=== io_map_ctrl ===
Fig. 1: io_map_ctrl, layout detail
Region (68, 13) to (98, 43) um. Cells in grey, sequential cells in the stronger grey; small squares are vias.
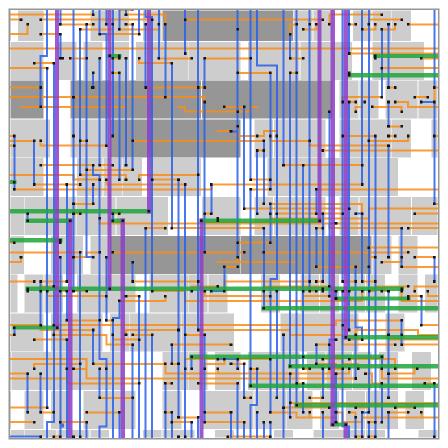
Fig. 2: io_map_ctrl, where the registers sit
The bar under the picture is 20 um long. Other sequential cells in the stronger grey, the rest of the logic in the fainter grey.
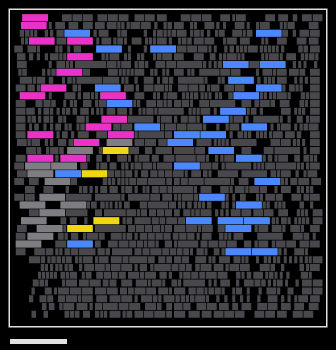
<file path="config.mk">
export PLATFORM = sky130hd
export DESIGN_NAME = io_map_ctrl
export DESIGN_NICKNAME = d
export VERILOG_FILES = /design/src/rtl/io_map_pkg.sv /design/src/rtl/btn_capture.sv /design/src/rtl/io_map_ctrl.sv
export SDC_FILE = /design/constraint.sdc
export NUM_CORES = 1
export LEC_CHECK = 0
export ABC_AREA = 1
export CAP_MARGIN = 5
export CORE_UTILIZATION = 41
export DETAILED_ROUTE_END_ITERATION = 12
export HOLD_SLACK_MARGIN = 0.03
export MAX_ROUTING_LAYER = met4
export PLACE_DENSITY_LB_ADDON = 0.08
export RECOVER_POWER = 50
export SETUP_SLACK_MARGIN = 0.05
export SYNTH_ARGS = -nofsm -noshare
export SYNTH_HDL_FRONTEND = slang
export SYNTH_HIERARCHICAL = 1
export SYNTH_SLANG_ARGS = --single-unit
</file>
<file path="constraint.sdc">
create_clock -name clk -period 1.86 [get_ports clk]
set_input_delay 0.186 -clock clk [delete_from_list [all_inputs] [get_ports clk]]
set_output_delay 0.186 -clock clk [all_outputs]
set_load 0.03 [all_outputs]
</file>
<file path="src/rtl/io_map_pkg.sv">
// Shared address map for the IO decoder: region bounds and region index type.
package io_map_pkg;

  localparam int unsigned MAP_N        = 5;
  localparam int unsigned MAP_AW       = 32;
  localparam int unsigned REGION_IDX_W = $clog2(MAP_N);

  typedef logic [REGION_IDX_W-1:0] region_idx_t;

  // Inclusive bounds; entry 0 is region 0.
  localparam logic [MAP_AW-1:0] REG_BASE [MAP_N] = '{
    32'd0, 32'd100, 32'd116, 32'd120, 32'd160120
  };
  localparam logic [MAP_AW-1:0] REG_LIMIT [MAP_N] = '{
    32'd96, 32'd100, 32'd116, 32'd160119, 32'd320120
  };

endpackage

</file>
<file path="src/rtl/btn_capture.sv">
// Two-flop synchroniser plus rising-edge detect for the push buttons.
module btn_capture #(
  parameter int unsigned BTN_N = 4
) (
  input  logic             clk,
  input  logic             rst_n,
  input  logic [BTN_N-1:0] btn_raw,
  output logic [BTN_N-1:0] btn_rise_c
);

  logic [BTN_N-1:0] sync_q1;
  logic [BTN_N-1:0] sync_q2;
  logic [BTN_N-1:0] prev_q;

  // Synchroniser chain and previous-level register for edge detection.
  always_ff @(posedge clk or negedge rst_n) begin
    if (!rst_n) begin
      sync_q1 <= '0;
      sync_q2 <= '0;
      prev_q  <= '0;
    end else begin
      sync_q1 <= btn_raw;
      sync_q2 <= sync_q1;
      prev_q  <= sync_q2;
    end
  end

  assign btn_rise_c = sync_q2 & ~prev_q;

endmodule

</file>
<file path="src/rtl/io_map_ctrl.sv">
// IO address decoder: region selects, one-cycle read return, fault tracking
// and sticky button capture behind a status word.
module io_map_ctrl
  import io_map_pkg::*;
#(
  parameter int unsigned ADDR_W   = 24,
  parameter int unsigned DATA_W   = 32,
  parameter int unsigned N_REG    = 5,
  parameter int unsigned BTN_N    = 4,
  parameter int unsigned BTN_ADDR = 100
) (
  input  logic                    clk,
  input  logic                    rst_n,
  input  logic [ADDR_W-1:0]       addr,
  input  logic                    re,
  input  logic                    we,
  input  logic [N_REG*DATA_W-1:0] region_rdata,
  input  logic [BTN_N-1:0]        btn_raw,
  output logic [N_REG-1:0]        region_sel,
  output logic [DATA_W-1:0]       rdata,
  output logic                    rvalid,
  output logic                    fault,
  output logic [15:0]             fault_count,
  output logic [BTN_N-1:0]        btn_pending
);

  localparam int unsigned CMP_W     = (ADDR_W > MAP_AW) ? ADDR_W : MAP_AW;
  localparam int unsigned BTN_IDX_W = (BTN_N > 1) ? $clog2(BTN_N) : 1;
  localparam logic [15:0] CNT_MAX   = 16'hFFFF;

  logic                 access_c;
  logic                 btn_hit_c;
  logic                 hit_any_c;
  region_idx_t          hit_idx_c;
  logic                 map_miss_c;
  logic [DATA_W-1:0]    region_word_c;
  logic [DATA_W-1:0]    btn_word_c;
  logic [BTN_IDX_W-1:0] btn_low_idx_c;
  logic [BTN_N-1:0]     btn_rise_c;
  logic [BTN_N-1:0]     btn_clr_c;

  assign access_c   = re | we;
  assign btn_hit_c  = (addr == ADDR_W'(BTN_ADDR));
  assign map_miss_c = ~btn_hit_c & ~hit_any_c;

  // Range match per region; iterating downward leaves the lowest index winning.
  always_comb begin
    hit_any_c = 1'b0;
    hit_idx_c = '0;
    for (int i = int'(N_REG) - 1; i >= 0; i--) begin
      if ((CMP_W'(addr) >= CMP_W'(REG_BASE[i])) &&
          (CMP_W'(addr) <= CMP_W'(REG_LIMIT[i]))) begin
        hit_any_c = 1'b1;
        hit_idx_c = region_idx_t'(i);
      end
    end
  end

  // One-hot enable; the button status word shadows any region at its address.
  always_comb begin
    region_sel = '0;
    for (int i = 0; i < int'(N_REG); i++) begin
      region_sel[i] = access_c & hit_any_c & ~btn_hit_c &
                      (hit_idx_c == region_idx_t'(i));
    end
  end

  // Slice of the packed read bus belonging to the hit region.
  always_comb begin
    region_word_c = '0;
    for (int i = 0; i < int'(N_REG); i++) begin
      if (hit_idx_c == region_idx_t'(i)) begin
        region_word_c = region_rdata[i*DATA_W +: DATA_W];
      end
    end
  end

  // Lowest set pending bit for the status word.
  always_comb begin
    btn_low_idx_c = '0;
    for (int i = int'(BTN_N) - 1; i >= 0; i--) begin
      if (btn_pending[i]) begin
        btn_low_idx_c = BTN_IDX_W'(i);
      end
    end
  end

  assign btn_word_c = DATA_W'({(|btn_pending), btn_low_idx_c, btn_pending});
  assign btn_clr_c  = (re && btn_hit_c) ? btn_pending : '0;

  btn_capture #(
    .BTN_N (BTN_N)
  ) u_btn_capture (
    .clk        (clk),
    .rst_n      (rst_n),
    .btn_raw    (btn_raw),
    .btn_rise_c (btn_rise_c)
  );

  // Read return: data is chosen at the capture edge and held until the next read.
  always_ff @(posedge clk or negedge rst_n) begin
    if (!rst_n) begin
      rvalid <= 1'b0;
      rdata  <= '0;
    end else begin
      rvalid <= re;
      if (re) begin
        if (btn_hit_c) begin
          rdata <= btn_word_c;
        end else if (hit_any_c) begin
          rdata <= region_word_c;
        end else begin
          rdata <= '0;
        end
      end
    end
  end

  // Unmapped-access pulse and saturating counter.
  always_ff @(posedge clk or negedge rst_n) begin
    if (!rst_n) begin
      fault       <= 1'b0;
      fault_count <= '0;
    end else begin
      fault <= access_c & map_miss_c;
      if (access_c && map_miss_c && (fault_count != CNT_MAX)) begin
        fault_count <= fault_count + 16'd1;
      end
    end
  end

  // Sticky pending bits; a fresh edge beats a clear on the same cycle.
  always_ff @(posedge clk or negedge rst_n) begin
    if (!rst_n) begin
      btn_pending <= '0;
    end else begin
      btn_pending <= (btn_pending & ~btn_clr_c) | btn_rise_c;
    end
  end

endmodule
</file>
==> Changelog: implementation <==
## Flow update

* Drt first-iter violations at 377
* DRT Pass-1 Iters at 7
* Switch share at 30.03%
* Result of the run: finished with violations
* Power attributed to the clock group at 1.90 mW
* Most used standard cells in the synthesized netlist: 299 x sky130_fd_sc_hd__nand2_1, 109 x sky130_fd_sc_hd__nor2_1, 75 x sky130_fd_sc_hd__inv_1, 66 x sky130_fd_sc_hd__dfrtp_1, 48 x sky130_fd_sc_hd__nand4_1
* Dominant cells by area after synthesis: sky130_fd_sc_hd__dfrtp_1 34%, sky130_fd_sc_hd__nand2_1 23%, sky130_fd_sc_hd__nor2_1 8.5%
* Number of nets in the finished design at 1311
* Violations in the final reports: negative setup slack
* HPWL after detailed placement at 14000 um
* Combinational group share of total power at 30.2%
* Startpoint types: input pin
* Adders+Majority by Area at 0.2610%
* Synth Area per Inst at 6.290 sq um
* Tool warnings at 29
* Horizontal die size at 110.1 um
* Clock sink total at 66
* Slack of the critical path at -0.2203 ns
* Latency at later pin at 0.33 ns
* Count of endpoints failing setup in the final report at 25
* Power share of the sequential group at 32.1%
* Category of the critical setup timing path: in -> out
* Leakage power figure at 4.474 nW
* Complex-gate fraction of the synthesized area at 2.793%
* Most used routing layer in global routing: met2
Notes on Fig. 1 above:
met1 -> orange
met2 -> blue
met4 -> purple
met3 -> green
most frequent = nand2_1 (30), clkdlybuf4s50_1 (21), nor2_1 (11)
netlist names of flops here include = rdata (6)
cells with their middle in the window = 97
sequential cells in the window = 6

Notes on Fig. 2 above:
fault_count -> magenta  # placed flops 16
rdata -> blue  # placed flops 32
btn_pending -> yellow  # placed flops 4
not coloured = 14
flop share of the area: 17.93%
combined flip-flop and latch cell area: 1652 sq um
P_seq: 1.62 mW
Final Core Density: 80.66%


=== fetch_ctrl ===
Fig. 3: fetch_ctrl, drive-strength map
The bar under the picture is 20 um long.
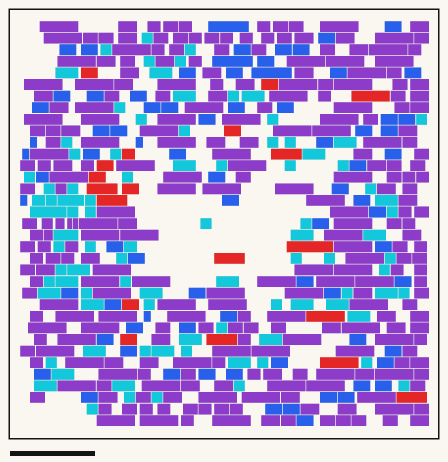
### config.mk
export PLATFORM = sky130hd
export DESIGN_NAME = fetch_ctrl
export DESIGN_NICKNAME = d
export VERILOG_FILES = /design/src/rtl/rv32_fetch_pkg.sv /design/src/rtl/fetch_buf.sv /design/src/rtl/fetch_ctrl.sv
export SDC_FILE = /design/constraint.sdc
export NUM_CORES = 1
export LEC_CHECK = 0
export CORE_MARGIN = 2
export CORE_UTILIZATION = 44
export CTS_BUF_LIST = sky130_fd_sc_hd__clkbuf_4
export DETAILED_ROUTE_END_ITERATION = 16
export PLACE_DENSITY = 0.9
export SKIP_LAST_GASP = 1
export SLEW_MARGIN = 20
export SYNTH_ARGS = -nofsm -noshare
export SYNTH_HDL_FRONTEND = slang
export SYNTH_SLANG_ARGS = --single-unit
export TNS_END_PERCENT = 100
### constraint.sdc
create_clock -name clk -period 2 [get_ports clk]
set_clock_uncertainty 0.2 [all_clocks]
set_input_delay 0.4 -clock clk [delete_from_list [all_inputs] [get_ports clk]]
set_output_delay 0.4 -clock clk [all_outputs]
set_load 0.01 [all_outputs]
### src/rtl/rv32_fetch_pkg.sv
// Shared types and defaults for the RV32 fetch controller.
package rv32_fetch_pkg;

  typedef enum logic [1:0] {
    IDLE,
    FETCH,
    WAIT,
    DRAIN
  } fetch_state_e;

  localparam int unsigned XLEN_DEF      = 32;
  localparam logic [31:0] NOP_INSTR_DEF = 32'h0000_0013;

endpackage

### src/rtl/fetch_buf.sv
// One-entry valid/ready buffer between fetch and decode, with a flush input.
module fetch_buf
  import rv32_fetch_pkg::*;
#(
  parameter int unsigned XLEN      = XLEN_DEF,
  parameter logic [31:0] NOP_INSTR = NOP_INSTR_DEF
) (
  input  logic            clk,
  input  logic            rst_n,
  input  logic            flush_i,
  input  logic            load_i,
  input  logic [XLEN-1:0] load_pc_i,
  input  logic [31:0]     load_instr_i,
  input  logic            ready_i,
  output logic            free_o,
  output logic            valid_o,
  output logic [XLEN-1:0] pc_o,
  output logic [31:0]     instr_o
);

  logic            valid_q, valid_d;
  logic [XLEN-1:0] pc_q, pc_d;
  logic [31:0]     instr_q, instr_d;

  always_comb begin
    valid_d = valid_q;
    pc_d    = pc_q;
    instr_d = instr_q;
    if (valid_q && ready_i) begin
      valid_d = 1'b0;
    end
    if (load_i) begin
      valid_d = 1'b1;
      pc_d    = load_pc_i;
      instr_d = load_instr_i;
    end
    // Flush wins so a redirect never lets a stale instruction reach decode.
    if (flush_i) begin
      valid_d = 1'b0;
    end
  end

  always_ff @(posedge clk or negedge rst_n) begin
    if (!rst_n) begin
      valid_q <= 1'b0;
      pc_q    <= '0;
      instr_q <= NOP_INSTR;
    end else begin
      valid_q <= valid_d;
      pc_q    <= pc_d;
      instr_q <= instr_d;
    end
  end

  assign free_o  = ~valid_q | ready_i;
  assign valid_o = valid_q;
  assign pc_o    = pc_q;
  assign instr_o = instr_q;

endmodule

### src/rtl/fetch_ctrl.sv
// RV32 fetch sequencer: PC hold/select, single-outstanding imem handshake, decode buffer.
// Optional FETCH_CTRL_PERF_EN adds stall and redirect performance counters.
module fetch_ctrl
  import rv32_fetch_pkg::*;
#(
  parameter int unsigned XLEN      = XLEN_DEF,
  parameter logic [31:0] NOP_INSTR = NOP_INSTR_DEF
`ifdef FETCH_CTRL_PERF_EN
  ,
  parameter int unsigned CNT_W     = 32
`endif
) (
  input  logic             clk,
  input  logic             rst_n,
  input  logic [XLEN-1:0]  cur_pc_i,
  input  logic             redirect_valid_i,
  input  logic             hazard_stall_i,
  output logic             imem_req_o,
  output logic [XLEN-1:0]  imem_addr_o,
  input  logic             imem_gnt_i,
  input  logic             imem_rvalid_i,
  input  logic [31:0]      imem_rdata_i,
  output logic             pc_stall_o,
  output logic             pc_sel_o,
  output logic             if_valid_o,
  output logic [XLEN-1:0]  if_pc_o,
  input  logic             if_ready_i,
`ifdef FETCH_CTRL_PERF_EN
  output logic [CNT_W-1:0] perf_stall_cnt_o,
  output logic [CNT_W-1:0] perf_redirect_cnt_o,
`endif
  output logic [31:0]      if_instr_o
);

  fetch_state_e    state_q, state_d;
  logic [XLEN-1:0] req_pc_q, req_pc_d;
  logic            fetch_req;
  logic            redirect_acc;
  logic            buf_load;
  logic            buf_free;

  // IDLE is the post-reset settle cycle; redirects there are not taken.
  assign redirect_acc = redirect_valid_i && (state_q != IDLE);

  always_comb begin
    state_d    = state_q;
    req_pc_d   = req_pc_q;
    fetch_req  = 1'b0;
    buf_load   = 1'b0;
    pc_stall_o = 1'b1;
    pc_sel_o   = 1'b0;
    case (state_q)
      IDLE: state_d = FETCH;
      FETCH: begin
        fetch_req = ~hazard_stall_i & ~redirect_valid_i & buf_free;
        if (fetch_req && imem_gnt_i) begin
          req_pc_d   = cur_pc_i;
          pc_stall_o = 1'b0;
          state_d    = WAIT;
        end
      end
      WAIT: begin
        if (redirect_acc) begin
          state_d = imem_rvalid_i ? FETCH : DRAIN;
        end else if (imem_rvalid_i) begin
          buf_load = 1'b1;
          state_d  = FETCH;
        end
      end
      DRAIN: begin
        // A response arriving alongside a redirect still retires the outstanding fetch.
        if (imem_rvalid_i) begin
          state_d = FETCH;
        end
      end
      default: state_d = IDLE;
    endcase
    if (redirect_acc) begin
      pc_stall_o = 1'b0;
      pc_sel_o   = 1'b1;
    end
  end

  always_ff @(posedge clk or negedge rst_n) begin
    if (!rst_n) begin
      state_q  <= IDLE;
      req_pc_q <= '0;
    end else begin
      state_q  <= state_d;
      req_pc_q <= req_pc_d;
    end
  end

  assign imem_req_o  = fetch_req;
  assign imem_addr_o = cur_pc_i;

  fetch_buf #(
    .XLEN      (XLEN),
    .NOP_INSTR (NOP_INSTR)
  ) u_fetch_buf (
    .clk          (clk),
    .rst_n        (rst_n),
    .flush_i      (redirect_acc),
    .load_i       (buf_load),
    .load_pc_i    (req_pc_q),
    .load_instr_i (imem_rdata_i),
    .ready_i      (if_ready_i),
    .free_o       (buf_free),
    .valid_o      (if_valid_o),
    .pc_o         (if_pc_o),
    .instr_o      (if_instr_o)
  );

`ifdef FETCH_CTRL_PERF_EN
  logic [CNT_W-1:0] stall_cnt_q, redirect_cnt_q;

  always_ff @(posedge clk or negedge rst_n) begin
    if (!rst_n) begin
      stall_cnt_q    <= '0;
      redirect_cnt_q <= '0;
    end else begin
      if ((state_q != IDLE) && pc_stall_o) begin
        stall_cnt_q <= stall_cnt_q + CNT_W'(1);
      end
      if (redirect_acc) begin
        redirect_cnt_q <= redirect_cnt_q + CNT_W'(1);
      end
    end
  end

  assign perf_stall_cnt_o    = stall_cnt_q;
  assign perf_redirect_cnt_o = redirect_cnt_q;
`endif

endmodule

==> Changelog: implementation <==
## Flow update

* Launch instance of the worst register-to-register path: state_q[1]
* Violations in the final reports: negative setup slack
* DR WL/cell at 16.77 um
* Syn-to-layout area delta at 57.90%
* First-pass GRT wire length at 14500 um
* DRT Pass-1 Iters at 4
* Power share of the clock group at 22.6%
* Result of the run: finished with violations
* HPWL after detailed placement at 6487 um
* Fraction of layout instances using a drive strength above 1 at 40.79%
* Worst path buffer plus inverter count at 1
* Clock sink total at 99
* CTS hold repair buffers at 1
* Post-synthesis async set-or-reset flop share at 100.0%
* Internal power summed over all cells at 3.489 mW
* Register bit total from synthesis at 99
* RSZ-0062 raised after global routing: yes
* Slack of the critical path at -0.1409 ns
* Drt first-iter violations at 112
* Global-route usage over all layers at 18.45%
* Post-synthesis share of cell area spent on xor and xnor gates at 0%
* Dpl ws at -0.4638 ns
* Combined flip-flop and latch cell area at 2481 sq um
* Complex-gate fraction of the synthesized area at 0.7031%
* Count of endpoints failing setup in the final report at 5
About Fig. 3:
drive 2 -> blue  # cells 77
drive 3 to 4 -> cyan  # cells 90
drive 1 or less -> purple  # cells 270
drive 6 and up -> red  # cells 19
final standard cell area without fillers: 6462 sq um
slack of the critical path: -0.1409 ns


=== dmem_lsu_master_flat ===
[config.mk]
export PLATFORM = sky130hd
export DESIGN_NAME = dmem_lsu_master_flat
export DESIGN_NICKNAME = d
export VERILOG_FILES = /design/src/rtl/dmem_lsu_master_pkg.sv /design/src/rtl/dmem_lsu_master_if.sv /design/src/rtl/dmem_lsu_master_lane_align.sv /design/src/rtl/dmem_lsu_master.sv /design/src/flat_wrapper.sv
export SDC_FILE = /design/constraint.sdc
export NUM_CORES = 1
export LEC_CHECK = 0
export ABC_AREA = 1
export CORE_MARGIN = 2
export CORE_UTILIZATION = 25
export DETAILED_ROUTE_END_ITERATION = 10
export DONT_BUFFER_PORTS = 1
export PLACE_DENSITY_LB_ADDON = 0.2
export SETUP_SLACK_MARGIN = 0.5
export SLEW_MARGIN = 25
export SYNTH_ARGS = -nofsm -noshare
export SYNTH_HDL_FRONTEND = slang
export SYNTH_HIERARCHICAL = 1
export SYNTH_SLANG_ARGS = --single-unit
export TNS_END_PERCENT = 10
[constraint.sdc]
create_clock -name clk -period 4.5 [get_ports clk]
set_clock_uncertainty 0.15 [all_clocks]
set_input_delay 0.675 -clock clk [delete_from_list [all_inputs] [get_ports clk]]
set_output_delay 0.675 -clock clk [all_outputs]
set_load 0.05 [all_outputs]
[src/rtl/dmem_lsu_master_pkg.sv]
// dmem_lsu_master_pkg: shared funct3 codes, FSM states and lane size helpers for the LSU
package dmem_lsu_master_pkg;
  typedef enum logic [1:0] {IDLE, ACCESS, WRITE, RESP} state_e;
  localparam logic [2:0] F3_LB  = 3'b000;
  localparam logic [2:0] F3_LH  = 3'b001;
  localparam logic [2:0] F3_LW  = 3'b010;
  localparam logic [2:0] F3_LD  = 3'b011;
  localparam logic [2:0] F3_LBU = 3'b100;
  localparam logic [2:0] F3_LHU = 3'b101;
  localparam logic [2:0] F3_LWU = 3'b110;
  localparam logic [1:0] SZ_B = 2'd0;
  localparam logic [1:0] SZ_H = 2'd1;
  localparam logic [1:0] SZ_W = 2'd2;
  localparam logic [1:0] SZ_D = 2'd3;
  function automatic logic [63:0] size_mask(input logic [1:0] sz);
    return sz == SZ_B ? 64'h0000_0000_0000_00FF :
           sz == SZ_H ? 64'h0000_0000_0000_FFFF :
           sz == SZ_W ? 64'h0000_0000_FFFF_FFFF : '1;
  endfunction
endpackage

[src/rtl/dmem_lsu_master_if.sv]
// dmem_lsu_master_if: core request/response handshake plus dmem bus seen by the LSU
interface dmem_lsu_master_if;
  logic        req_valid;
  logic        req_ready;
  logic        req_we;
  logic [2:0]  req_funct3;
  logic [63:0] req_addr;
  logic [63:0] req_wdata;
  logic        resp_valid;
  logic        resp_ready;
  logic [63:0] resp_rdata;
  logic        resp_err;
  logic        mem_we;
  logic [63:0] mem_a;
  logic [63:0] mem_wd;
  logic [63:0] mem_rd;
  modport master (
    input  req_valid, req_we, req_funct3, req_addr, req_wdata, resp_ready, mem_rd,
    output req_ready, resp_valid, resp_rdata, resp_err, mem_we, mem_a, mem_wd
  );
  modport slave (
    output req_valid, req_we, req_funct3, req_addr, req_wdata, resp_ready, mem_rd,
    input  req_ready, resp_valid, resp_rdata, resp_err, mem_we, mem_a, mem_wd
  );
endinterface

[src/rtl/dmem_lsu_master_lane_align.sv]
// lsu_lane_align: little-endian lane extraction/extension, store merge and alignment check
module lsu_lane_align
  import dmem_lsu_master_pkg::*;
(
  input  logic [2:0]  funct3,
  input  logic [2:0]  off,
  input  logic [63:0] rd,
  input  logic [63:0] wdata,
  output logic [63:0] load_ext,
  output logic [63:0] store_merged,
  output logic        misaligned
);
  logic [1:0]  sz;
  logic [5:0]  sh;
  logic [63:0] mask;
  logic [63:0] lane;
  assign sz   = funct3[1:0];
  assign sh   = {off, 3'b000};
  assign mask = size_mask(sz);
  assign lane = rd >> sh;
  assign load_ext = funct3[2]  ? lane & mask :
                    sz == SZ_B ? {{56{lane[7]}}, lane[7:0]} :
                    sz == SZ_H ? {{48{lane[15]}}, lane[15:0]} :
                    sz == SZ_W ? {{32{lane[31]}}, lane[31:0]} : lane;
  assign store_merged = (rd & ~(mask << sh)) | ((wdata & mask) << sh);
  assign misaligned = sz == SZ_H ? off[0] :
                      sz == SZ_W ? |off[1:0] :
                      sz == SZ_D ? |off : 1'b0;
endmodule

[src/rtl/dmem_lsu_master.sv]
// dmem_lsu_master: valid/ready load/store unit driving a doubleword dmem with RMW sub-word stores
module dmem_lsu_master
  import dmem_lsu_master_pkg::*;
#(
  parameter int MEM_WORDS = 256
) (
  input logic              clk,
  input logic              reset_n,
  dmem_lsu_master_if.master bus
);
  state_e      state_q, state_d;
  logic        we_q, we_d;
  logic [2:0]  f3_q, f3_d;
  logic [63:0] addr_q, addr_d;
  logic [63:0] wdata_q, wdata_d;
  logic [63:0] buf_q, buf_d;
  logic [63:0] rdata_q, rdata_d;
  logic        err_q, err_d;
  logic        idle;
  logic [2:0]  f3_sel;
  logic [2:0]  off_sel;
  logic [63:0] rd_sel;
  logic [63:0] load_ext;
  logic [63:0] store_merged;
  logic        misaligned;
  logic        req_err;
  assign idle    = state_q == IDLE;
  // In IDLE the aligner checks the incoming request; afterwards it works on the latched one.
  assign f3_sel  = idle ? bus.req_funct3 : f3_q;
  assign off_sel = idle ? bus.req_addr[2:0] : addr_q[2:0];
  assign rd_sel  = state_q == WRITE ? buf_q : bus.mem_rd;
  lsu_lane_align u_align (
    .funct3      (f3_sel),
    .off         (off_sel),
    .rd          (rd_sel),
    .wdata       (wdata_q),
    .load_ext    (load_ext),
    .store_merged(store_merged),
    .misaligned  (misaligned)
  );
  assign req_err = misaligned || bus.req_funct3 == 3'b111 || (bus.req_we && bus.req_funct3[2])
                   || bus.req_addr[63:3] >= 61'(MEM_WORDS);
  assign bus.req_ready  = idle;
  assign bus.resp_valid = state_q == RESP;
  assign bus.resp_rdata = rdata_q;
  assign bus.resp_err   = err_q;
  // Write strobe is purely state-decoded so an asynchronous reset removes it immediately.
  assign bus.mem_we = (state_q == ACCESS && we_q && f3_q[1:0] == SZ_D) || state_q == WRITE;
  assign bus.mem_a  = {addr_q[63:3], 3'b000};
  assign bus.mem_wd = state_q == WRITE ? store_merged : wdata_q;
  // Next-state and latch logic for accept, access, read-modify-write and response hold.
  always_comb begin
    state_d = state_q;
    we_d    = we_q;
    f3_d    = f3_q;
    addr_d  = addr_q;
    wdata_d = wdata_q;
    buf_d   = buf_q;
    rdata_d = rdata_q;
    err_d   = err_q;
    case (state_q)
      IDLE: if (bus.req_valid) begin
        we_d    = bus.req_we;
        f3_d    = bus.req_funct3;
        addr_d  = bus.req_addr;
        wdata_d = bus.req_wdata;
        rdata_d = '0;
        err_d   = req_err;
        state_d = req_err ? RESP : ACCESS;
      end
      ACCESS: begin
        rdata_d = we_q ? '0 : load_ext;
        buf_d   = bus.mem_rd;
        state_d = (we_q && f3_q[1:0] != SZ_D) ? WRITE : RESP;
      end
      WRITE:   state_d = RESP;
      RESP:    state_d = bus.resp_ready ? IDLE : RESP;
      default: state_d = IDLE;
    endcase
  end
  // State and request latches with asynchronous active-low reset.
  always_ff @(posedge clk or negedge reset_n) begin
    if (!reset_n) begin
      state_q <= IDLE;
      we_q    <= 1'b0;
      f3_q    <= '0;
      addr_q  <= '0;
      wdata_q <= '0;
      buf_q   <= '0;
      rdata_q <= '0;
      err_q   <= 1'b0;
    end else begin
      state_q <= state_d;
      we_q    <= we_d;
      f3_q    <= f3_d;
      addr_q  <= addr_d;
      wdata_q <= wdata_d;
      buf_q   <= buf_d;
      rdata_q <= rdata_d;
      err_q   <= err_d;
    end
  end
endmodule
[src/flat_wrapper.sv]
// flat-port wrapper written by rule: the top's interface ports become plain ports
module dmem_lsu_master_flat import dmem_lsu_master_pkg::*;
#(
  parameter int MEM_WORDS = 256
)
  (clk, reset_n, bus_req_valid, bus_req_we, bus_req_funct3, bus_req_addr, bus_req_wdata, bus_resp_ready, bus_mem_rd, bus_req_ready, bus_resp_valid, bus_resp_rdata, bus_resp_err, bus_mem_we, bus_mem_a, bus_mem_wd);
  dmem_lsu_master_if bus_i ();
  input logic clk;
  input logic reset_n;
  input wire logic [$bits(bus_i.req_valid)-1:0] bus_req_valid;
  input wire logic [$bits(bus_i.req_we)-1:0] bus_req_we;
  input wire logic [$bits(bus_i.req_funct3)-1:0] bus_req_funct3;
  input wire logic [$bits(bus_i.req_addr)-1:0] bus_req_addr;
  input wire logic [$bits(bus_i.req_wdata)-1:0] bus_req_wdata;
  input wire logic [$bits(bus_i.resp_ready)-1:0] bus_resp_ready;
  input wire logic [$bits(bus_i.mem_rd)-1:0] bus_mem_rd;
  output wire logic [$bits(bus_i.req_ready)-1:0] bus_req_ready;
  output wire logic [$bits(bus_i.resp_valid)-1:0] bus_resp_valid;
  output wire logic [$bits(bus_i.resp_rdata)-1:0] bus_resp_rdata;
  output wire logic [$bits(bus_i.resp_err)-1:0] bus_resp_err;
  output wire logic [$bits(bus_i.mem_we)-1:0] bus_mem_we;
  output wire logic [$bits(bus_i.mem_a)-1:0] bus_mem_a;
  output wire logic [$bits(bus_i.mem_wd)-1:0] bus_mem_wd;
  assign bus_i.req_valid = bus_req_valid;
  assign bus_i.req_we = bus_req_we;
  assign bus_i.req_funct3 = bus_req_funct3;
  assign bus_i.req_addr = bus_req_addr;
  assign bus_i.req_wdata = bus_req_wdata;
  assign bus_i.resp_ready = bus_resp_ready;
  assign bus_i.mem_rd = bus_mem_rd;
  assign bus_req_ready = bus_i.req_ready;
  assign bus_resp_valid = bus_i.resp_valid;
  assign bus_resp_rdata = bus_i.resp_rdata;
  assign bus_resp_err = bus_i.resp_err;
  assign bus_mem_we = bus_i.mem_we;
  assign bus_mem_a = bus_i.mem_a;
  assign bus_mem_wd = bus_i.mem_wd;
  dmem_lsu_master #(.MEM_WORDS(MEM_WORDS)) u_core (.clk(clk), .reset_n(reset_n), .bus(bus_i));
endmodule
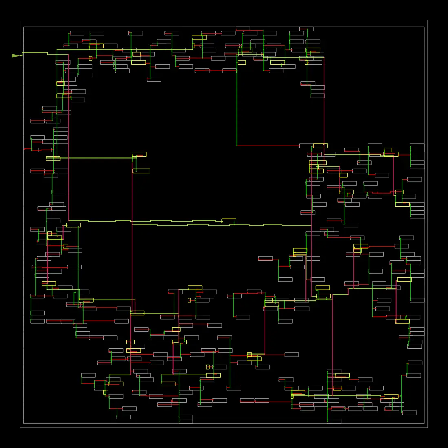
Fig. 4. Clock nets (dmem_lsu_master_flat).
number of sequential cells in the layout: 263
clock sink total: 263

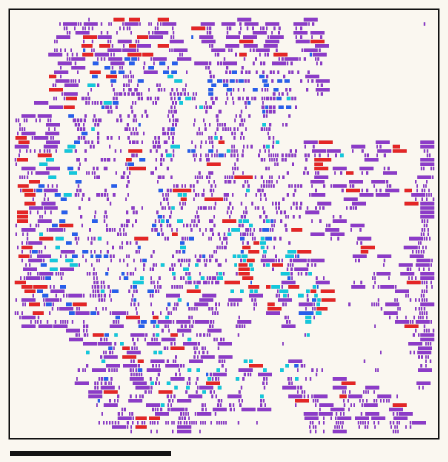
Fig. 5. Drive-strength map (dmem_lsu_master_flat).
The bar under the picture is 100 um long.
drive 1 or less -> purple  # cells 2077
drive 6 and up -> red  # cells 113
drive 3 to 4 -> cyan  # cells 120
drive 2 -> blue  # cells 125
non-clock buffer total of the final layout: 132
Syn-to-layout area delta: 17.67%

==> Changelog: implementation <==
## Flow update

* Final clock period utilization by the worst path at 88.72%
* Setup slack on the worst flop-to-flop path at 0.84 ns
* Number of nets in the finished design at 2611
* Wire length on met2 at 38460 um
* Critical path, cell by cell: nor2_4, inv_8, nand2_1, o21ai_4, nor2_1, buf_4, nor2_1, o21ai_0, nor2_1, o21ai_1, nand3_1, mux2_2, buf_12
* Pin count of the biggest net entering global routing at 264
* Class of the tightest hold or removal check: in -> async
* Flop share of the area at 32.67%
* Global route overflow at 0
* Latency at later pin at 0.57 ns
* ANT nets after route at 0
* Result of the run: finished with violations
* Most popular library cell in the synthesized design by count: sky130_fd_sc_hd__nand2_1
* Dpl ws at 0.3705 ns
* Logic Gate Count at 1825
* Number of failing hold endpoints at the final stage at 263
* Fmax at 0.2505 GHz
* I/O pin cnt at 396
* Worst EP arrival at 3.17 ns
* Simple logic cell fraction of the synthesized area at 34.03%
* Largest family of logic cells by area: simple AND/OR/NAND/NOR gates
* Worst hold slack after final layout at -0.3484 ns
* Worst path buffer plus inverter count at 3
* Termination of the worst setup path: bus_mem_wd[53]
* Number of gates resized after cts at 66
* Dominant cells by area after synthesis: sky130_fd_sc_hd__dfrtp_1 38%, sky130_fd_sc_hd__nand2_1 19%, sky130_fd_sc_hd__nand3_1 8.6%
* Met3 layer wire length in the routed design at 6763 um
* Violations in the final reports: negative hold slack

=== store_queue ===
[src/rtl/store_queue.sv]
// Store queue: buffers CPU stores in a FIFO and drains each one as a two-cycle
// memory write, letting non-conflicting loads bypass while the drain is idle.
module store_queue #(
  parameter int DEPTH = 4,
  parameter int IDX_W = 10
) (
  input  logic        clk,
  input  logic        reset,
  input  logic [31:0] req_addr,
  input  logic [31:0] req_wdata,
  input  logic        req_write,
  input  logic        req_read,
  input  logic [3:0]  req_sign_mask,
  input  logic        mem_stall,
  output logic [31:0] mem_addr,
  output logic [31:0] mem_wdata,
  output logic        mem_write,
  output logic        mem_read,
  output logic [3:0]  mem_sign_mask,
  output logic        cpu_stall,
  output logic        sq_empty
);

  localparam int PTR_W = $clog2(DEPTH);
  localparam int CNT_W = PTR_W + 1;
  localparam logic [CNT_W-1:0] FULL_CNT  = CNT_W'(DEPTH);
  localparam logic [CNT_W-1:0] STARVE_MAX = CNT_W'(DEPTH - 1);

  typedef enum logic [1:0] {
    ST_IDLE  = 2'd0,
    ST_ISSUE = 2'd1,
    ST_WAIT  = 2'd2
  } state_t;

  state_t r_state;
  state_t w_state_nxt;

  logic [31:0]      r_addr  [DEPTH];
  logic [31:0]      r_wdata [DEPTH];
  logic [3:0]       r_mask  [DEPTH];
  logic [PTR_W-1:0] r_head;
  logic [PTR_W-1:0] r_tail;
  logic [CNT_W-1:0] r_count;
  logic [CNT_W-1:0] r_starve;
  logic [IDX_W-1:0] r_inflight_idx;

  logic [IDX_W-1:0] w_req_idx;
  logic [PTR_W-1:0] w_off [DEPTH];
  logic             w_hit_q;
  logic             w_hazard;
  logic             w_full;
  logic             w_pop;
  logic             w_enq;
  logic             w_force;
  logic             w_load_go;
  logic             w_drain_go;

  assign w_req_idx = req_addr[IDX_W+1:2];
  assign w_full    = (r_count == FULL_CNT);
  assign w_pop     = (r_state == ST_ISSUE);
  assign w_enq     = req_write & (~w_full | w_pop);
  assign w_force   = (r_starve == STARVE_MAX);

  // Compare the load's word index against every occupied FIFO slot
  always_comb begin
    w_hit_q = 1'b0;
    for (int i = 0; i < DEPTH; i++) begin
      w_off[i] = PTR_W'(i) - r_head;
      w_hit_q  = w_hit_q | (({1'b0, w_off[i]} < r_count) &&
                            (r_addr[i][IDX_W+1:2] == w_req_idx));
    end
  end

  // The head stays in the FIFO during ISSUE, so only WAIT needs the captured index
  assign w_hazard   = w_hit_q | ((r_state == ST_WAIT) && (r_inflight_idx == w_req_idx));
  assign w_load_go  = req_read & ~req_write & ~w_hazard & (r_state == ST_IDLE) &
                      ~mem_stall & ~w_force;
  assign w_drain_go = (r_state == ST_IDLE) && (r_count != CNT_W'(0)) &&
                      !w_load_go && !mem_stall;

  // Drain FSM next-state
  always_comb begin
    w_state_nxt = ST_IDLE;
    case (r_state)
      ST_IDLE:  w_state_nxt = w_drain_go ? ST_ISSUE : ST_IDLE;
      ST_ISSUE: w_state_nxt = ST_WAIT;
      ST_WAIT:  w_state_nxt = mem_stall ? ST_WAIT : ST_IDLE;
      default:  w_state_nxt = ST_IDLE;
    endcase
  end

  // Control state: FSM, pointers, occupancy, starvation and in-flight index
  always_ff @(posedge clk) begin
    if (reset) begin
      r_state        <= ST_IDLE;
      r_head         <= PTR_W'(0);
      r_tail         <= PTR_W'(0);
      r_count        <= CNT_W'(0);
      r_starve       <= CNT_W'(0);
      r_inflight_idx <= IDX_W'(0);
    end else begin
      r_state <= w_state_nxt;
      if (w_enq) begin
        r_tail <= r_tail + PTR_W'(1);
      end
      if (w_pop) begin
        r_head         <= r_head + PTR_W'(1);
        r_inflight_idx <= r_addr[r_head][IDX_W+1:2];
      end
      case ({w_enq, w_pop})
        2'b10:   r_count <= r_count + CNT_W'(1);
        2'b01:   r_count <= r_count - CNT_W'(1);
        default: r_count <= r_count;
      endcase
      // Loads beating a pending drain are counted; saturation forces the drain
      if ((r_count == CNT_W'(0)) || w_drain_go) begin
        r_starve <= CNT_W'(0);
      end else if (w_load_go && !w_force) begin
        r_starve <= r_starve + CNT_W'(1);
      end
    end
  end

  // FIFO payload storage
  always_ff @(posedge clk) begin
    if (!reset && w_enq) begin
      r_addr[r_tail]  <= req_addr;
      r_wdata[r_tail] <= req_wdata;
      r_mask[r_tail]  <= req_sign_mask;
    end
  end

  // Memory port, pipeline stall and empty flag
  always_comb begin
    mem_addr      = 32'h0;
    mem_wdata     = 32'h0;
    mem_write     = 1'b0;
    mem_read      = 1'b0;
    mem_sign_mask = 4'h0;
    cpu_stall     = 1'b0;
    sq_empty      = 1'b1;
    if (reset) begin
      sq_empty = 1'b1;
    end else begin
      sq_empty = (r_count == CNT_W'(0)) && (r_state == ST_IDLE);
      if (r_state == ST_ISSUE) begin
        mem_write     = 1'b1;
        mem_addr      = r_addr[r_head];
        mem_wdata     = r_wdata[r_head];
        mem_sign_mask = r_mask[r_head];
      end else if (w_load_go) begin
        mem_read      = 1'b1;
        mem_addr      = req_addr;
        mem_sign_mask = req_sign_mask;
      end else begin
        mem_write = 1'b0;
        mem_read  = 1'b0;
      end
      // A combined read+write is handled purely as a store
      if (req_write) begin
        cpu_stall = ~w_enq;
      end else if (req_read) begin
        cpu_stall = ~w_load_go;
      end else begin
        cpu_stall = 1'b0;
      end
    end
  end

endmodule

[config.mk]
export PLATFORM = sky130hd
export DESIGN_NAME = store_queue
export DESIGN_NICKNAME = d
export VERILOG_FILES = /design/src/rtl/store_queue.sv
export SDC_FILE = /design/constraint.sdc
export NUM_CORES = 1
export LEC_CHECK = 0
export CORE_ASPECT_RATIO = 0.6
export CORE_UTILIZATION = 40
export CTS_CLUSTER_SIZE = 20
export DETAILED_ROUTE_END_ITERATION = 10
export PLACE_DENSITY_LB_ADDON = 0.25
export RECOVER_POWER = 100
export SETUP_SLACK_MARGIN = 0.15
export SYNTH_ARGS = -nofsm -noshare
export SYNTH_HDL_FRONTEND = slang
export SYNTH_SLANG_ARGS = --single-unit
export TNS_END_PERCENT = 20
[constraint.sdc]
create_clock -name clk -period 4.78 [get_ports clk]
set_clock_uncertainty 0.2 [all_clocks]
set_input_delay 1.434 -clock clk [delete_from_list [all_inputs] [get_ports clk]]
set_output_delay 1.434 -clock clk [all_outputs]
set_load 0.01 [all_outputs]
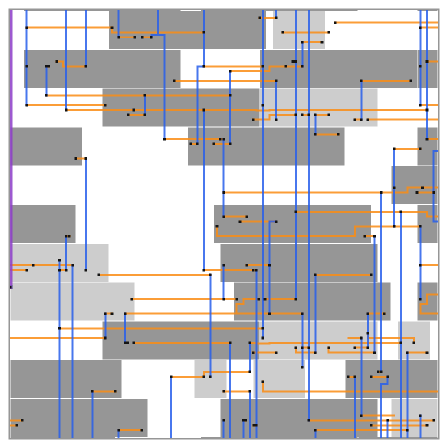
Fig. 6. Layout detail (store_queue).
Region (155, 19) to (185, 49) um. Cells in grey, sequential cells in the stronger grey; small squares are vias.
met2 -> blue
met4 -> purple
met1 -> orange
met3 -> green
sequential cells in the window = 13
most frequent = edfxtp_1 (13), mux4_2 (3)
netlist names of flops here include = r_wdata (12), r_mask (1)
cells with their middle in the window = 21

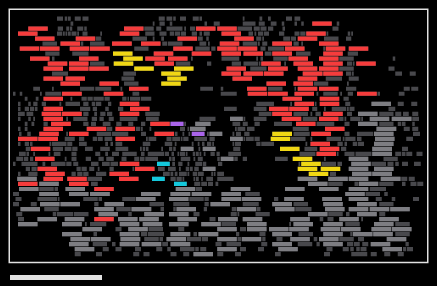
Fig. 7. Where the registers sit (store_queue).
The bar under the picture is 50 um long. Other sequential cells in the stronger grey, the rest of the logic in the fainter grey.
r_starve -> cyan  # placed flops 3
r_head -> purple  # placed flops 2
r_addr -> red  # placed flops 128
r_mask -> yellow  # placed flops 16
not coloured = 137

==> Changelog: implementation <==
## Flow update

* Net count of the mapped netlist at 770
* Worst path buffer plus inverter count at 6
* Finished Layout Cells at 1304
* Pin count of the biggest net entering global routing at 43
* Most used standard cells in the synthesized netlist: 272 x sky130_fd_sc_hd__edfxtp_1, 68 x sky130_fd_sc_hd__mux4_2, 38 x sky130_fd_sc_hd__nand2_1, 36 x sky130_fd_sc_hd__and2_1, 36 x sky130_fd_sc_hd__o21ai_0
* Number of nets in the finished design at 967
* Switch share at 23.00%
* Crit path DRT at 3.15 ns
* Clock sink total at 286
* Tap cell instance count at 400
* Result of the run: finished with violations
* Worst hold path cell count at 2
* Number of clock buffers in the layout at 30
* GR Util met2 at 26.41%
* Overall power after layout at 5.525 mW
* Net switching power figure at 1.270 mW
* IR Drop Worst-Case VDD at 0.2816 mV
* Combinational group share of total power at 11.6%
* Vias after detailed routing at 6791
* Global-route usage over all layers at 18.08%
* Count of endpoints failing setup in the final report at 23
* Violations in the final reports: negative setup slack
* RSZ-0062 raised after global routing: yes
* Slack of the critical path at -0.08302 ns
* Final Core Density at 53.22%
* Critical-path cell with the highest stage delay: sky130_fd_sc_hd__nor4_2
* Met3 GRT Util at 3.542%
* Drt first-iter violations at 458
* Worst hold slack after final layout at 0.2671 ns
* Category of the critical setup timing path: in -> out
* Cell class contributing the biggest share of worst-path delay: simple AND/OR/NAND/NOR gates
* CTS hold repair buffers at 0

=== seq_addsub_acc ===
--- config.mk ---
export PLATFORM = sky130hd
export DESIGN_NAME = seq_addsub_acc
export DESIGN_NICKNAME = d
export VERILOG_FILES = /design/src/rtl/seq_addsub_acc.sv
export SDC_FILE = /design/constraint.sdc
export NUM_CORES = 1
export LEC_CHECK = 0
export CELL_PAD_IN_SITES_DETAIL_PLACEMENT = 1
export CELL_PAD_IN_SITES_GLOBAL_PLACEMENT = 1
export CORE_UTILIZATION = 39
export CTS_CLUSTER_DIAMETER = 40
export CTS_CLUSTER_SIZE = 24
export DETAILED_ROUTE_END_ITERATION = 8
export GPL_TIMING_DRIVEN = 0
export PLACE_DENSITY = 0.81
export SETUP_SLACK_MARGIN = 0.4
export SYNTH_ARGS = -nofsm -noshare
export SYNTH_HDL_FRONTEND = slang
export SYNTH_SLANG_ARGS = --single-unit
export TNS_END_PERCENT = 1
--- constraint.sdc ---
create_clock -name Clk -period 3 [get_ports Clk]
set_input_delay 0.45 -clock Clk [delete_from_list [all_inputs] [get_ports Clk]]
set_output_delay 0.45 -clock Clk [all_outputs]
set_load 0.01 [all_outputs]
--- src/rtl/seq_addsub_acc.sv ---
// ============================================================================
//  Module      : seq_addsub_acc
//  Description : Multi-cycle two's-complement add/subtract with accumulate
//                mode; SLICE bits per clock, carry rippled through a flop.
//  Revision    : 1.0 - initial release
// ============================================================================
`default_nettype none

module seq_addsub_acc #(
    parameter int WIDTH = 8,
    parameter int SLICE = 4
) (
    input  logic             Clk,
    input  logic             Reset,
    input  logic             Start,
    input  logic             AddSub,
    input  logic             AccMode,
    input  logic [WIDTH-1:0] A,
    input  logic [WIDTH-1:0] B,
    input  logic             ClrSticky,
    output logic             Busy,
    output logic             Done,
    output logic [WIDTH-1:0] S,
    output logic             Cout,
    output logic             OVR,
    output logic             OvrSticky
);

    localparam int N_SLICES = WIDTH / SLICE;
    localparam int IDX_W    = (N_SLICES > 1) ? $clog2(N_SLICES) : 1;
    localparam logic [IDX_W-1:0] LAST_IDX = IDX_W'(N_SLICES - 1);

    typedef enum logic [1:0] {
        ST_IDLE = 2'd0,
        ST_CALC = 2'd1,
        ST_DONE = 2'd2
    } state_t;

    state_t           state_q, state_d;
    logic [WIDTH-1:0] opa_q, opa_d;
    logic [WIDTH-1:0] opb_q, opb_d;
    logic [WIDTH-1:0] shadow_q, shadow_d;
    logic [WIDTH-1:0] s_q, s_d;
    logic [IDX_W-1:0] idx_q, idx_d;
    logic             carry_q, carry_d;
    logic             cmsb_q, cmsb_d;
    logic             cout_q, cout_d;
    logic             ovr_q, ovr_d;
    logic             sticky_q, sticky_d;
    logic             done_q, done_d;

    logic [SLICE-1:0] slice_a, slice_b, slice_r;
    logic             slice_c;
    logic             slice_cin_msb;

    always_comb begin
        slice_a = opa_q[idx_q * SLICE +: SLICE];
        slice_b = opb_q[idx_q * SLICE +: SLICE];
        {slice_c, slice_r} = {1'b0, slice_a} + {1'b0, slice_b} + {{SLICE{1'b0}}, carry_q};
        // Carry into the top bit recovered from the sum bit: c_in = a ^ b ^ r.
        slice_cin_msb = slice_a[SLICE-1] ^ slice_b[SLICE-1] ^ slice_r[SLICE-1];
    end

    always_comb begin
        state_d  = state_q;
        opa_d    = opa_q;
        opb_d    = opb_q;
        shadow_d = shadow_q;
        s_d      = s_q;
        idx_d    = idx_q;
        carry_d  = carry_q;
        cmsb_d   = cmsb_q;
        cout_d   = cout_q;
        ovr_d    = ovr_q;
        sticky_d = ClrSticky ? 1'b0 : sticky_q;
        done_d   = 1'b0;

        case (state_q)
            ST_IDLE: begin
                if (Start) begin
                    opa_d   = AccMode ? s_q : A;
                    opb_d   = B ^ {WIDTH{AddSub}};
                    carry_d = AddSub;
                    idx_d   = '0;
                    state_d = ST_CALC;
                end
            end
            ST_CALC: begin
                shadow_d[idx_q * SLICE +: SLICE] = slice_r;
                carry_d = slice_c;
                if (idx_q == LAST_IDX) begin
                    cmsb_d  = slice_cin_msb;
                    state_d = ST_DONE;
                end else begin
                    idx_d = idx_q + IDX_W'(1);
                end
            end
            ST_DONE: begin
                s_d    = shadow_q;
                cout_d = carry_q;
                ovr_d  = cmsb_q ^ carry_q;
                // Setting takes precedence over a simultaneous clear.
                if (cmsb_q ^ carry_q) begin
                    sticky_d = 1'b1;
                end
                done_d  = 1'b1;
                state_d = ST_IDLE;
            end
            default: begin
                state_d = ST_IDLE;
            end
        endcase
    end

    always_ff @(posedge Clk) begin
        if (Reset) begin
            state_q  <= ST_IDLE;
            opa_q    <= '0;
            opb_q    <= '0;
            shadow_q <= '0;
            s_q      <= '0;
            idx_q    <= '0;
            carry_q  <= 1'b0;
            cmsb_q   <= 1'b0;
            cout_q   <= 1'b0;
            ovr_q    <= 1'b0;
            sticky_q <= 1'b0;
            done_q   <= 1'b0;
        end else begin
            state_q  <= state_d;
            opa_q    <= opa_d;
            opb_q    <= opb_d;
            shadow_q <= shadow_d;
            s_q      <= s_d;
            idx_q    <= idx_d;
            carry_q  <= carry_d;
            cmsb_q   <= cmsb_d;
            cout_q   <= cout_d;
            ovr_q    <= ovr_d;
            sticky_q <= sticky_d;
            done_q   <= done_d;
        end
    end

    assign Busy      = (state_q != ST_IDLE);
    assign Done      = done_q;
    assign S         = s_q;
    assign Cout      = cout_q;
    assign OVR       = ovr_q;
    assign OvrSticky = sticky_q;

endmodule

`default_nettype wire

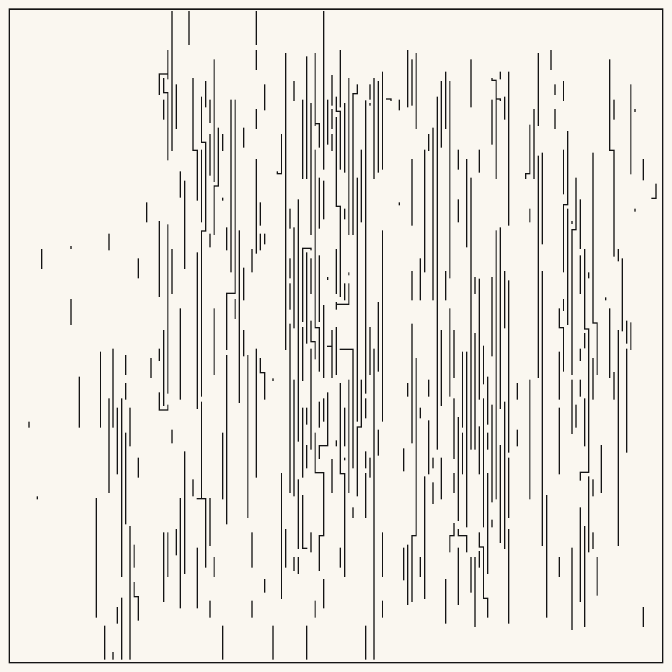
Fig. 8. Metal 2 (seq_addsub_acc).
main direction = vertical
longest straight run = 38.4 um
nets with wire on the layer = 230
vias after detailed routing: 1551
DRT Wirelength: 4939 um
GR Util met2: 38.20%

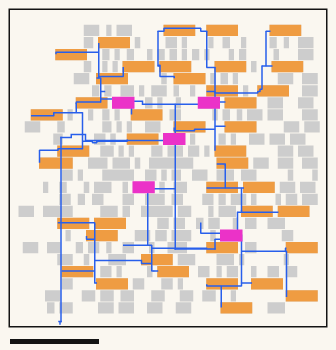
Fig. 9. Clock distribution (seq_addsub_acc).
The bar under the picture is 20 um long.
cells driving clock nets -> magenta  # count 5
flip-flops -> orange  # count 41
clock wires -> blue  # length 520 um
flops lie = all over the die
power attributed to the clock group: 0.359 mW
worst setup skew after layout: 0.002047 ns

==> Changelog: implementation <==
## Flow update

* Clock sink total at 41
* Maximum level of the CTS H-tree at 2
* Non-clock buffer total of the final layout at 46
* Largest family of logic cells by area: AND-OR/OR-AND gates
* Min-delay src: Cout
* Critical Path Sink Type: flop
* Post-synthesis share of cell area spent on xor and xnor gates at 4.682%
* DR DRC count at 4
* Result of the run: finished with violations
* Total standard cell area after synthesis at 1871 sq um
* Root cell of the clock tree: sky130_fd_sc_hd__clkbuf_8
* HPWL after detailed placement at 3579 um
* Floorplan core area at 4474 sq um
* Crit path DRT at 3.16 ns
* Violations in the final reports: design-rule violations
* Fraction of layout instances using a drive strength above 1 at 11.30%
* Dpl ws at 0.4980 ns
* Finished Layout Cells at 291
* Peak per-stage delay on the critical path at 0.45 ns
* Launch instance of the worst register-to-register path: idx_q
* Placed cell areas at 2246 sq um
* Wire length on met2 at 2424 um
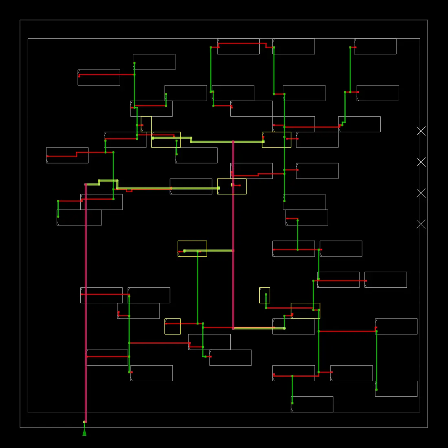
Fig. 10. Clock nets (seq_addsub_acc).
CTS buffer count: 5
number of clock buffers in the layout: 5
number of sequential cells in the layout: 41


=== pin_keyer_flat ===
Fig. 11: pin_keyer_flat, layout detail
Region (31, 0) to (61, 30) um. Cells in grey, sequential cells in the stronger grey; small squares are vias.
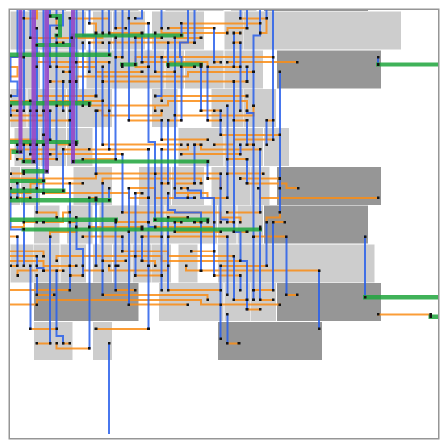
Fig. 12: pin_keyer_flat, where the registers sit
The bar under the picture is 20 um long. Other sequential cells in the stronger grey, the rest of the logic in the fainter grey.
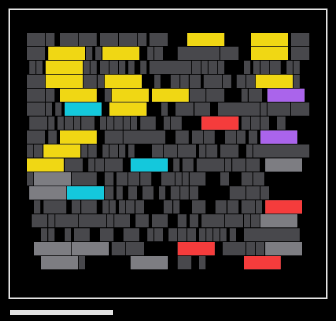
[config.mk]
export PLATFORM = sky130hd
export DESIGN_NAME = pin_keyer_flat
export DESIGN_NICKNAME = d
export VERILOG_FILES = /design/src/rtl/pin_keyer_if.sv /design/src/rtl/pin_keyer.sv /design/src/flat_wrapper.sv
export SDC_FILE = /design/constraint.sdc
export NUM_CORES = 1
export LEC_CHECK = 0
export CORE_ASPECT_RATIO = 0.9
export CORE_MARGIN = 3
export CORE_UTILIZATION = 62
export CTS_CLUSTER_DIAMETER = 30
export DETAILED_ROUTE_END_ITERATION = 12
export DONT_BUFFER_PORTS = 1
export GPL_TIMING_DRIVEN = 0
export PLACE_DENSITY = 0.78
export SYNTH_ARGS = -nofsm -noshare
export SYNTH_HDL_FRONTEND = slang
export SYNTH_SLANG_ARGS = --single-unit
export TNS_END_PERCENT = 1
[constraint.sdc]
create_clock -name clk_i -period 2.3 [get_ports clk_i]
set_clock_uncertainty 0.1 [all_clocks]
set_input_delay 0.23 -clock clk_i [delete_from_list [all_inputs] [get_ports clk_i]]
set_output_delay 0.23 -clock clk_i [all_outputs]
set_load 0.03 [all_outputs]
[src/rtl/pin_keyer_if.sv]
// pin_keyer_if: PIN request in, button presses and status out; abort_i exists only with PIN_KEYER_ABORT_EN
interface pin_keyer_if #(
    parameter int N_DIGITS = 4
);
    logic                  start_i;
    logic [4*N_DIGITS-1:0] pin_vec_i;
    logic                  b_dir_o;
    logic                  b_esq_o;
    logic                  busy_o;
    logic                  done_o;
    logic                  err_o;
`ifdef PIN_KEYER_ABORT_EN
    logic                  abort_i;
    modport master (output start_i, pin_vec_i, abort_i, input b_dir_o, b_esq_o, busy_o, done_o, err_o);
    modport slave  (input start_i, pin_vec_i, abort_i, output b_dir_o, b_esq_o, busy_o, done_o, err_o);
`else
    modport master (output start_i, pin_vec_i, input b_dir_o, b_esq_o, busy_o, done_o, err_o);
    modport slave  (input start_i, pin_vec_i, output b_dir_o, b_esq_o, busy_o, done_o, err_o);
`endif
endinterface

[src/rtl/pin_keyer.sv]
// pin_keyer: replays a stored PIN as b_dir/b_esq presses; PIN_KEYER_ABORT_EN adds the abort_i input
module pin_keyer #(
    parameter int PULSE_CYC = 10,
    parameter int GAP_CYC   = 10,
    parameter int DIGIT_MAX = 9,
    parameter int N_DIGITS  = 4
) (
    input logic        clk_i,
    input logic        rst_i,
    pin_keyer_if.slave bus
);
    localparam int TMAX = PULSE_CYC > GAP_CYC ? PULSE_CYC : GAP_CYC;
    localparam int TW   = $clog2(TMAX + 1);
    localparam int IW   = N_DIGITS > 1 ? $clog2(N_DIGITS) : 1;
    localparam int PW   = 4 * N_DIGITS;

    typedef enum logic [2:0] {IDLE, CHECK, INC_HI, INC_LO, SEL_HI, SEL_LO, DONE} state_t;

    state_t        state, nxt;
    logic [PW-1:0] pin;
    logic [IW-1:0] idx;
    logic [3:0]    rem, cur_d, nxt_d;
    logic [TW-1:0] tmr;
    logic          bad, ab, last, p_end, g_end;
    logic          dir_n, esq_n, busy_n, done_n, err_n;

`ifdef PIN_KEYER_ABORT_EN
    assign ab = bus.abort_i;
`else
    assign ab = 1'b0;
`endif

    assign cur_d = 4'(pin >> (4 * idx));
    assign nxt_d = 4'(pin >> (4 * idx + 4));
    assign last  = idx == IW'(N_DIGITS - 1);
    assign p_end = tmr == TW'(PULSE_CYC - 1);
    assign g_end = tmr == TW'(GAP_CYC - 1);

    // a single out-of-range digit rejects the whole PIN before anything is pressed
    always_comb begin
        bad = 1'b0;
        for (int i = 0; i < N_DIGITS; i++) bad = bad | (pin[4*i +: 4] > 4'(DIGIT_MAX));
    end

    // state register
    always_ff @(posedge clk_i) state <= rst_i ? IDLE : nxt;

    // next state: press/gap phases per digit, abort always falls back to IDLE
    always_comb begin
        nxt = state;
        case (state)
            IDLE:    nxt = bus.start_i ? CHECK : IDLE;
            CHECK:   nxt = bad ? IDLE : (cur_d != 4'd0 ? INC_HI : SEL_HI);
            INC_HI:  nxt = p_end ? INC_LO : INC_HI;
            INC_LO:  nxt = g_end ? (rem > 4'd1 ? INC_HI : SEL_HI) : INC_LO;
            SEL_HI:  nxt = p_end ? SEL_LO : SEL_HI;
            SEL_LO:  nxt = g_end ? (last ? DONE : (nxt_d != 4'd0 ? INC_HI : SEL_HI)) : SEL_LO;
            default: nxt = IDLE;
        endcase
        if (ab) nxt = IDLE;
    end

    // datapath: PIN latch while idle, digit index, remaining increments, phase timer
    always_ff @(posedge clk_i) begin
        if (rst_i) begin
            pin <= '0;
            idx <= '0;
            rem <= '0;
            tmr <= '0;
        end else begin
            tmr <= (nxt != state) ? '0 : tmr + 1'b1;
            if (state == IDLE) begin
                pin <= bus.pin_vec_i;
                idx <= '0;
            end
            if (state == CHECK) rem <= cur_d;
            if (state == INC_LO && g_end) rem <= rem - 4'd1;
            if (state == SEL_LO && g_end && !last) begin
                idx <= idx + 1'b1;
                rem <= nxt_d;
            end
        end
    end

    // output decode; busy covers acceptance through the last gap and drops with done/err
    always_comb begin
        dir_n  = state == INC_HI && !ab;
        esq_n  = state == SEL_HI && !ab;
        done_n = state == DONE && !ab;
        err_n  = state == CHECK && bad && !ab;
        busy_n = !ab && (state == IDLE ? bus.start_i : !(state == DONE || (state == CHECK && bad)));
    end

    // registered outputs so button lines never glitch
    always_ff @(posedge clk_i) begin
        if (rst_i) {bus.b_dir_o, bus.b_esq_o, bus.busy_o, bus.done_o, bus.err_o} <= '0;
        else {bus.b_dir_o, bus.b_esq_o, bus.busy_o, bus.done_o, bus.err_o} <= {dir_n, esq_n, busy_n, done_n, err_n};
    end
endmodule
[src/flat_wrapper.sv]
// flat-port wrapper written by rule: the top's interface ports become plain ports
module pin_keyer_flat 
#(
    parameter int PULSE_CYC = 10,
    parameter int GAP_CYC   = 10,
    parameter int DIGIT_MAX = 9,
    parameter int N_DIGITS  = 4
)
  (clk_i, rst_i, bus_start_i, bus_pin_vec_i, bus_b_dir_o, bus_b_esq_o, bus_busy_o, bus_done_o, bus_err_o);
  pin_keyer_if #(.N_DIGITS(N_DIGITS)) bus_i ();
  input logic clk_i;
  input logic rst_i;
  input wire logic [$bits(bus_i.start_i)-1:0] bus_start_i;
  input wire logic [$bits(bus_i.pin_vec_i)-1:0] bus_pin_vec_i;
  output wire logic [$bits(bus_i.b_dir_o)-1:0] bus_b_dir_o;
  output wire logic [$bits(bus_i.b_esq_o)-1:0] bus_b_esq_o;
  output wire logic [$bits(bus_i.busy_o)-1:0] bus_busy_o;
  output wire logic [$bits(bus_i.done_o)-1:0] bus_done_o;
  output wire logic [$bits(bus_i.err_o)-1:0] bus_err_o;
  assign bus_i.start_i = bus_start_i;
  assign bus_i.pin_vec_i = bus_pin_vec_i;
  assign bus_b_dir_o = bus_i.b_dir_o;
  assign bus_b_esq_o = bus_i.b_esq_o;
  assign bus_busy_o = bus_i.busy_o;
  assign bus_done_o = bus_i.done_o;
  assign bus_err_o = bus_i.err_o;
  pin_keyer #(.PULSE_CYC(PULSE_CYC), .GAP_CYC(GAP_CYC), .DIGIT_MAX(DIGIT_MAX), .N_DIGITS(N_DIGITS)) u_core (.clk_i(clk_i), .rst_i(rst_i), .bus(bus_i));
endmodule
==> Changelog: implementation <==
## Flow update

* Result of the run: finished with violations
* Violations in the final reports: design-rule violations
* Latency at later pin at 0.35 ns
* Die Ht at 56.07 um
* Tap cell instance count at 28
* Total standard cell area after synthesis at 1727 sq um
* Wire length on met2 at 1960 um
* Switch share at 30.27%
* Number of flip-flops in the largest register at 16
* Cell type with the largest total area after synthesis: sky130_fd_sc_hd__dfxtp_1
* Number of gates resized after cts at 0
* Dominant flop cell: sky130_fd_sc_hd__dfxtp_1
* HPWL after detailed placement at 2833 um
* Net switching power figure at 0.5107 mW
* Dominant cells by area after synthesis: sky130_fd_sc_hd__dfxtp_1 39%, sky130_fd_sc_hd__nand2_1 8.0%, sky130_fd_sc_hd__a21oi_1 7.2%
* Worst EP arrival at 2.21 ns
* I/O pin cnt at 24
* DR DRC count at 1
* Met3 GRT Util at 6.729%
* Critical-path cell with the highest stage delay: sky130_fd_sc_hd__mux4_2
* Highest-power group: sequential cells
* Most used standard cells in the synthesized netlist: 37 x sky130_fd_sc_hd__nand2_1, 34 x sky130_fd_sc_hd__dfxtp_1, 25 x sky130_fd_sc_hd__a21oi_1, 14 x sky130_fd_sc_hd__nor2_1
* RSZ-0062 raised after global routing: no
* Register bit total from synthesis at 34
* Number of clock buffers in the layout at 6
* Yosys warns at 0
* Number of distinct library cells after synthesis at 44
* Most popular library cell in the synthesized design by count: sky130_fd_sc_hd__nand2_1
* Met1 Track Usage GR at 38.69%
* Overall power after layout at 1.687 mW
* Post-Syn Instances at 208
* Worst hold path cell count at 4
* Complex-gate fraction of the synthesized area at 18.77%
* Via count of the first global-routing pass at 1574
* Data-path buffer share of cell area in the final layout at 11.08%
* Count of flip-flops with a built-in enable after synthesis at 0
## Picture notes: Fig. 11
met3 -> green
met2 -> blue
met4 -> purple
met1 -> orange
most frequent = nor2_1 (7), nor3_1 (7), dfxtp_1 (6)
cells with their middle in the window = 57
netlist names of flops here include = u_core.rem (3)
sequential cells in the window = 6

## Picture notes: Fig. 12
u_core.pin -> yellow  # placed flops 16
u_core.idx -> purple  # placed flops 2
u_core.rem -> red  # placed flops 4
u_core.state -> cyan  # placed flops 3
not coloured = 9


=== avalon_uart_bridge_v2 ===
Fig. 13: avalon_uart_bridge_v2, layout detail
Region (71, 19) to (101, 49) um. Cells in grey, sequential cells in the stronger grey; small squares are vias.
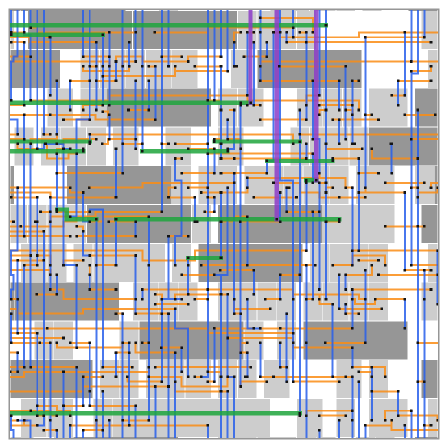
Fig. 14: avalon_uart_bridge_v2, where the registers sit
The bar under the picture is 20 um long. Other sequential cells in the stronger grey, the rest of the logic in the fainter grey.
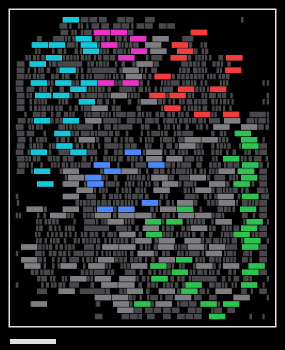
Fig. 15: avalon_uart_bridge_v2, drive-strength map
The bar under the picture is 20 um long.
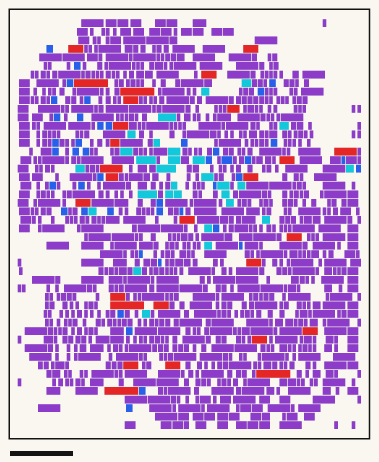
==> config.mk <==
export PLATFORM = sky130hd
export DESIGN_NAME = avalon_uart_bridge_v2
export DESIGN_NICKNAME = d
export VERILOG_FILES = /design/src/rtl/avalon_uart_bridge_v2.sv
export SDC_FILE = /design/constraint.sdc
export NUM_CORES = 1
export LEC_CHECK = 0
export ABC_AREA = 1
export CAP_MARGIN = 20
export CORE_ASPECT_RATIO = 1.2
export CORE_MARGIN = 2
export CORE_UTILIZATION = 57
export CTS_BUF_LIST = sky130_fd_sc_hd__clkbuf_8
export DETAILED_ROUTE_END_ITERATION = 10
export GPL_TIMING_DRIVEN = 1
export PLACE_DENSITY = 0.87
export SYNTH_ARGS = -nofsm -noshare
export SYNTH_HDL_FRONTEND = slang
export SYNTH_SLANG_ARGS = --single-unit
export TNS_END_PERCENT = 50
==> constraint.sdc <==
create_clock -name CLK -period 2.3 [get_ports CLK]
set_input_delay 0.575 -clock CLK [delete_from_list [all_inputs] [get_ports CLK]]
set_output_delay 0.575 -clock CLK [all_outputs]
set_load 0.05 [all_outputs]
==> src/rtl/avalon_uart_bridge_v2.sv <==
// UART-to-Avalon-MM command bridge: 8N1 receiver/transmitter plus a command FSM that
// turns {rnw,idx} + little-endian data bytes into single Avalon reads/writes.
//
// state     | meaning
// S_IDLE    | waiting for a command byte
// S_GETDATA | collecting NB write-data bytes, inter-byte timeout armed
// S_AVWRITE | Avalon write in flight
// S_AVREAD  | Avalon read in flight
// S_SEND    | shifting read data out on TX, LSB byte first
module avalon_uart_bridge_v2 #(
    parameter int          CLKS_PER_BIT = 434,
    parameter int          DATA_W       = 32,
    parameter logic [31:0] BASE_ADDR    = 32'h0,
    parameter int          TIMEOUT_CLKS = 8680
) (
    input  logic              CLK,
    input  logic              RST,
    input  logic              RX,
    output logic              TX,
    output logic [31:0]       ADDRESS,
    output logic [DATA_W-1:0] WRITEDATA,
    input  logic [DATA_W-1:0] READDATA,
    input  logic              WAITREQUEST,
    output logic              READ,
    output logic              WRITE,
    output logic              BEGINTRANSFER,
    output logic              LOCK,
    output logic              busy,
    output logic              done,
    output logic              err_frame,
    output logic              err_timeout,
    output logic              err_overrun
);

    localparam int          NB    = DATA_W / 8;
    localparam int          BC_W  = $clog2(NB) + 1;
    localparam int          CNT_W = $clog2(CLKS_PER_BIT);
    localparam int          TO_W  = $clog2(TIMEOUT_CLKS + 1);
    localparam int          HALF  = CLKS_PER_BIT / 2;
    localparam logic [31:0] NB32  = 32'(NB);

    typedef enum logic [1:0] {R_IDLE, R_START, R_DATA, R_STOP} rx_state_t;
    typedef enum logic [2:0] {S_IDLE, S_GETDATA, S_AVWRITE, S_AVREAD, S_SEND} state_t;

    logic             rx_meta, rx_s, rx_prev;
    rx_state_t        rx_state;
    logic [CNT_W-1:0] rx_cnt;
    logic [2:0]       rx_bit;
    logic [7:0]       rx_sr, rx_byte;
    logic             rx_valid, rx_ferr;

    state_t           state;
    logic [BC_W-1:0]  byte_cnt, tx_byte;
    logic [TO_W-1:0]  to_cnt;
    logic [DATA_W-1:0] data_sr, data_next, rd_word;
    logic [9:0]       tx_frame;
    logic [CNT_W-1:0] tx_cnt;
    logic [3:0]       tx_bit;

    assign LOCK = 1'b0;
    assign busy = (state != S_IDLE);

    // Receiver. The start-bit delay is shortened by two to absorb the synchroniser
    // latency, so every sample lands near the bit centre.
    always_ff @(posedge CLK) begin
        if (RST) begin
            rx_meta  <= 1'b1;
            rx_s     <= 1'b1;
            rx_prev  <= 1'b1;
            rx_state <= R_IDLE;
            rx_cnt   <= '0;
            rx_bit   <= '0;
            rx_sr    <= '0;
            rx_byte  <= '0;
            rx_valid <= 1'b0;
            rx_ferr  <= 1'b0;
        end else begin
            rx_meta  <= RX;
            rx_s     <= rx_meta;
            rx_prev  <= rx_s;
            rx_valid <= 1'b0;
            rx_ferr  <= 1'b0;
            case (rx_state)
                R_IDLE: begin
                    if (rx_prev && !rx_s) begin
                        rx_cnt   <= CNT_W'(HALF - 2);
                        rx_state <= R_START;
                    end
                end
                R_START: begin
                    if (rx_cnt != '0) begin
                        rx_cnt <= rx_cnt - 1'b1;
                    end else if (!rx_s) begin
                        rx_cnt   <= CNT_W'(CLKS_PER_BIT - 1);
                        rx_bit   <= '0;
                        rx_state <= R_DATA;
                    end else begin
                        rx_state <= R_IDLE;
                    end
                end
                R_DATA: begin
                    if (rx_cnt != '0) begin
                        rx_cnt <= rx_cnt - 1'b1;
                    end else begin
                        rx_sr  <= {rx_s, rx_sr[7:1]};
                        rx_cnt <= CNT_W'(CLKS_PER_BIT - 1);
                        if (rx_bit == 3'd7) rx_state <= R_STOP;
                        else                rx_bit   <= rx_bit + 1'b1;
                    end
                end
                R_STOP: begin
                    if (rx_cnt != '0) begin
                        rx_cnt <= rx_cnt - 1'b1;
                    end else begin
                        rx_byte  <= rx_sr;
                        rx_valid <= rx_s;
                        rx_ferr  <= !rx_s;
                        rx_state <= R_IDLE;
                    end
                end
                default: rx_state <= R_IDLE;
            endcase
        end
    end

    always_comb begin
        data_next = data_sr;
        for (int b = 0; b < NB; b++) begin
            if (byte_cnt == BC_W'(b)) data_next[8*b +: 8] = rx_byte;
        end
    end

    always_ff @(posedge CLK) begin
        if (RST) begin
            state         <= S_IDLE;
            TX            <= 1'b1;
            ADDRESS       <= '0;
            WRITEDATA     <= '0;
            READ          <= 1'b0;
            WRITE         <= 1'b0;
            BEGINTRANSFER <= 1'b0;
            done          <= 1'b0;
            err_frame     <= 1'b0;
            err_timeout   <= 1'b0;
            err_overrun   <= 1'b0;
            byte_cnt      <= '0;
            tx_byte       <= '0;
            to_cnt        <= '0;
            data_sr       <= '0;
            rd_word       <= '0;
            tx_frame      <= '1;
            tx_cnt        <= '0;
            tx_bit        <= '0;
        end else begin
            done        <= 1'b0;
            err_frame   <= rx_ferr;
            err_timeout <= 1'b0;
            err_overrun <= rx_valid && (state == S_AVWRITE || state == S_AVREAD ||
                                        state == S_SEND);
            case (state)
                S_IDLE: begin
                    if (rx_valid) begin
                        ADDRESS  <= BASE_ADDR + {25'd0, rx_byte[6:0]} * NB32;
                        byte_cnt <= '0;
                        to_cnt   <= TO_W'(TIMEOUT_CLKS - 1);
                        state    <= rx_byte[7] ? S_AVREAD : S_GETDATA;
                    end
                end
                S_GETDATA: begin
                    // A byte arriving on the expiry cycle still counts.
                    if (rx_valid) begin
                        data_sr <= data_next;
                        to_cnt  <= TO_W'(TIMEOUT_CLKS - 1);
                        if (byte_cnt == BC_W'(NB - 1)) begin
                            WRITEDATA <= data_next;
                            state     <= S_AVWRITE;
                        end else begin
                            byte_cnt <= byte_cnt + 1'b1;
                        end
                    end else if (rx_ferr) begin
                        state <= S_IDLE;
                    end else if (to_cnt == '0) begin
                        err_timeout <= 1'b1;
                        state       <= S_IDLE;
                    end else begin
                        to_cnt <= to_cnt - 1'b1;
                    end
                end
                S_AVWRITE: begin
                    if (!WRITE) begin
                        WRITE         <= 1'b1;
                        BEGINTRANSFER <= 1'b1;
                    end else begin
                        BEGINTRANSFER <= 1'b0;
                        if (!WAITREQUEST) begin
                            WRITE <= 1'b0;
                            done  <= 1'b1;
                            state <= S_IDLE;
                        end
                    end
                end
                S_AVREAD: begin
                    if (!READ) begin
                        READ          <= 1'b1;
                        BEGINTRANSFER <= 1'b1;
                    end else begin
                        BEGINTRANSFER <= 1'b0;
                        if (!WAITREQUEST) begin
                            READ     <= 1'b0;
                            rd_word  <= READDATA >> 8;
                            tx_frame <= {1'b1, READDATA[7:0], 1'b0};
                            TX       <= 1'b0;
                            tx_cnt   <= CNT_W'(CLKS_PER_BIT - 1);
                            tx_bit   <= '0;
                            tx_byte  <= '0;
                            state    <= S_SEND;
                        end
                    end
                end
                S_SEND: begin
                    if (tx_cnt != '0) begin
                        tx_cnt <= tx_cnt - 1'b1;
                    end else if (tx_bit != 4'd9) begin
                        tx_frame <= {1'b1, tx_frame[9:1]};
                        TX       <= tx_frame[1];
                        tx_bit   <= tx_bit + 1'b1;
                        tx_cnt   <= CNT_W'(CLKS_PER_BIT - 1);
                    end else if (tx_byte == BC_W'(NB - 1)) begin
                        done  <= 1'b1;
                        state <= S_IDLE;
                    end else begin
                        tx_byte  <= tx_byte + 1'b1;
                        tx_frame <= {1'b1, rd_word[7:0], 1'b0};
                        rd_word  <= rd_word >> 8;
                        TX       <= 1'b0;
                        tx_bit   <= '0;
                        tx_cnt   <= CNT_W'(CLKS_PER_BIT - 1);
                    end
                end
                default: state <= S_IDLE;
            endcase
        end
    end

endmodule

==> Changelog: implementation <==
## Flow update

* Final standard cell area without fillers at 9510 sq um
* Commonest cells after routing, fill and taps aside: 215 x sky130_fd_sc_hd__nand2_1, 190 x sky130_fd_sc_hd__nor2_1, 174 x sky130_fd_sc_hd__dfxtp_1, 117 x sky130_fd_sc_hd__o21ai_0, 100 x sky130_fd_sc_hd__inv_1
* IR Drop Worst-Case VDD at 0.4449 mV
* Highest-power group: sequential cells
* ClkCell Share at 4.763%
* Number of failing hold endpoints at the final stage at 0
* Via count of the first global-routing pass at 6770
* Number of cell rows at 48
* Normalized max-slew margin at 47.10%
* TritonCTS clock tree: done
* Critical path, cell by cell: clkdlybuf4s50_1
* Wire length on met2 at 9105 um
* Largest buffer count on any clock path at 2
* Most popular library cell in the synthesized design by count: sky130_fd_sc_hd__nand2_1
* Met3 GRT Util at 5.528%
* Worst path buffer plus inverter count at 1
* CTS buffer count at 17
* Result of the run: finished clean
* Number of logic inverters in the finished layout at 108
* FP Util at 58.02%
* Die Footprint at 15530 sq um
* Maximum fanout encountered on the critical timing path at 2
* Largest family of logic cells by area: simple AND/OR/NAND/NOR gates
* ANT nets after route at 0
* Worst hold slack after final layout at 0.4211 ns
* Power share of the clock group at 30.3%
* Peak per-stage delay on the critical path at 0.82 ns
* Combinational group share of total power at 28.1%
* Pin count of the biggest net entering global routing at 88
* CP startpoint: WRITEDATA[2]
* RSZ-0062 raised after global routing: no
* Post-synthesis async set-or-reset flop share at 0%
* GR Util met2 at 42.03%
* Area-dominant cell class after layout: multi-input combinational cells
* Root cell of the clock tree: sky130_fd_sc_hd__clkbuf_8
* Post-synthesis share of cell area spent on xor and xnor gates at 0.4225%
* Most used standard cells in the synthesized netlist: 215 x sky130_fd_sc_hd__nand2_1, 190 x sky130_fd_sc_hd__nor2_1, 174 x sky130_fd_sc_hd__dfxtp_1, 117 x sky130_fd_sc_hd__o21ai_0, 99 x sky130_fd_sc_hd__inv_1
About Fig. 13:
met1 -> orange
met3 -> green
met2 -> blue
met4 -> purple
cells with their middle in the window = 93
sequential cells in the window = 13
most frequent = nor2_1 (21), dfxtp_1 (13), o21ai_0 (13)
netlist names of flops here include = data_sr (10), WRITEDATA (3)

About Fig. 14:
to_cnt -> red  # placed flops 14
tx_cnt -> blue  # placed flops 9, where centre
WRITEDATA -> green  # placed flops 32
rd_word -> cyan  # placed flops 24
tx_frame -> magenta  # placed flops 8, where top centre
not coloured = 87
flop share of the area: 36.63%
combined flip-flop and latch cell area: 3483 sq um

About Fig. 15:
drive 6 and up -> red  # cells 27
drive 3 to 4 -> cyan  # cells 29
drive 2 -> blue  # cells 43
drive 1 or less -> purple  # cells 1132


=== count_sequencer_flat ===
Fig. 16: count_sequencer_flat, layout detail
Region (35, 2) to (65, 32) um. Cells in grey, sequential cells in the stronger grey; small squares are vias.
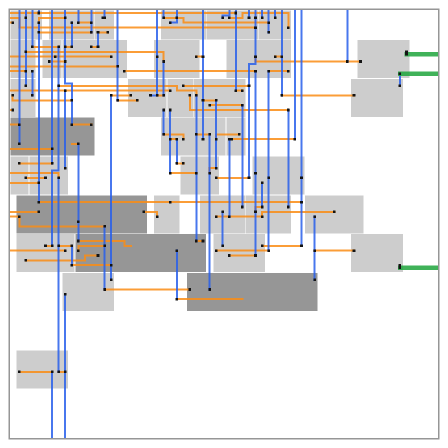
Fig. 17: count_sequencer_flat, where the registers sit
The bar under the picture is 20 um long. Other sequential cells in the stronger grey, the rest of the logic in the fainter grey.
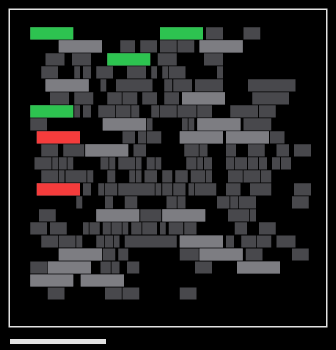
Fig. 18: count_sequencer_flat, clock distribution
The bar under the picture is 20 um long.
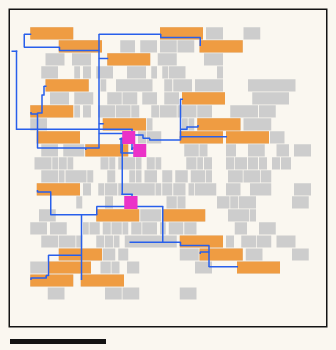
### src/rtl/count_sequencer_if.sv
// Handshake/data bundle between a count_sequencer and whatever drives it.
// The master drives the controls and the slave drives the registered count and status.
interface count_sequencer_if #(
    parameter int WIDTH = 4
);
    logic             start_i;
    logic             stop_i;
    logic             en_i;
    logic [1:0]       mode_i;
    logic             dir_i;
    logic [WIDTH-1:0] load_val_i;
    logic [WIDTH-1:0] term_val_i;
    logic [WIDTH-1:0] data_o;
    logic             busy_o;
    logic             done_o;
    logic             wrap_o;

    modport master (
        output start_i, stop_i, en_i, mode_i, dir_i, load_val_i, term_val_i,
        input  data_o, busy_o, done_o, wrap_o
    );

    modport slave (
        input  start_i, stop_i, en_i, mode_i, dir_i, load_val_i, term_val_i,
        output data_o, busy_o, done_o, wrap_o
    );
endinterface

### src/rtl/count_sequencer.sv
// Start/stop count sequencer: counts from a captured load value toward a captured terminal
// value in one of three modes: stop once, reload, or bounce between the two endpoints.
module count_sequencer #(
    parameter int WIDTH = 4
) (
    input  logic                clk,
    input  logic                rst_n,
    count_sequencer_if.slave    bus
);
    typedef enum logic [1:0] {
        S_IDLE = 2'd0,
        S_RUN  = 2'd1,
        S_DONE = 2'd2
    } state_t;

    localparam logic [1:0]       M_RELOAD   = 2'b01;
    localparam logic [1:0]       M_PINGPONG = 2'b10;
    localparam logic [WIDTH-1:0] ONE        = WIDTH'(1);

    state_t           state_q;
    logic [1:0]       mode_q;
    logic             dir_q;
    logic [WIDTH-1:0] load_q;
    logic [WIDTH-1:0] term_q;
    logic [WIDTH-1:0] count_q;
    logic [WIDTH-1:0] target_q;
    logic             busy_q;
    logic             done_q;
    logic             wrap_q;

    logic             at_target;
    logic [WIDTH-1:0] step_fwd_d;
    logic [WIDTH-1:0] step_rev_d;

    // Steps wrap modulo 2^WIDTH; the reversed step is what a PINGPONG turnaround takes.
    assign at_target  = (count_q == target_q);
    assign step_fwd_d = dir_q ? (count_q + ONE) : (count_q - ONE);
    assign step_rev_d = dir_q ? (count_q - ONE) : (count_q + ONE);

    always_ff @(posedge clk or negedge rst_n) begin
        if (!rst_n) begin
            state_q  <= S_IDLE;
            mode_q   <= 2'b00;
            dir_q    <= 1'b0;
            load_q   <= '0;
            term_q   <= '0;
            count_q  <= '0;
            target_q <= '0;
            busy_q   <= 1'b0;
            done_q   <= 1'b0;
            wrap_q   <= 1'b0;
        end else begin
            done_q <= 1'b0;
            wrap_q <= 1'b0;
            case (state_q)
                S_IDLE: begin
                    if (bus.start_i) begin
                        mode_q   <= bus.mode_i;
                        dir_q    <= bus.dir_i;
                        load_q   <= bus.load_val_i;
                        term_q   <= bus.term_val_i;
                        count_q  <= bus.load_val_i;
                        target_q <= bus.term_val_i;
                        busy_q   <= 1'b1;
                        state_q  <= S_RUN;
                    end
                end

                S_RUN: begin
                    // Abort wins over any terminal event in the same cycle.
                    if (bus.stop_i) begin
                        busy_q  <= 1'b0;
                        state_q <= S_IDLE;
                    end else if (bus.en_i) begin
                        if (!at_target) begin
                            count_q <= step_fwd_d;
                        end else begin
                            case (mode_q)
                                M_RELOAD: begin
                                    count_q <= load_q;
                                    wrap_q  <= 1'b1;
                                end
                                M_PINGPONG: begin
                                    wrap_q <= 1'b1;
                                    // Degenerate span (load==term) just parks and keeps pulsing.
                                    if (load_q != term_q) begin
                                        dir_q    <= ~dir_q;
                                        target_q <= (target_q == term_q) ? load_q : term_q;
                                        count_q  <= step_rev_d;
                                    end
                                end
                                default: begin
                                    done_q  <= 1'b1;
                                    state_q <= S_DONE;
                                end
                            endcase
                        end
                    end
                end

                S_DONE: begin
                    busy_q  <= 1'b0;
                    state_q <= S_IDLE;
                end

                default: begin
                    busy_q  <= 1'b0;
                    state_q <= S_IDLE;
                end
            endcase
        end
    end

    assign bus.data_o = count_q;
    assign bus.busy_o = busy_q;
    assign bus.done_o = done_q;
    assign bus.wrap_o = wrap_q;
endmodule

### src/flat_wrapper.sv
// flat-port wrapper written by rule: the top's interface ports become plain ports
module count_sequencer_flat 
#(
    parameter int WIDTH = 4
)
  (clk, rst_n, bus_start_i, bus_stop_i, bus_en_i, bus_mode_i, bus_dir_i, bus_load_val_i, bus_term_val_i, bus_data_o, bus_busy_o, bus_done_o, bus_wrap_o);
  count_sequencer_if #(.WIDTH(WIDTH)) bus_i ();
  input  logic clk;
  input  logic rst_n;
  input wire logic [$bits(bus_i.start_i)-1:0] bus_start_i;
  input wire logic [$bits(bus_i.stop_i)-1:0] bus_stop_i;
  input wire logic [$bits(bus_i.en_i)-1:0] bus_en_i;
  input wire logic [$bits(bus_i.mode_i)-1:0] bus_mode_i;
  input wire logic [$bits(bus_i.dir_i)-1:0] bus_dir_i;
  input wire logic [$bits(bus_i.load_val_i)-1:0] bus_load_val_i;
  input wire logic [$bits(bus_i.term_val_i)-1:0] bus_term_val_i;
  output wire logic [$bits(bus_i.data_o)-1:0] bus_data_o;
  output wire logic [$bits(bus_i.busy_o)-1:0] bus_busy_o;
  output wire logic [$bits(bus_i.done_o)-1:0] bus_done_o;
  output wire logic [$bits(bus_i.wrap_o)-1:0] bus_wrap_o;
  assign bus_i.start_i = bus_start_i;
  assign bus_i.stop_i = bus_stop_i;
  assign bus_i.en_i = bus_en_i;
  assign bus_i.mode_i = bus_mode_i;
  assign bus_i.dir_i = bus_dir_i;
  assign bus_i.load_val_i = bus_load_val_i;
  assign bus_i.term_val_i = bus_term_val_i;
  assign bus_data_o = bus_i.data_o;
  assign bus_busy_o = bus_i.busy_o;
  assign bus_done_o = bus_i.done_o;
  assign bus_wrap_o = bus_i.wrap_o;
  count_sequencer #(.WIDTH(WIDTH)) u_core (.clk(clk), .rst_n(rst_n), .bus(bus_i));
endmodule
### config.mk
export PLATFORM = sky130hd
export DESIGN_NAME = count_sequencer_flat
export DESIGN_NICKNAME = d
export VERILOG_FILES = /design/src/rtl/count_sequencer_if.sv /design/src/rtl/count_sequencer.sv /design/src/flat_wrapper.sv
export SDC_FILE = /design/constraint.sdc
export NUM_CORES = 1
export LEC_CHECK = 0
export CORE_MARGIN = 3
export CORE_UTILIZATION = 45
export DETAILED_ROUTE_END_ITERATION = 8
export GPL_ROUTABILITY_DRIVEN = 0
export GPL_TIMING_DRIVEN = 0
export PLACE_DENSITY_LB_ADDON = 0.12
export SKIP_CTS_REPAIR_TIMING = 1
export SYNTH_ARGS = -nofsm -noshare
export SYNTH_HDL_FRONTEND = slang
export SYNTH_SLANG_ARGS = --single-unit
export TNS_END_PERCENT = 1
### constraint.sdc
create_clock -name clk -period 2.4 [get_ports clk]
set_input_delay 0.48 -clock clk [delete_from_list [all_inputs] [get_ports clk]]
set_output_delay 0.48 -clock clk [all_outputs]
set_load 0.02 [all_outputs]
==> Changelog: implementation <==
## Flow update

* Class of the tightest hold or removal check: reg -> reg
* Power share of the clock group at 12.3%
* Net switching power figure at 1.016 mW
* Drt first-iter violations at 71
* Largest family of logic cells by area: simple AND/OR/NAND/NOR gates
* Met3 layer wire length in the routed design at 129 um
* Area-dominant cell class after layout: multi-input combinational cells
* Post-Syn Instances at 157
* Dominant flop cell: sky130_fd_sc_hd__dfrtp_1
* Critical R2R Capture: u_core.target_q[3]
* Fraction of layout instances using a drive strength above 1 at 15.30%
* Met1 Wirelength at 1616 um
* Met3 GRT Util at 1.701%
* Crit path DRT at 2.62 ns
* P_seq at 0.783 mW
* Port Buffers at 22
* Adders+Majority by Area at 3.079%
* Vias per cell at 5.611
* HPWL after detailed placement at 2562 um
* Syn-to-layout area delta at 20.32%
* Slew of the pin with the lowest slew margin at 1.095 ns
* Number of max-capacitance violations reported at 0
* Horizontal die size at 66.10 um
* Logic Gate Count at 119
* Worst setup skew after layout at 0.01154 ns
* Peak per-stage delay on the critical path at 0.43 ns
* Number of standard cells reported by yosys at 157
* Commonest cells after routing, fill and taps aside: 24 x sky130_fd_sc_hd__dfrtp_1, 22 x sky130_fd_sc_hd__clkdlybuf4s50_1, 13 x sky130_fd_sc_hd__nand2_1, 11 x sky130_fd_sc_hd__o21ai_0, 10 x sky130_fd_sc_hd__mux2_2
* Result of the run: finished clean
* DR WL/cell at 14.88 um
* Min Tclk post-route at 2.202 ns
* Dpl ws at 0.006964 ns
* CTS buffer count at 3
* Share of the synthesized area in the top cell type at 36.95%
* Min-delay src: u_core.state_q[1]
* FP Util at 47.58%
About Fig. 16:
met3 -> green
met1 -> orange
met2 -> blue
cells with their middle in the window = 35
sequential cells in the window = 4
netlist names of flops here include = u_core.bus.data_o (2)
most frequent = clkdlybuf4s50_1 (5), dfrtp_1 (4)

About Fig. 17:
u_core.term_q -> green  # placed flops 4
u_core.mode_q -> red  # placed flops 2
not coloured = 18

About Fig. 18:
flip-flops -> orange  # count 24
cells driving clock nets -> magenta  # count 3
clock wires -> blue  # length 311 um
routed clock nets = 4


=== alu_div_seq ===
File: src/rtl/alu_div_seq_pkg.sv
// Shared definitions for the ALU-sequencing divider: ALU control codes and
// divider FSM state encodings. The signed states exist only when
// ALU_DIV_SIGNED_EN is defined.
package alu_div_seq_pkg;

    localparam logic [2:0] ALU_ADDU = 3'b000;
    localparam logic [2:0] ALU_ADD  = 3'b001;
    localparam logic [2:0] ALU_OR   = 3'b010;
    localparam logic [2:0] ALU_SUBU = 3'b100;
    localparam logic [2:0] ALU_SUB  = 3'b101;
    localparam logic [2:0] ALU_SLTU = 3'b110;
    localparam logic [2:0] ALU_SLT  = 3'b111;

    typedef enum logic [2:0] {
        ST_IDLE  = 3'd0,
        ST_CMP   = 3'd1,
        ST_SUB   = 3'd2,
        ST_DONE  = 3'd3
`ifdef ALU_DIV_SIGNED_EN
        ,
        ST_NEG_A = 3'd4,
        ST_NEG_B = 3'd5,
        ST_FIX_Q = 3'd6,
        ST_FIX_R = 3'd7
`endif
    } div_state_e;

    // Partial remainder shifted left by one with the next dividend bit brought in.
    function automatic logic [31:0] shift_in(input logic [31:0] rem, input logic [31:0] dq);
        return {rem[30:0], dq[31]};
    endfunction

endpackage

File: src/rtl/alu_div_seq.sv
// alu_div_seq: multi-cycle 32-bit restoring divider that borrows the shared
// execute-stage ALU (sltu compare, then subu) instead of owning a subtractor.
// One quotient bit every two cycles; divide-by-zero resolves in one cycle.
// Optional feature macro: ALU_DIV_SIGNED_EN (signed divide via signed_op,
// adding NEG_A/NEG_B/FIX_Q/FIX_R steps for a fixed 69-cycle latency).
module alu_div_seq
    import alu_div_seq_pkg::*;
#(
    parameter logic [31:0] ZERO_Q = 32'hFFFFFFFF
) (
    input  logic        clk,
    input  logic        rst,
    input  logic        start,
    input  logic        signed_op,
    input  logic [31:0] dividend,
    input  logic [31:0] divisor,
    output logic        busy,
    output logic        done,
    output logic [31:0] quotient,
    output logic [31:0] remainder,
    output logic        div_by_zero,
    output logic [31:0] alu_x,
    output logic [31:0] alu_y,
    output logic [2:0]  alu_ctr,
    input  logic [31:0] alu_r
);

    div_state_e  state_r;
    div_state_e  state_next_s;

    logic [31:0] rem_r;
    logic [31:0] dq_r;
    logic [31:0] dsr_r;
    logic [4:0]  cnt_r;
    logic        qb_r;
    logic        zero_r;
    logic        busy_r;
    logic        done_r;
    logic [31:0] quotient_r;
    logic [31:0] remainder_r;
    logic        dbz_r;

    logic        accept_s;
    logic [31:0] rs_s;

`ifdef ALU_DIV_SIGNED_EN
    logic        sgn_r;
    logic        neg_a_r;
    logic        neg_b_r;
`else
    logic        signed_op_unused_s;
    assign signed_op_unused_s = signed_op;
`endif

    assign accept_s    = start & ~busy_r & (state_r == ST_IDLE);
    assign rs_s        = shift_in(rem_r, dq_r);

    assign busy        = busy_r;
    assign done        = done_r;
    assign quotient    = quotient_r;
    assign remainder   = remainder_r;
    assign div_by_zero = dbz_r;

    // State register; reset aborts any divide in flight.
    always_ff @(posedge clk) begin
        if (rst) begin
            state_r <= ST_IDLE;
        end else begin
            state_r <= state_next_s;
        end
    end

    // Next-state sequencing and the operands/opcode presented to the shared ALU.
    always_comb begin
        state_next_s = state_r;
        alu_x        = 32'd0;
        alu_y        = 32'd0;
        alu_ctr      = ALU_ADDU;
        case (state_r)
            ST_IDLE: begin
                if (accept_s) begin
                    if (divisor == 32'd0) begin
                        state_next_s = ST_DONE;
                    end else begin
`ifdef ALU_DIV_SIGNED_EN
                        if (signed_op) begin
                            state_next_s = ST_NEG_A;
                        end else begin
                            state_next_s = ST_CMP;
                        end
`else
                        state_next_s = ST_CMP;
`endif
                    end
                end else begin
                    state_next_s = ST_IDLE;
                end
            end
            ST_CMP: begin
                alu_x        = rs_s;
                alu_y        = dsr_r;
                alu_ctr      = ALU_SLTU;
                state_next_s = ST_SUB;
            end
            ST_SUB: begin
                alu_x   = rs_s;
                alu_y   = dsr_r;
                alu_ctr = ALU_SUBU;
                if (cnt_r == 5'd0) begin
`ifdef ALU_DIV_SIGNED_EN
                    if (sgn_r) begin
                        state_next_s = ST_FIX_Q;
                    end else begin
                        state_next_s = ST_DONE;
                    end
`else
                    state_next_s = ST_DONE;
`endif
                end else begin
                    state_next_s = ST_CMP;
                end
            end
            ST_DONE: begin
                state_next_s = ST_IDLE;
            end
`ifdef ALU_DIV_SIGNED_EN
            ST_NEG_A: begin
                alu_y        = dq_r;
                alu_ctr      = ALU_SUBU;
                state_next_s = ST_NEG_B;
            end
            ST_NEG_B: begin
                alu_y        = dsr_r;
                alu_ctr      = ALU_SUBU;
                state_next_s = ST_CMP;
            end
            ST_FIX_Q: begin
                alu_y        = dq_r;
                alu_ctr      = ALU_SUBU;
                state_next_s = ST_FIX_R;
            end
            ST_FIX_R: begin
                alu_y        = rem_r;
                alu_ctr      = ALU_SUBU;
                state_next_s = ST_DONE;
            end
`endif
            default: begin
                state_next_s = ST_IDLE;
            end
        endcase
    end

    // Datapath: operand capture, one quotient bit per CMP/SUB pair, result publication.
    always_ff @(posedge clk) begin
        if (rst) begin
            rem_r       <= 32'd0;
            dq_r        <= 32'd0;
            dsr_r       <= 32'd0;
            cnt_r       <= 5'd0;
            qb_r        <= 1'b0;
            zero_r      <= 1'b0;
            busy_r      <= 1'b0;
            done_r      <= 1'b0;
            quotient_r  <= 32'd0;
            remainder_r <= 32'd0;
            dbz_r       <= 1'b0;
`ifdef ALU_DIV_SIGNED_EN
            sgn_r       <= 1'b0;
            neg_a_r     <= 1'b0;
            neg_b_r     <= 1'b0;
`endif
        end else begin
            done_r <= 1'b0;
            case (state_r)
                ST_IDLE: begin
                    if (accept_s) begin
                        busy_r <= 1'b1;
                        dbz_r  <= 1'b0;
                        dsr_r  <= divisor;
                        cnt_r  <= 5'd31;
                        zero_r <= (divisor == 32'd0);
`ifdef ALU_DIV_SIGNED_EN
                        sgn_r   <= signed_op;
                        neg_a_r <= signed_op & dividend[31];
                        neg_b_r <= signed_op & divisor[31];
`endif
                        // Divide-by-zero pre-loads its result so DONE simply publishes it.
                        if (divisor == 32'd0) begin
                            dq_r  <= ZERO_Q;
                            rem_r <= dividend;
                        end else begin
                            dq_r  <= dividend;
                            rem_r <= 32'd0;
                        end
                    end
                end
                ST_CMP: begin
                    // A set bit 31 before the shift means the 33-bit remainder already exceeds the divisor.
                    qb_r <= rem_r[31] | ~alu_r[0];
                end
                ST_SUB: begin
                    rem_r <= qb_r ? alu_r : rs_s;
                    dq_r  <= {dq_r[30:0], qb_r};
                    cnt_r <= cnt_r - 5'd1;
                end
                ST_DONE: begin
                    quotient_r  <= dq_r;
                    remainder_r <= rem_r;
                    done_r      <= 1'b1;
                    busy_r      <= 1'b0;
                    dbz_r       <= zero_r;
                end
`ifdef ALU_DIV_SIGNED_EN
                ST_NEG_A: begin
                    if (neg_a_r) begin
                        dq_r <= alu_r;
                    end
                end
                ST_NEG_B: begin
                    if (neg_b_r) begin
                        dsr_r <= alu_r;
                    end
                end
                ST_FIX_Q: begin
                    if (neg_a_r ^ neg_b_r) begin
                        dq_r <= alu_r;
                    end
                end
                ST_FIX_R: begin
                    if (neg_a_r) begin
                        rem_r <= alu_r;
                    end
                end
`endif
                default: begin
                    busy_r <= 1'b0;
                end
            endcase
        end
    end

endmodule
File: config.mk
export PLATFORM = sky130hd
export DESIGN_NAME = alu_div_seq
export DESIGN_NICKNAME = d
export VERILOG_FILES = /design/src/rtl/alu_div_seq_pkg.sv /design/src/rtl/alu_div_seq.sv
export SDC_FILE = /design/constraint.sdc
export NUM_CORES = 1
export LEC_CHECK = 0
export ABC_CLOCK_PERIOD_IN_PS = 5840
export CORE_ASPECT_RATIO = 1.1
export CORE_MARGIN = 5
export CORE_UTILIZATION = 45
export CTS_BUF_LIST = sky130_fd_sc_hd__clkbuf_16
export DETAILED_ROUTE_END_ITERATION = 8
export PLACE_DENSITY = 0.76
export SYNTH_ARGS = -nofsm -noshare
export SYNTH_HDL_FRONTEND = slang
export SYNTH_SLANG_ARGS = --single-unit
File: constraint.sdc
create_clock -name clk -period 5.84 [get_ports clk]
set_clock_uncertainty 0.15 [all_clocks]
set_input_delay 1.168 -clock clk [delete_from_list [all_inputs] [get_ports clk]]
set_output_delay 1.168 -clock clk [all_outputs]
set_load 0.05 [all_outputs]
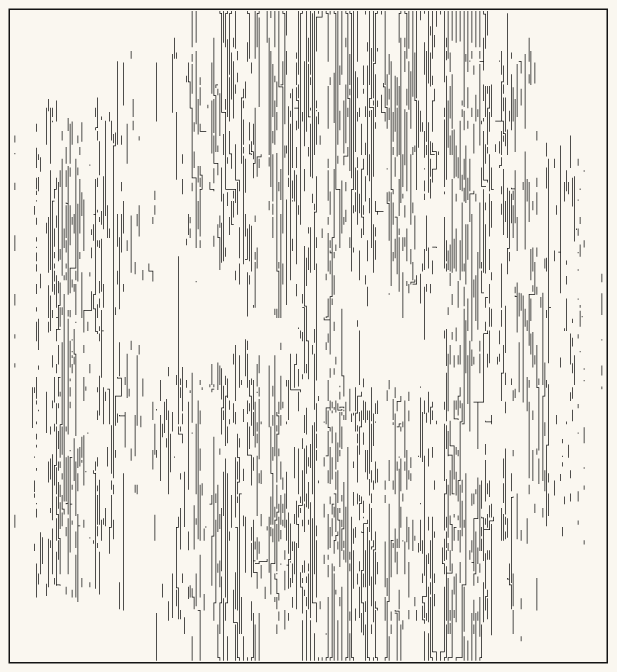
Fig. 19. Metal 2 (alu_div_seq).
wire length on this layer = 10500 um
share of all routed wire = 45%
longest straight run = 77.5 um
main direction = vertical

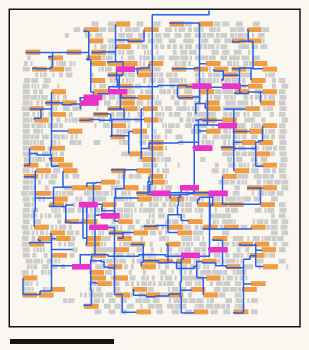
Fig. 20. Clock distribution (alu_div_seq).
The bar under the picture is 50 um long.
flip-flops -> orange  # count 172
cells driving clock nets -> magenta  # count 17
clock wires -> blue  # length 2150 um
routed clock nets = 18
power attributed to the clock group: 1.22 mW
power share of the clock group: 36.0%
Latency at later pin: 0.42 ns

==> Changelog: implementation <==
## Flow update

* Fill cell instance count of the final layout at 1622
* TritonCTS clock tree: done
* RSZ-0062 raised after global routing: no
* Slack of the critical path at 1.360 ns
* GR Util met2 at 33.46%
* Internal power summed over all cells at 2.352 mW
* Slew Viols, Final at 0
* Total standard cell area after synthesis at 8280 sq um
* Tap cell instance count at 243
* Via count of the first global-routing pass at 6900
* Critical R2R Capture: rem_r[30]
* Global-route usage over all layers at 21.23%
* Final standard cell area without fillers at 11220 sq um
* Post-Syn Instances at 942
* Result of the run: finished clean
* Class of the tightest hold or removal check: reg -> reg
* Number of failing hold endpoints at the final stage at 0
* Power per cell area at 303.0 nW/um^2
* Most popular library cell in the synthesized design by count: sky130_fd_sc_hd__dfxtp_1
* Vias per cell at 5.250
* Termination of the worst setup path: alu_x[4]
* DR WL/cell at 16.93 um
* Total stage count of the critical path at 4
* Mux share at 14.32%
* DRT Pass-1 Iters at 5
* Logic Gate Count at 681

=== inner_cnt ===
Fig. 21: inner_cnt, where the registers sit
The bar under the picture is 20 um long. Other sequential cells in the stronger grey, the rest of the logic in the fainter grey.
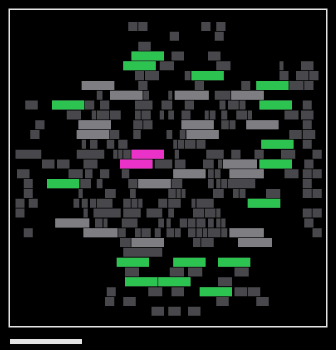
Fig. 22: inner_cnt, clock distribution
The bar under the picture is 20 um long.
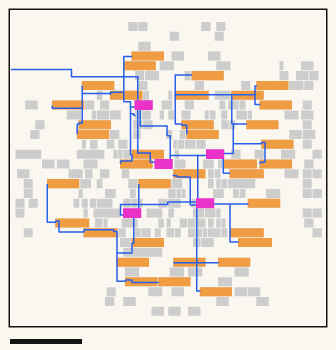
## src/rtl/inner_cnt.sv

```systemverilog
// -----------------------------------------------------------------------------
// inner_cnt -- blitter inner-loop (pixel) counter and pass controller.
//
// Sits under the outer-loop sequencer. A GPU-written reload value is loaded
// into a working counter on instart. The counter then decrements once per
// accepted pixel step. When the pass completes, a one-cycle indone pulse is
// raised and the controller returns to idle.
//
// Ports:
//   clk          system clock, rising edge
//   reset        asynchronous active-high reset
//   countld      GPU write strobe for the reload register
//   gpu_din      GPU write data, bit 0 is the LSB of the inner count
//   instart      start one inner pass
//   step         data path finished one pixel this cycle
//   stopped      collision stop; counting is frozen while high
//   statrd       status read strobe
//   indone       registered one-cycle pass-complete pulse
//   inner_busy   high while a pass is running
//   ilast        running and counter == 1 (current step is the last one)
//   icount       live working counter
//   gpu_dout     status read data (always the live counter)
//   gpu_dout_oe  status read drive enable (follows statrd)
// -----------------------------------------------------------------------------
module inner_cnt #(
    parameter int CNT_W = 16
) (
    input  logic             clk,
    input  logic             reset,
    input  logic             countld,
    input  logic [0:31]      gpu_din,
    input  logic             instart,
    input  logic             step,
    input  logic             stopped,
    input  logic             statrd,
    output logic             indone,
    output logic             inner_busy,
    output logic             ilast,
    output logic [CNT_W-1:0] icount,
    output logic [CNT_W-1:0] gpu_dout,
    output logic             gpu_dout_oe
);

    typedef enum logic [1:0] {
        ST_IDLE = 2'd0,
        ST_RUN  = 2'd1,
        ST_DONE = 2'd2
    } state_t;

    localparam logic [CNT_W-1:0] CNT_ONE = {{(CNT_W-1){1'b0}}, 1'b1};

    state_t           state_r;
    state_t           state_s;
    logic [CNT_W-1:0] reload_r;
    logic [CNT_W-1:0] icount_r;
    logic [CNT_W-1:0] icount_s;
    logic [CNT_W-1:0] din_cnt_s;
    logic [CNT_W-1:0] load_val_s;
    logic             indone_r;
    logic             busy_r;
    logic             din_unused_s;

    // Upper GPU data bits are not part of the count field.
    assign din_unused_s = ^gpu_din;

    // gpu_din is numbered ascending with bit 0 as LSB, so copy bit by bit
    // into a conventional descending vector rather than slicing.
    always_comb begin
        din_cnt_s = {CNT_W{1'b0}};
        for (int i = 0; i < CNT_W; i++) begin
            din_cnt_s[i] = gpu_din[i];
        end
    end

    // A same-cycle GPU write bypasses the reload register.
    always_comb begin
        if (countld) begin
            load_val_s = din_cnt_s;
        end else begin
            load_val_s = reload_r;
        end
    end

    // Next-state and next-count logic for the pass FSM.
    always_comb begin
        state_s  = state_r;
        icount_s = icount_r;
        case (state_r)
            ST_IDLE: begin
                if (instart) begin
                    state_s  = ST_RUN;
                    icount_s = load_val_s;
                end else begin
                    state_s  = ST_IDLE;
                end
            end
            ST_RUN: begin
                // stopped has priority, even over the final step.
                if (step && !stopped) begin
                    icount_s = icount_r - CNT_ONE;
                    if (icount_r == CNT_ONE) begin
                        state_s = ST_DONE;
                    end else begin
                        state_s = ST_RUN;
                    end
                end else begin
                    state_s = ST_RUN;
                end
            end
            ST_DONE: begin
                // Same-cycle restart lets the outer sequencer chain passes.
                if (instart) begin
                    state_s  = ST_RUN;
                    icount_s = load_val_s;
                end else begin
                    state_s  = ST_IDLE;
                    icount_s = {CNT_W{1'b0}};
                end
            end
            default: begin
                state_s  = ST_IDLE;
                icount_s = {CNT_W{1'b0}};
            end
        endcase
    end

    // State, counter and decoded status flags; flags are registered from the
    // next state so indone and inner_busy cannot glitch on state-bit changes.
    always_ff @(posedge clk or posedge reset) begin
        if (reset) begin
            state_r  <= ST_IDLE;
            icount_r <= {CNT_W{1'b0}};
            indone_r <= 1'b0;
            busy_r   <= 1'b0;
        end else begin
            state_r  <= state_s;
            icount_r <= icount_s;
            indone_r <= (state_s == ST_DONE);
            busy_r   <= (state_s == ST_RUN);
        end
    end

    // Reload register; writable in any state without touching the counter.
    always_ff @(posedge clk or posedge reset) begin
        if (reset) begin
            reload_r <= {CNT_W{1'b0}};
        end else if (countld) begin
            reload_r <= din_cnt_s;
        end else begin
            reload_r <= reload_r;
        end
    end

    assign indone      = indone_r;
    assign inner_busy  = busy_r;
    assign ilast       = busy_r && (icount_r == CNT_ONE);
    assign icount      = icount_r;
    assign gpu_dout    = icount_r;
    assign gpu_dout_oe = statrd;

endmodule

```

## config.mk

```make
export PLATFORM = sky130hd
export DESIGN_NAME = inner_cnt
export DESIGN_NICKNAME = d
export VERILOG_FILES = /design/src/rtl/inner_cnt.sv
export SDC_FILE = /design/constraint.sdc
export NUM_CORES = 1
export LEC_CHECK = 0
export CAP_MARGIN = 0
export CORE_UTILIZATION = 27
export DETAILED_ROUTE_END_ITERATION = 16
export SYNTH_ARGS = -nofsm -noshare
export SYNTH_HDL_FRONTEND = slang
export SYNTH_SLANG_ARGS = --single-unit
```

## constraint.sdc

```tcl
create_clock -name clk -period 2.89 [get_ports clk]
set_clock_uncertainty 0.05 [all_clocks]
set_input_delay 0.289 -clock clk [delete_from_list [all_inputs] [get_ports clk]]
set_output_delay 0.289 -clock clk [all_outputs]
set_load 0.1 [all_outputs]
```

==> Changelog: implementation <==
## Flow update

* Startpoint types: flop
* Largest buffer count on any clock path at 2
* Number of gates resized after cts at 0
* Commonest cells after routing, fill and taps aside: 40 x sky130_fd_sc_hd__buf_4, 29 x sky130_fd_sc_hd__dfrtp_1, 21 x sky130_fd_sc_hd__clkdlybuf4s50_1, 16 x sky130_fd_sc_hd__mux2_2, 13 x sky130_fd_sc_hd__o21ai_0
* Vias per cell at 5.027
* Port Buffers at 56
* Area-dominant cell class after layout: sequential cells
* Number of nets in the finished design at 274
* Total stage count of the critical path at 4
* Total Neg Setup Slack at 0 ns
* Number of logic inverters in the finished layout at 7
* ANT nets after route at 0
* Fmax at 0.4160 GHz
* Result of the run: finished clean
* Mux share at 9.120%
* Synth Area per Inst at 10.34 sq um
* Yosys warns at 0
* Count of endpoints failing setup in the final report at 0
* Most used routing layer in global routing: met2
* Number of failing hold endpoints at the final stage at 0
* Data-path buffer share of cell area in the final layout at 20.47%
* Largest family of logic cells by area: simple AND/OR/NAND/NOR gates
* Antenna violations before repair at 0
* Floorplan core area at 6944 sq um
* Finished Layout Cells at 330
* Drt first-iter violations at 161
* Combinational Power at 1.62 mW
* Peak per-stage delay on the critical path at 0.47 ns
* Overall power after layout at 2.831 mW
* Most popular library cell in the synthesized design by count: sky130_fd_sc_hd__dfrtp_1
* Flop share of the area at 35.10%
* Leakage power figure at 1.042 nW
* Global route overflow at 0
* Most instantiated logic cell after routing: sky130_fd_sc_hd__buf_4
* Vias after detailed routing at 1659
* P_seq at 0.773 mW
* Combinational group share of total power at 57.1%
Notes on Fig. 21 above:
reload_r -> green  # placed flops 16
state_r -> magenta  # placed flops 2
not coloured = 18

Notes on Fig. 22 above:
cells driving clock nets -> magenta  # count 5
clock wires -> blue  # length 487 um
flip-flops -> orange  # count 36
routed clock nets = 6
power attributed to the clock group: 0.440 mW
power share of the clock group: 15.6%


=== alarm_sequencer ===
Fig. 23: alarm_sequencer, clock nets
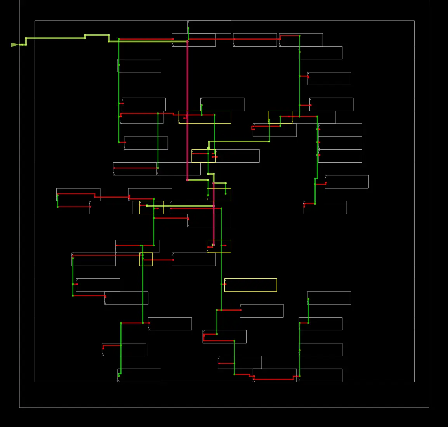
## src/rtl/alarm_sequencer.sv

```systemverilog
// Alarm control FSM: once-per-second setpoint compare, ringing, bounded snooze, stop and auto-timeout.
// Optional feature: define ALARM_BLINK_EN to make ring toggle on every tick while ringing.
module alarm_sequencer #(
  parameter int unsigned SNOOZE_MIN     = 9,
  parameter int unsigned RING_TIMEOUT_S = 60,
  parameter int unsigned MAX_SNOOZES    = 3
) (
  input  logic       clk,
  input  logic       reset,
  input  logic       tick_1hz,
  input  logic [7:0] cur_hr,
  input  logic [7:0] cur_min,
  input  logic [7:0] cur_sec,
  input  logic [7:0] alm_hr,
  input  logic [7:0] alm_min,
  input  logic       arm,
  input  logic       snooze_btn,
  input  logic       stop_btn,
  output logic       ring,
  output logic       armed,
  output logic       snoozing,
  output logic [3:0] snooze_cnt
);

  localparam logic [15:0] SNZ_LOAD  = 16'(SNOOZE_MIN * 60);
  localparam logic [15:0] RING_LAST = 16'(RING_TIMEOUT_S - 1);
  localparam logic [3:0]  SNZ_MAX   = 4'(MAX_SNOOZES);

  typedef enum logic [1:0] {
    S_IDLE,
    S_ARMED,
    S_RINGING,
    S_SNOOZE
  } state_t;

  state_t      r_state;
  logic [15:0] r_ring_tmr;
  logic [15:0] r_snz_tmr;
  logic        r_snooze_q;
  logic        r_stop_q;

  state_t      w_state_nxt;
  logic [15:0] w_ring_tmr_nxt;
  logic [15:0] w_snz_tmr_nxt;
  logic [3:0]  w_cnt_nxt;
  logic        w_ring_nxt;
  logic        w_snooze_rise;
  logic        w_stop_rise;
  logic        w_match;

  assign w_snooze_rise = snooze_btn & ~r_snooze_q;
  assign w_stop_rise   = stop_btn & ~r_stop_q;
  // Seconds must be zero, so a stop or timeout inside the alarm minute cannot re-trigger.
  assign w_match = tick_1hz && (cur_hr == alm_hr) && (cur_min == alm_min) && (cur_sec == 8'd0);

  always_comb begin
    // NOTE: every signal gets a default first so no path leaves one unassigned (no latch).
    w_state_nxt    = r_state;
    w_ring_tmr_nxt = r_ring_tmr;
    w_snz_tmr_nxt  = r_snz_tmr;
    w_cnt_nxt      = snooze_cnt;

    if (!arm) begin
      w_state_nxt    = S_IDLE;
      w_cnt_nxt      = 4'd0;
      w_ring_tmr_nxt = 16'd0;
      w_snz_tmr_nxt  = 16'd0;
    end else begin
      unique case (r_state)
        S_IDLE: w_state_nxt = S_ARMED;
        S_ARMED: begin
          if (w_match) begin
            w_state_nxt    = S_RINGING;
            w_cnt_nxt      = 4'd0;
            w_ring_tmr_nxt = 16'd0;
          end
        end
        S_RINGING: begin
          // Priority when events coincide: stop, then snooze, then timeout.
          if (w_stop_rise) begin
            w_state_nxt = S_ARMED;
          end else if (w_snooze_rise && (snooze_cnt < SNZ_MAX)) begin
            w_state_nxt   = S_SNOOZE;
            w_cnt_nxt     = snooze_cnt + 4'd1;
            w_snz_tmr_nxt = SNZ_LOAD;
          end else if (tick_1hz && (r_ring_tmr == RING_LAST)) begin
            w_state_nxt = S_ARMED;
          end else if (tick_1hz) begin
            w_ring_tmr_nxt = r_ring_tmr + 16'd1;
          end
        end
        S_SNOOZE: begin
          if (w_stop_rise) begin
            w_state_nxt = S_ARMED;
          end else if (tick_1hz && (r_snz_tmr == 16'd1)) begin
            w_state_nxt    = S_RINGING;
            w_ring_tmr_nxt = 16'd0;
          end else if (tick_1hz) begin
            w_snz_tmr_nxt = r_snz_tmr - 16'd1;
          end
        end
        default: w_state_nxt = S_IDLE;
      endcase
    end

`ifdef ALARM_BLINK_EN
    w_ring_nxt = 1'b0;
    if (w_state_nxt == S_RINGING) begin
      if (r_state != S_RINGING) w_ring_nxt = 1'b1;
      else if (tick_1hz)        w_ring_nxt = ~ring;
      else                      w_ring_nxt = ring;
    end
`else
    w_ring_nxt = (w_state_nxt == S_RINGING);
`endif
  end

  // Outputs are decoded from the next state, so they settle one clk after the deciding cycle.
  always_ff @(posedge clk or posedge reset) begin
    if (reset) begin
      r_state    <= S_IDLE;
      r_ring_tmr <= 16'd0;
      r_snz_tmr  <= 16'd0;
      r_snooze_q <= 1'b0;
      r_stop_q   <= 1'b0;
      ring       <= 1'b0;
      armed      <= 1'b0;
      snoozing   <= 1'b0;
      snooze_cnt <= 4'd0;
    end else begin
      // NOTE: non-blocking assignments so every register samples pre-edge values.
      r_state    <= w_state_nxt;
      r_ring_tmr <= w_ring_tmr_nxt;
      r_snz_tmr  <= w_snz_tmr_nxt;
      r_snooze_q <= snooze_btn;
      r_stop_q   <= stop_btn;
      ring       <= w_ring_nxt;
      armed      <= (w_state_nxt != S_IDLE);
      snoozing   <= (w_state_nxt == S_SNOOZE);
      snooze_cnt <= w_cnt_nxt;
    end
  end

endmodule

```

## config.mk

```make
export PLATFORM = sky130hd
export DESIGN_NAME = alarm_sequencer
export DESIGN_NICKNAME = d
export VERILOG_FILES = /design/src/rtl/alarm_sequencer.sv
export SDC_FILE = /design/constraint.sdc
export NUM_CORES = 1
export LEC_CHECK = 0
export CORE_MARGIN = 3
export CORE_UTILIZATION = 43
export CTS_BUF_LIST = sky130_fd_sc_hd__clkbuf_4 sky130_fd_sc_hd__clkbuf_8
export DETAILED_ROUTE_END_ITERATION = 8
export MAX_ROUTING_LAYER = met4
export PLACE_DENSITY = 0.79
export SYNTH_ARGS = -nofsm -noshare
export SYNTH_HDL_FRONTEND = slang
export SYNTH_SLANG_ARGS = --single-unit
export TNS_END_PERCENT = 30
```

## constraint.sdc

```tcl
create_clock -name clk -period 3.05 [get_ports clk]
set_input_delay 0.61 -clock clk [delete_from_list [all_inputs] [get_ports clk]]
set_output_delay 0.61 -clock clk [all_outputs]
set_load 0.02 [all_outputs]
```

==> Changelog: implementation <==
## Flow update

* Post-synthesis share of cell area spent on xor and xnor gates at 5.052%
* Tap cell instance count at 75
* Mux share at 2.030%
* Horizontal die size at 86.32 um
* Worst hold slack after final layout at 0.4888 ns
* Number of standard cells reported by yosys at 315
* Synth Area per Inst at 8.806 sq um
* Number of distinct library cells after synthesis at 52
* Highest-power group: sequential cells
* Total stage count of the critical path at 8
* Post-Syn Instances at 315
* Fmax at 0.3684 GHz
* Most used routing layer in global routing: met2
* Yosys warns at 0
* Routability congestion estimate from global placement at 0.8459
* Leakage power figure at 1.479 nW
* Result of the run: finished clean
* DR WL/cell at 15.52 um
* Finished Layout Cells at 454
* Critical Path Sink Type: flop
* Clock sink total at 43
* Logic Gate Count at 247
* Die Ht at 86.32 um
* CTS hold repair buffers at 0
* Number of nets in the finished design at 432
* Biggest registers after layout: r_ring_tmr x16, r_snz_tmr x16, snooze_cnt x4
* Number of gates resized after cts at 0
* Worst path buffer plus inverter count at 2
* Tool warnings at 30
* Final Core Density at 58.87%
* Combinational group share of total power at 15.7%
* Power attributed to the clock group at 0.532 mW
* Yosys synthesis chip area at 2774 sq um
* Share of the yosys chip area belonging to registers at 38.79%
* Fraction of layout instances using a drive strength above 1 at 8.179%
* Dominant cells by area after synthesis: sky130_fd_sc_hd__dfrtp_1 39%, sky130_fd_sc_hd__xnor2_1 4.7%, sky130_fd_sc_hd__nand2_1 3.9%
* Share of the synthesized area in the top cell type at 38.79%
* Combined area of the multi-input logic cells at 1592 sq um
* Die Footprint at 7450 sq um
* Critical-path cell with the highest stage delay: sky130_fd_sc_hd__or4_1
* Overall power after layout at 1.329 mW
## Picture notes: Fig. 23
Latency at later pin: 0.30 ns
CTS buffer count: 5
number of sequential cells in the layout: 43


=== display_mode_ctrl ===
[config.mk]
export PLATFORM = sky130hd
export DESIGN_NAME = display_mode_ctrl
export DESIGN_NICKNAME = d
export VERILOG_FILES = /design/src/rtl/display_mode_ctrl.sv
export SDC_FILE = /design/constraint.sdc
export NUM_CORES = 1
export LEC_CHECK = 0
export ABC_AREA = 1
export CAP_MARGIN = 25
export CORE_UTILIZATION = 50
export DETAILED_ROUTE_END_ITERATION = 6
export GPL_TIMING_DRIVEN = 0
export HOLD_SLACK_MARGIN = 0.02
export PLACE_DENSITY = 0.78
export RECOVER_POWER = 50
export SYNTH_ARGS = -nofsm -noshare
export SYNTH_HDL_FRONTEND = slang
export SYNTH_SLANG_ARGS = --single-unit
[constraint.sdc]
create_clock -name clk -period 1.8 [get_ports clk]
set_clock_uncertainty 0.05 [all_clocks]
set_input_delay 0.36 -clock clk [delete_from_list [all_inputs] [get_ports clk]]
set_output_delay 0.36 -clock clk [all_outputs]
set_load 0.01 [all_outputs]
[src/rtl/display_mode_ctrl.sv]
// Frame-synchronous display mode controller: arbitrates grant/alarm/clear events
// into a pattern_select code, changing mode only on vsync rising edges.
module display_mode_ctrl #(
   parameter int unsigned GRANT_FRAMES = 120,
   parameter int unsigned BLINK_FRAMES = 30,
   parameter int unsigned CNT_W        = 8
) (
   input  logic       clk,
   input  logic       reset_n,
   input  logic       vs_in,
   input  logic       grant_pulse,
   input  logic       alarm_pulse,
   input  logic       alarm_clear,
   output logic [1:0] pattern_select,
   output logic       alarm_active,
   output logic       frame_tick
);

   typedef enum logic [1:0] {IDLE, GRANT, ALARM} state_t;

   localparam logic [CNT_W-1:0] GRANT_LAST = CNT_W'(GRANT_FRAMES - 1);
   localparam logic [CNT_W-1:0] BLINK_LAST = CNT_W'(BLINK_FRAMES - 1);

   state_t           state, state_n;
   logic [CNT_W-1:0] fcnt, fcnt_n;
   logic             blink_on, blink_n;
   logic             vs_d;
   logic             alarm_pend, grant_pend, clear_pend;
   logic             alarm_take, grant_take, clear_take;
   logic [1:0]       pat_n;

   always_comb begin
      state_n    = state;
      fcnt_n     = fcnt;
      blink_n    = blink_on;
      alarm_take = 1'b0;
      grant_take = 1'b0;
      clear_take = 1'b0;
      if (frame_tick) begin
         // clear_pend is either acted on (ALARM) or discarded at every tick
         clear_take = 1'b1;
         if (alarm_pend) begin
            state_n    = ALARM;
            fcnt_n     = '0;
            blink_n    = 1'b1;
            alarm_take = 1'b1;
            grant_take = 1'b1;
         end else begin
            case (state)
               IDLE: begin
                  if (grant_pend) begin
                     state_n    = GRANT;
                     fcnt_n     = '0;
                     grant_take = 1'b1;
                  end
               end
               GRANT: begin
                  if (grant_pend) begin
                     fcnt_n     = '0;
                     grant_take = 1'b1;
                  end else if (fcnt == GRANT_LAST) begin
                     state_n = IDLE;
                  end else begin
                     fcnt_n = fcnt + CNT_W'(1);
                  end
               end
               ALARM: begin
                  grant_take = 1'b1;
                  if (clear_pend) begin
                     state_n = IDLE;
                  end else if (fcnt == BLINK_LAST) begin
                     blink_n = ~blink_on;
                     fcnt_n  = '0;
                  end else begin
                     fcnt_n = fcnt + CNT_W'(1);
                  end
               end
               default: state_n = IDLE;
            endcase
         end
      end
   end

   always_comb begin
      pat_n = 2'd0;
      case (state_n)
         GRANT:   pat_n = 2'd1;
         ALARM:   pat_n = blink_n ? 2'd2 : 2'd0;
         default: pat_n = 2'd0;
      endcase
   end

   always_ff @(posedge clk or negedge reset_n) begin
      if (!reset_n) begin
         vs_d           <= 1'b0;
         frame_tick     <= 1'b0;
         state          <= IDLE;
         fcnt           <= '0;
         blink_on       <= 1'b0;
         alarm_pend     <= 1'b0;
         grant_pend     <= 1'b0;
         clear_pend     <= 1'b0;
         pattern_select <= 2'd0;
         alarm_active   <= 1'b0;
      end else begin
         vs_d           <= vs_in;
         frame_tick     <= vs_in & ~vs_d;
         state          <= state_n;
         fcnt           <= fcnt_n;
         blink_on       <= blink_n;
         // A pulse landing on the consuming tick survives to the next tick
         alarm_pend     <= (alarm_pend & ~alarm_take) | alarm_pulse;
         grant_pend     <= (grant_pend & ~grant_take) | grant_pulse;
         clear_pend     <= (clear_pend & ~clear_take) | (alarm_clear & ~alarm_pulse);
         pattern_select <= pat_n;
         alarm_active   <= (state_n == ALARM);
      end
   end

endmodule
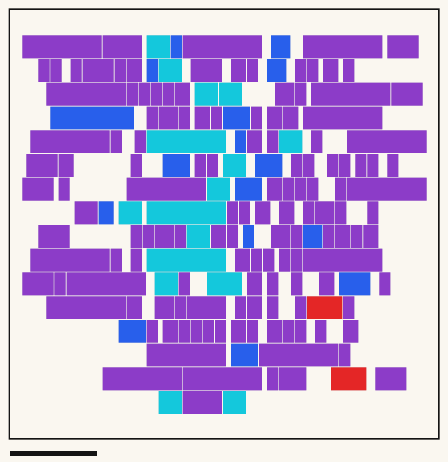
Fig. 24. Drive-strength map (display_mode_ctrl).
The bar under the picture is 10 um long.
drive 1 or less -> purple  # cells 137
drive 2 -> blue  # cells 16
drive 3 to 4 -> cyan  # cells 16
drive 6 and up -> red  # cells 2
slack of the critical path: 0.01497 ns
final standard cell area without fillers: 1394 sq um

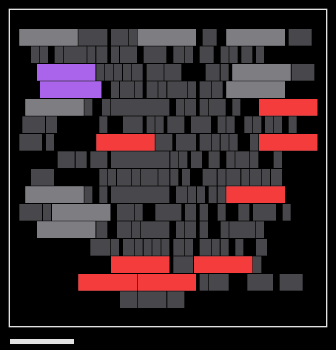
Fig. 25. Where the registers sit (display_mode_ctrl).
The bar under the picture is 10 um long. Other sequential cells in the stronger grey, the rest of the logic in the fainter grey.
state -> purple  # placed flops 2
fcnt -> red  # placed flops 8
not coloured = 9

==> Changelog: implementation <==
## Flow update

* Result of the run: finished clean
* Cell type with the largest total area after synthesis: sky130_fd_sc_hd__dfrtp_1
* Die Ht at 49.11 um
* Power share of the clock group at 24.4%
* Most used standard cells in the synthesized netlist: 30 x sky130_fd_sc_hd__inv_1, 30 x sky130_fd_sc_hd__nand2_1, 19 x sky130_fd_sc_hd__dfrtp_1, 18 x sky130_fd_sc_hd__nor2_1, 12 x sky130_fd_sc_hd__nand3_1
* Port Buffers at 9
* DR WL/cell at 14.43 um
* DR DRC count at 0
* Total standard cell area after synthesis at 1110 sq um
* Placed Cells incl. Taps at 184
* FP Util at 54.89%
* Combinational Power at 0.224 mW
* Number of cell rows at 16
* CTS hold repair buffers at 0
* CTS buffer count at 3
* Worst path buffer plus inverter count at 6
* Post-Syn Instances at 148
* Combinational group share of total power at 24.5%
* Largest buffer count on any clock path at 2
* Met1 Track Usage GR at 25.35%
* DRT Pass-1 Iters at 4
* Dominant flop cell: sky130_fd_sc_hd__dfrtp_1
* Most instantiated logic cell after routing: sky130_fd_sc_hd__nand2_1
* Termination of the worst setup path: fcnt[3]
* Yosys synthesis chip area at 1110 sq um
* ANT nets after route at 0
* HPWL after detailed placement at 1622 um
* Antenna diode count at 0
* Slew Viols, Final at 0
* Die Footprint at 2412 sq um
* Number of cells on the worst reg-to-reg path at 13
* Most used routing layer in global routing: met2
* Number of distinct library cells after synthesis at 23
* Met1 Wirelength at 1151 um
* First-pass GRT wire length at 3933 um
* Via count of the first global-routing pass at 907
* Startpoint types: flop
* Vias after detailed routing at 1060
* Latency at later pin at 0.30 ns
* Floorplan core area at 2022 sq um
* Biggest registers after layout: fcnt x8, pattern_select x2, state x2
* Total Neg Setup Slack at 0 ns


==> screenshots <==
Clock nets.
Plate I
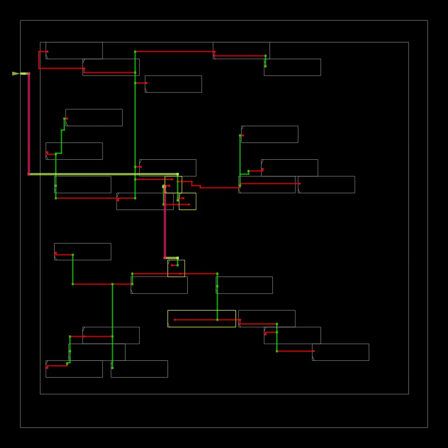
Plate II
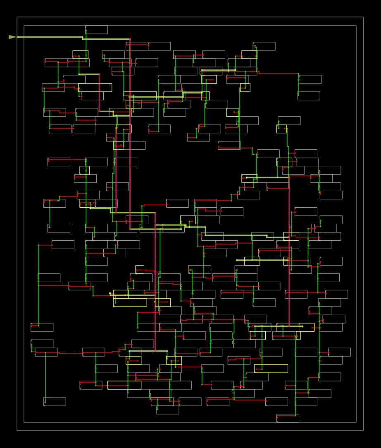
Plate III
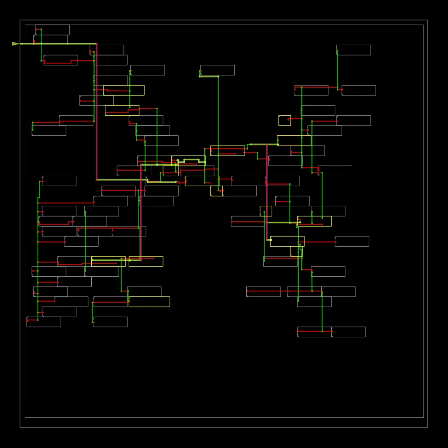
Plate IV
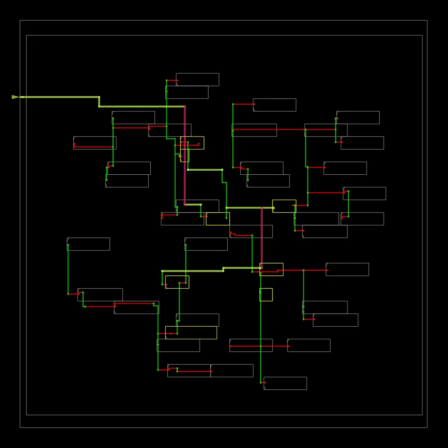
Plate V
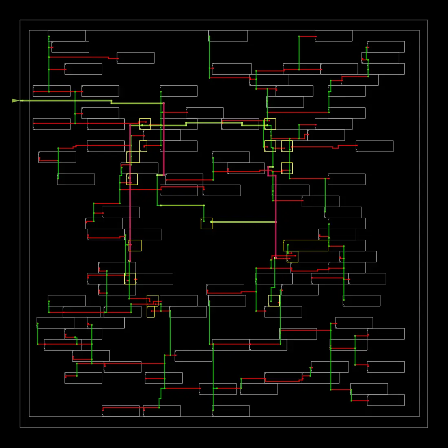
Plate VI
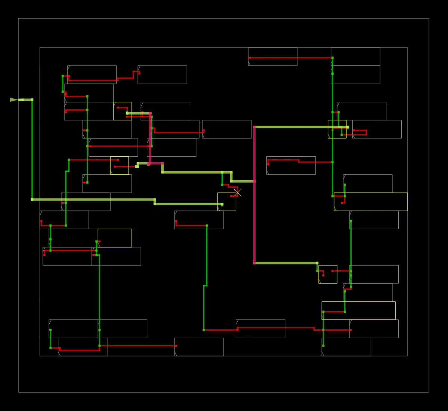
Plate V is fetch_ctrl.
Plate III is io_map_ctrl.
Plate I is count_sequencer_flat.
Plate VI is pin_keyer_flat.
Plate IV is inner_cnt.
Plate II is avalon_uart_bridge_v2.
Of these, most clock buffers: Plate II


## Gallery

Drive-strength map.
panel A
The bar under the picture is 20 um long.
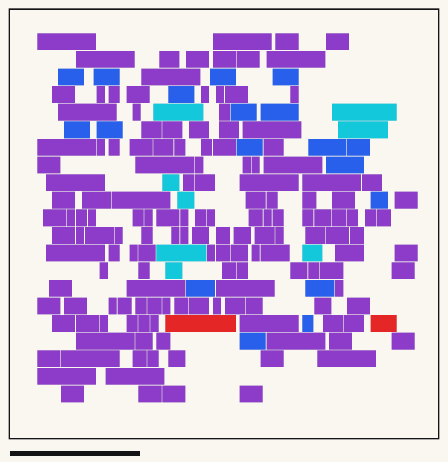
panel B
The bar under the picture is 50 um long.
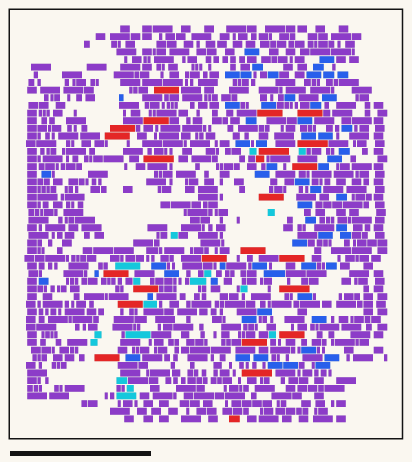
panel C
The bar under the picture is 20 um long.
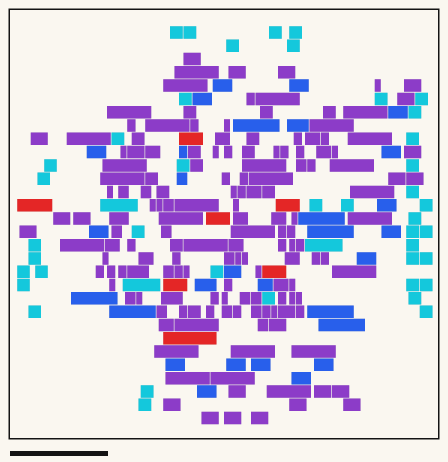
panel D
The bar under the picture is 20 um long.
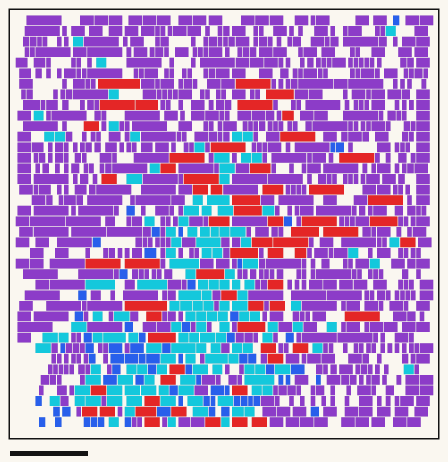
panel E
The bar under the picture is 20 um long.
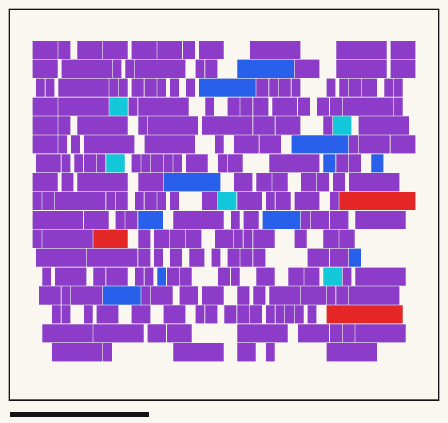
panel F
The bar under the picture is 20 um long.
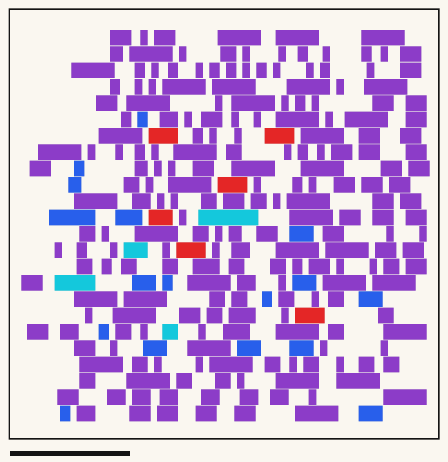
io_map_ctrl is panel D.
pin_keyer_flat is panel E.
count_sequencer_flat is panel A.
inner_cnt is panel C.
alu_div_seq is panel B.
seq_addsub_acc is panel F.
The one with the smallest die is panel E.

Power is estimated from default activity; no workload was simulated.
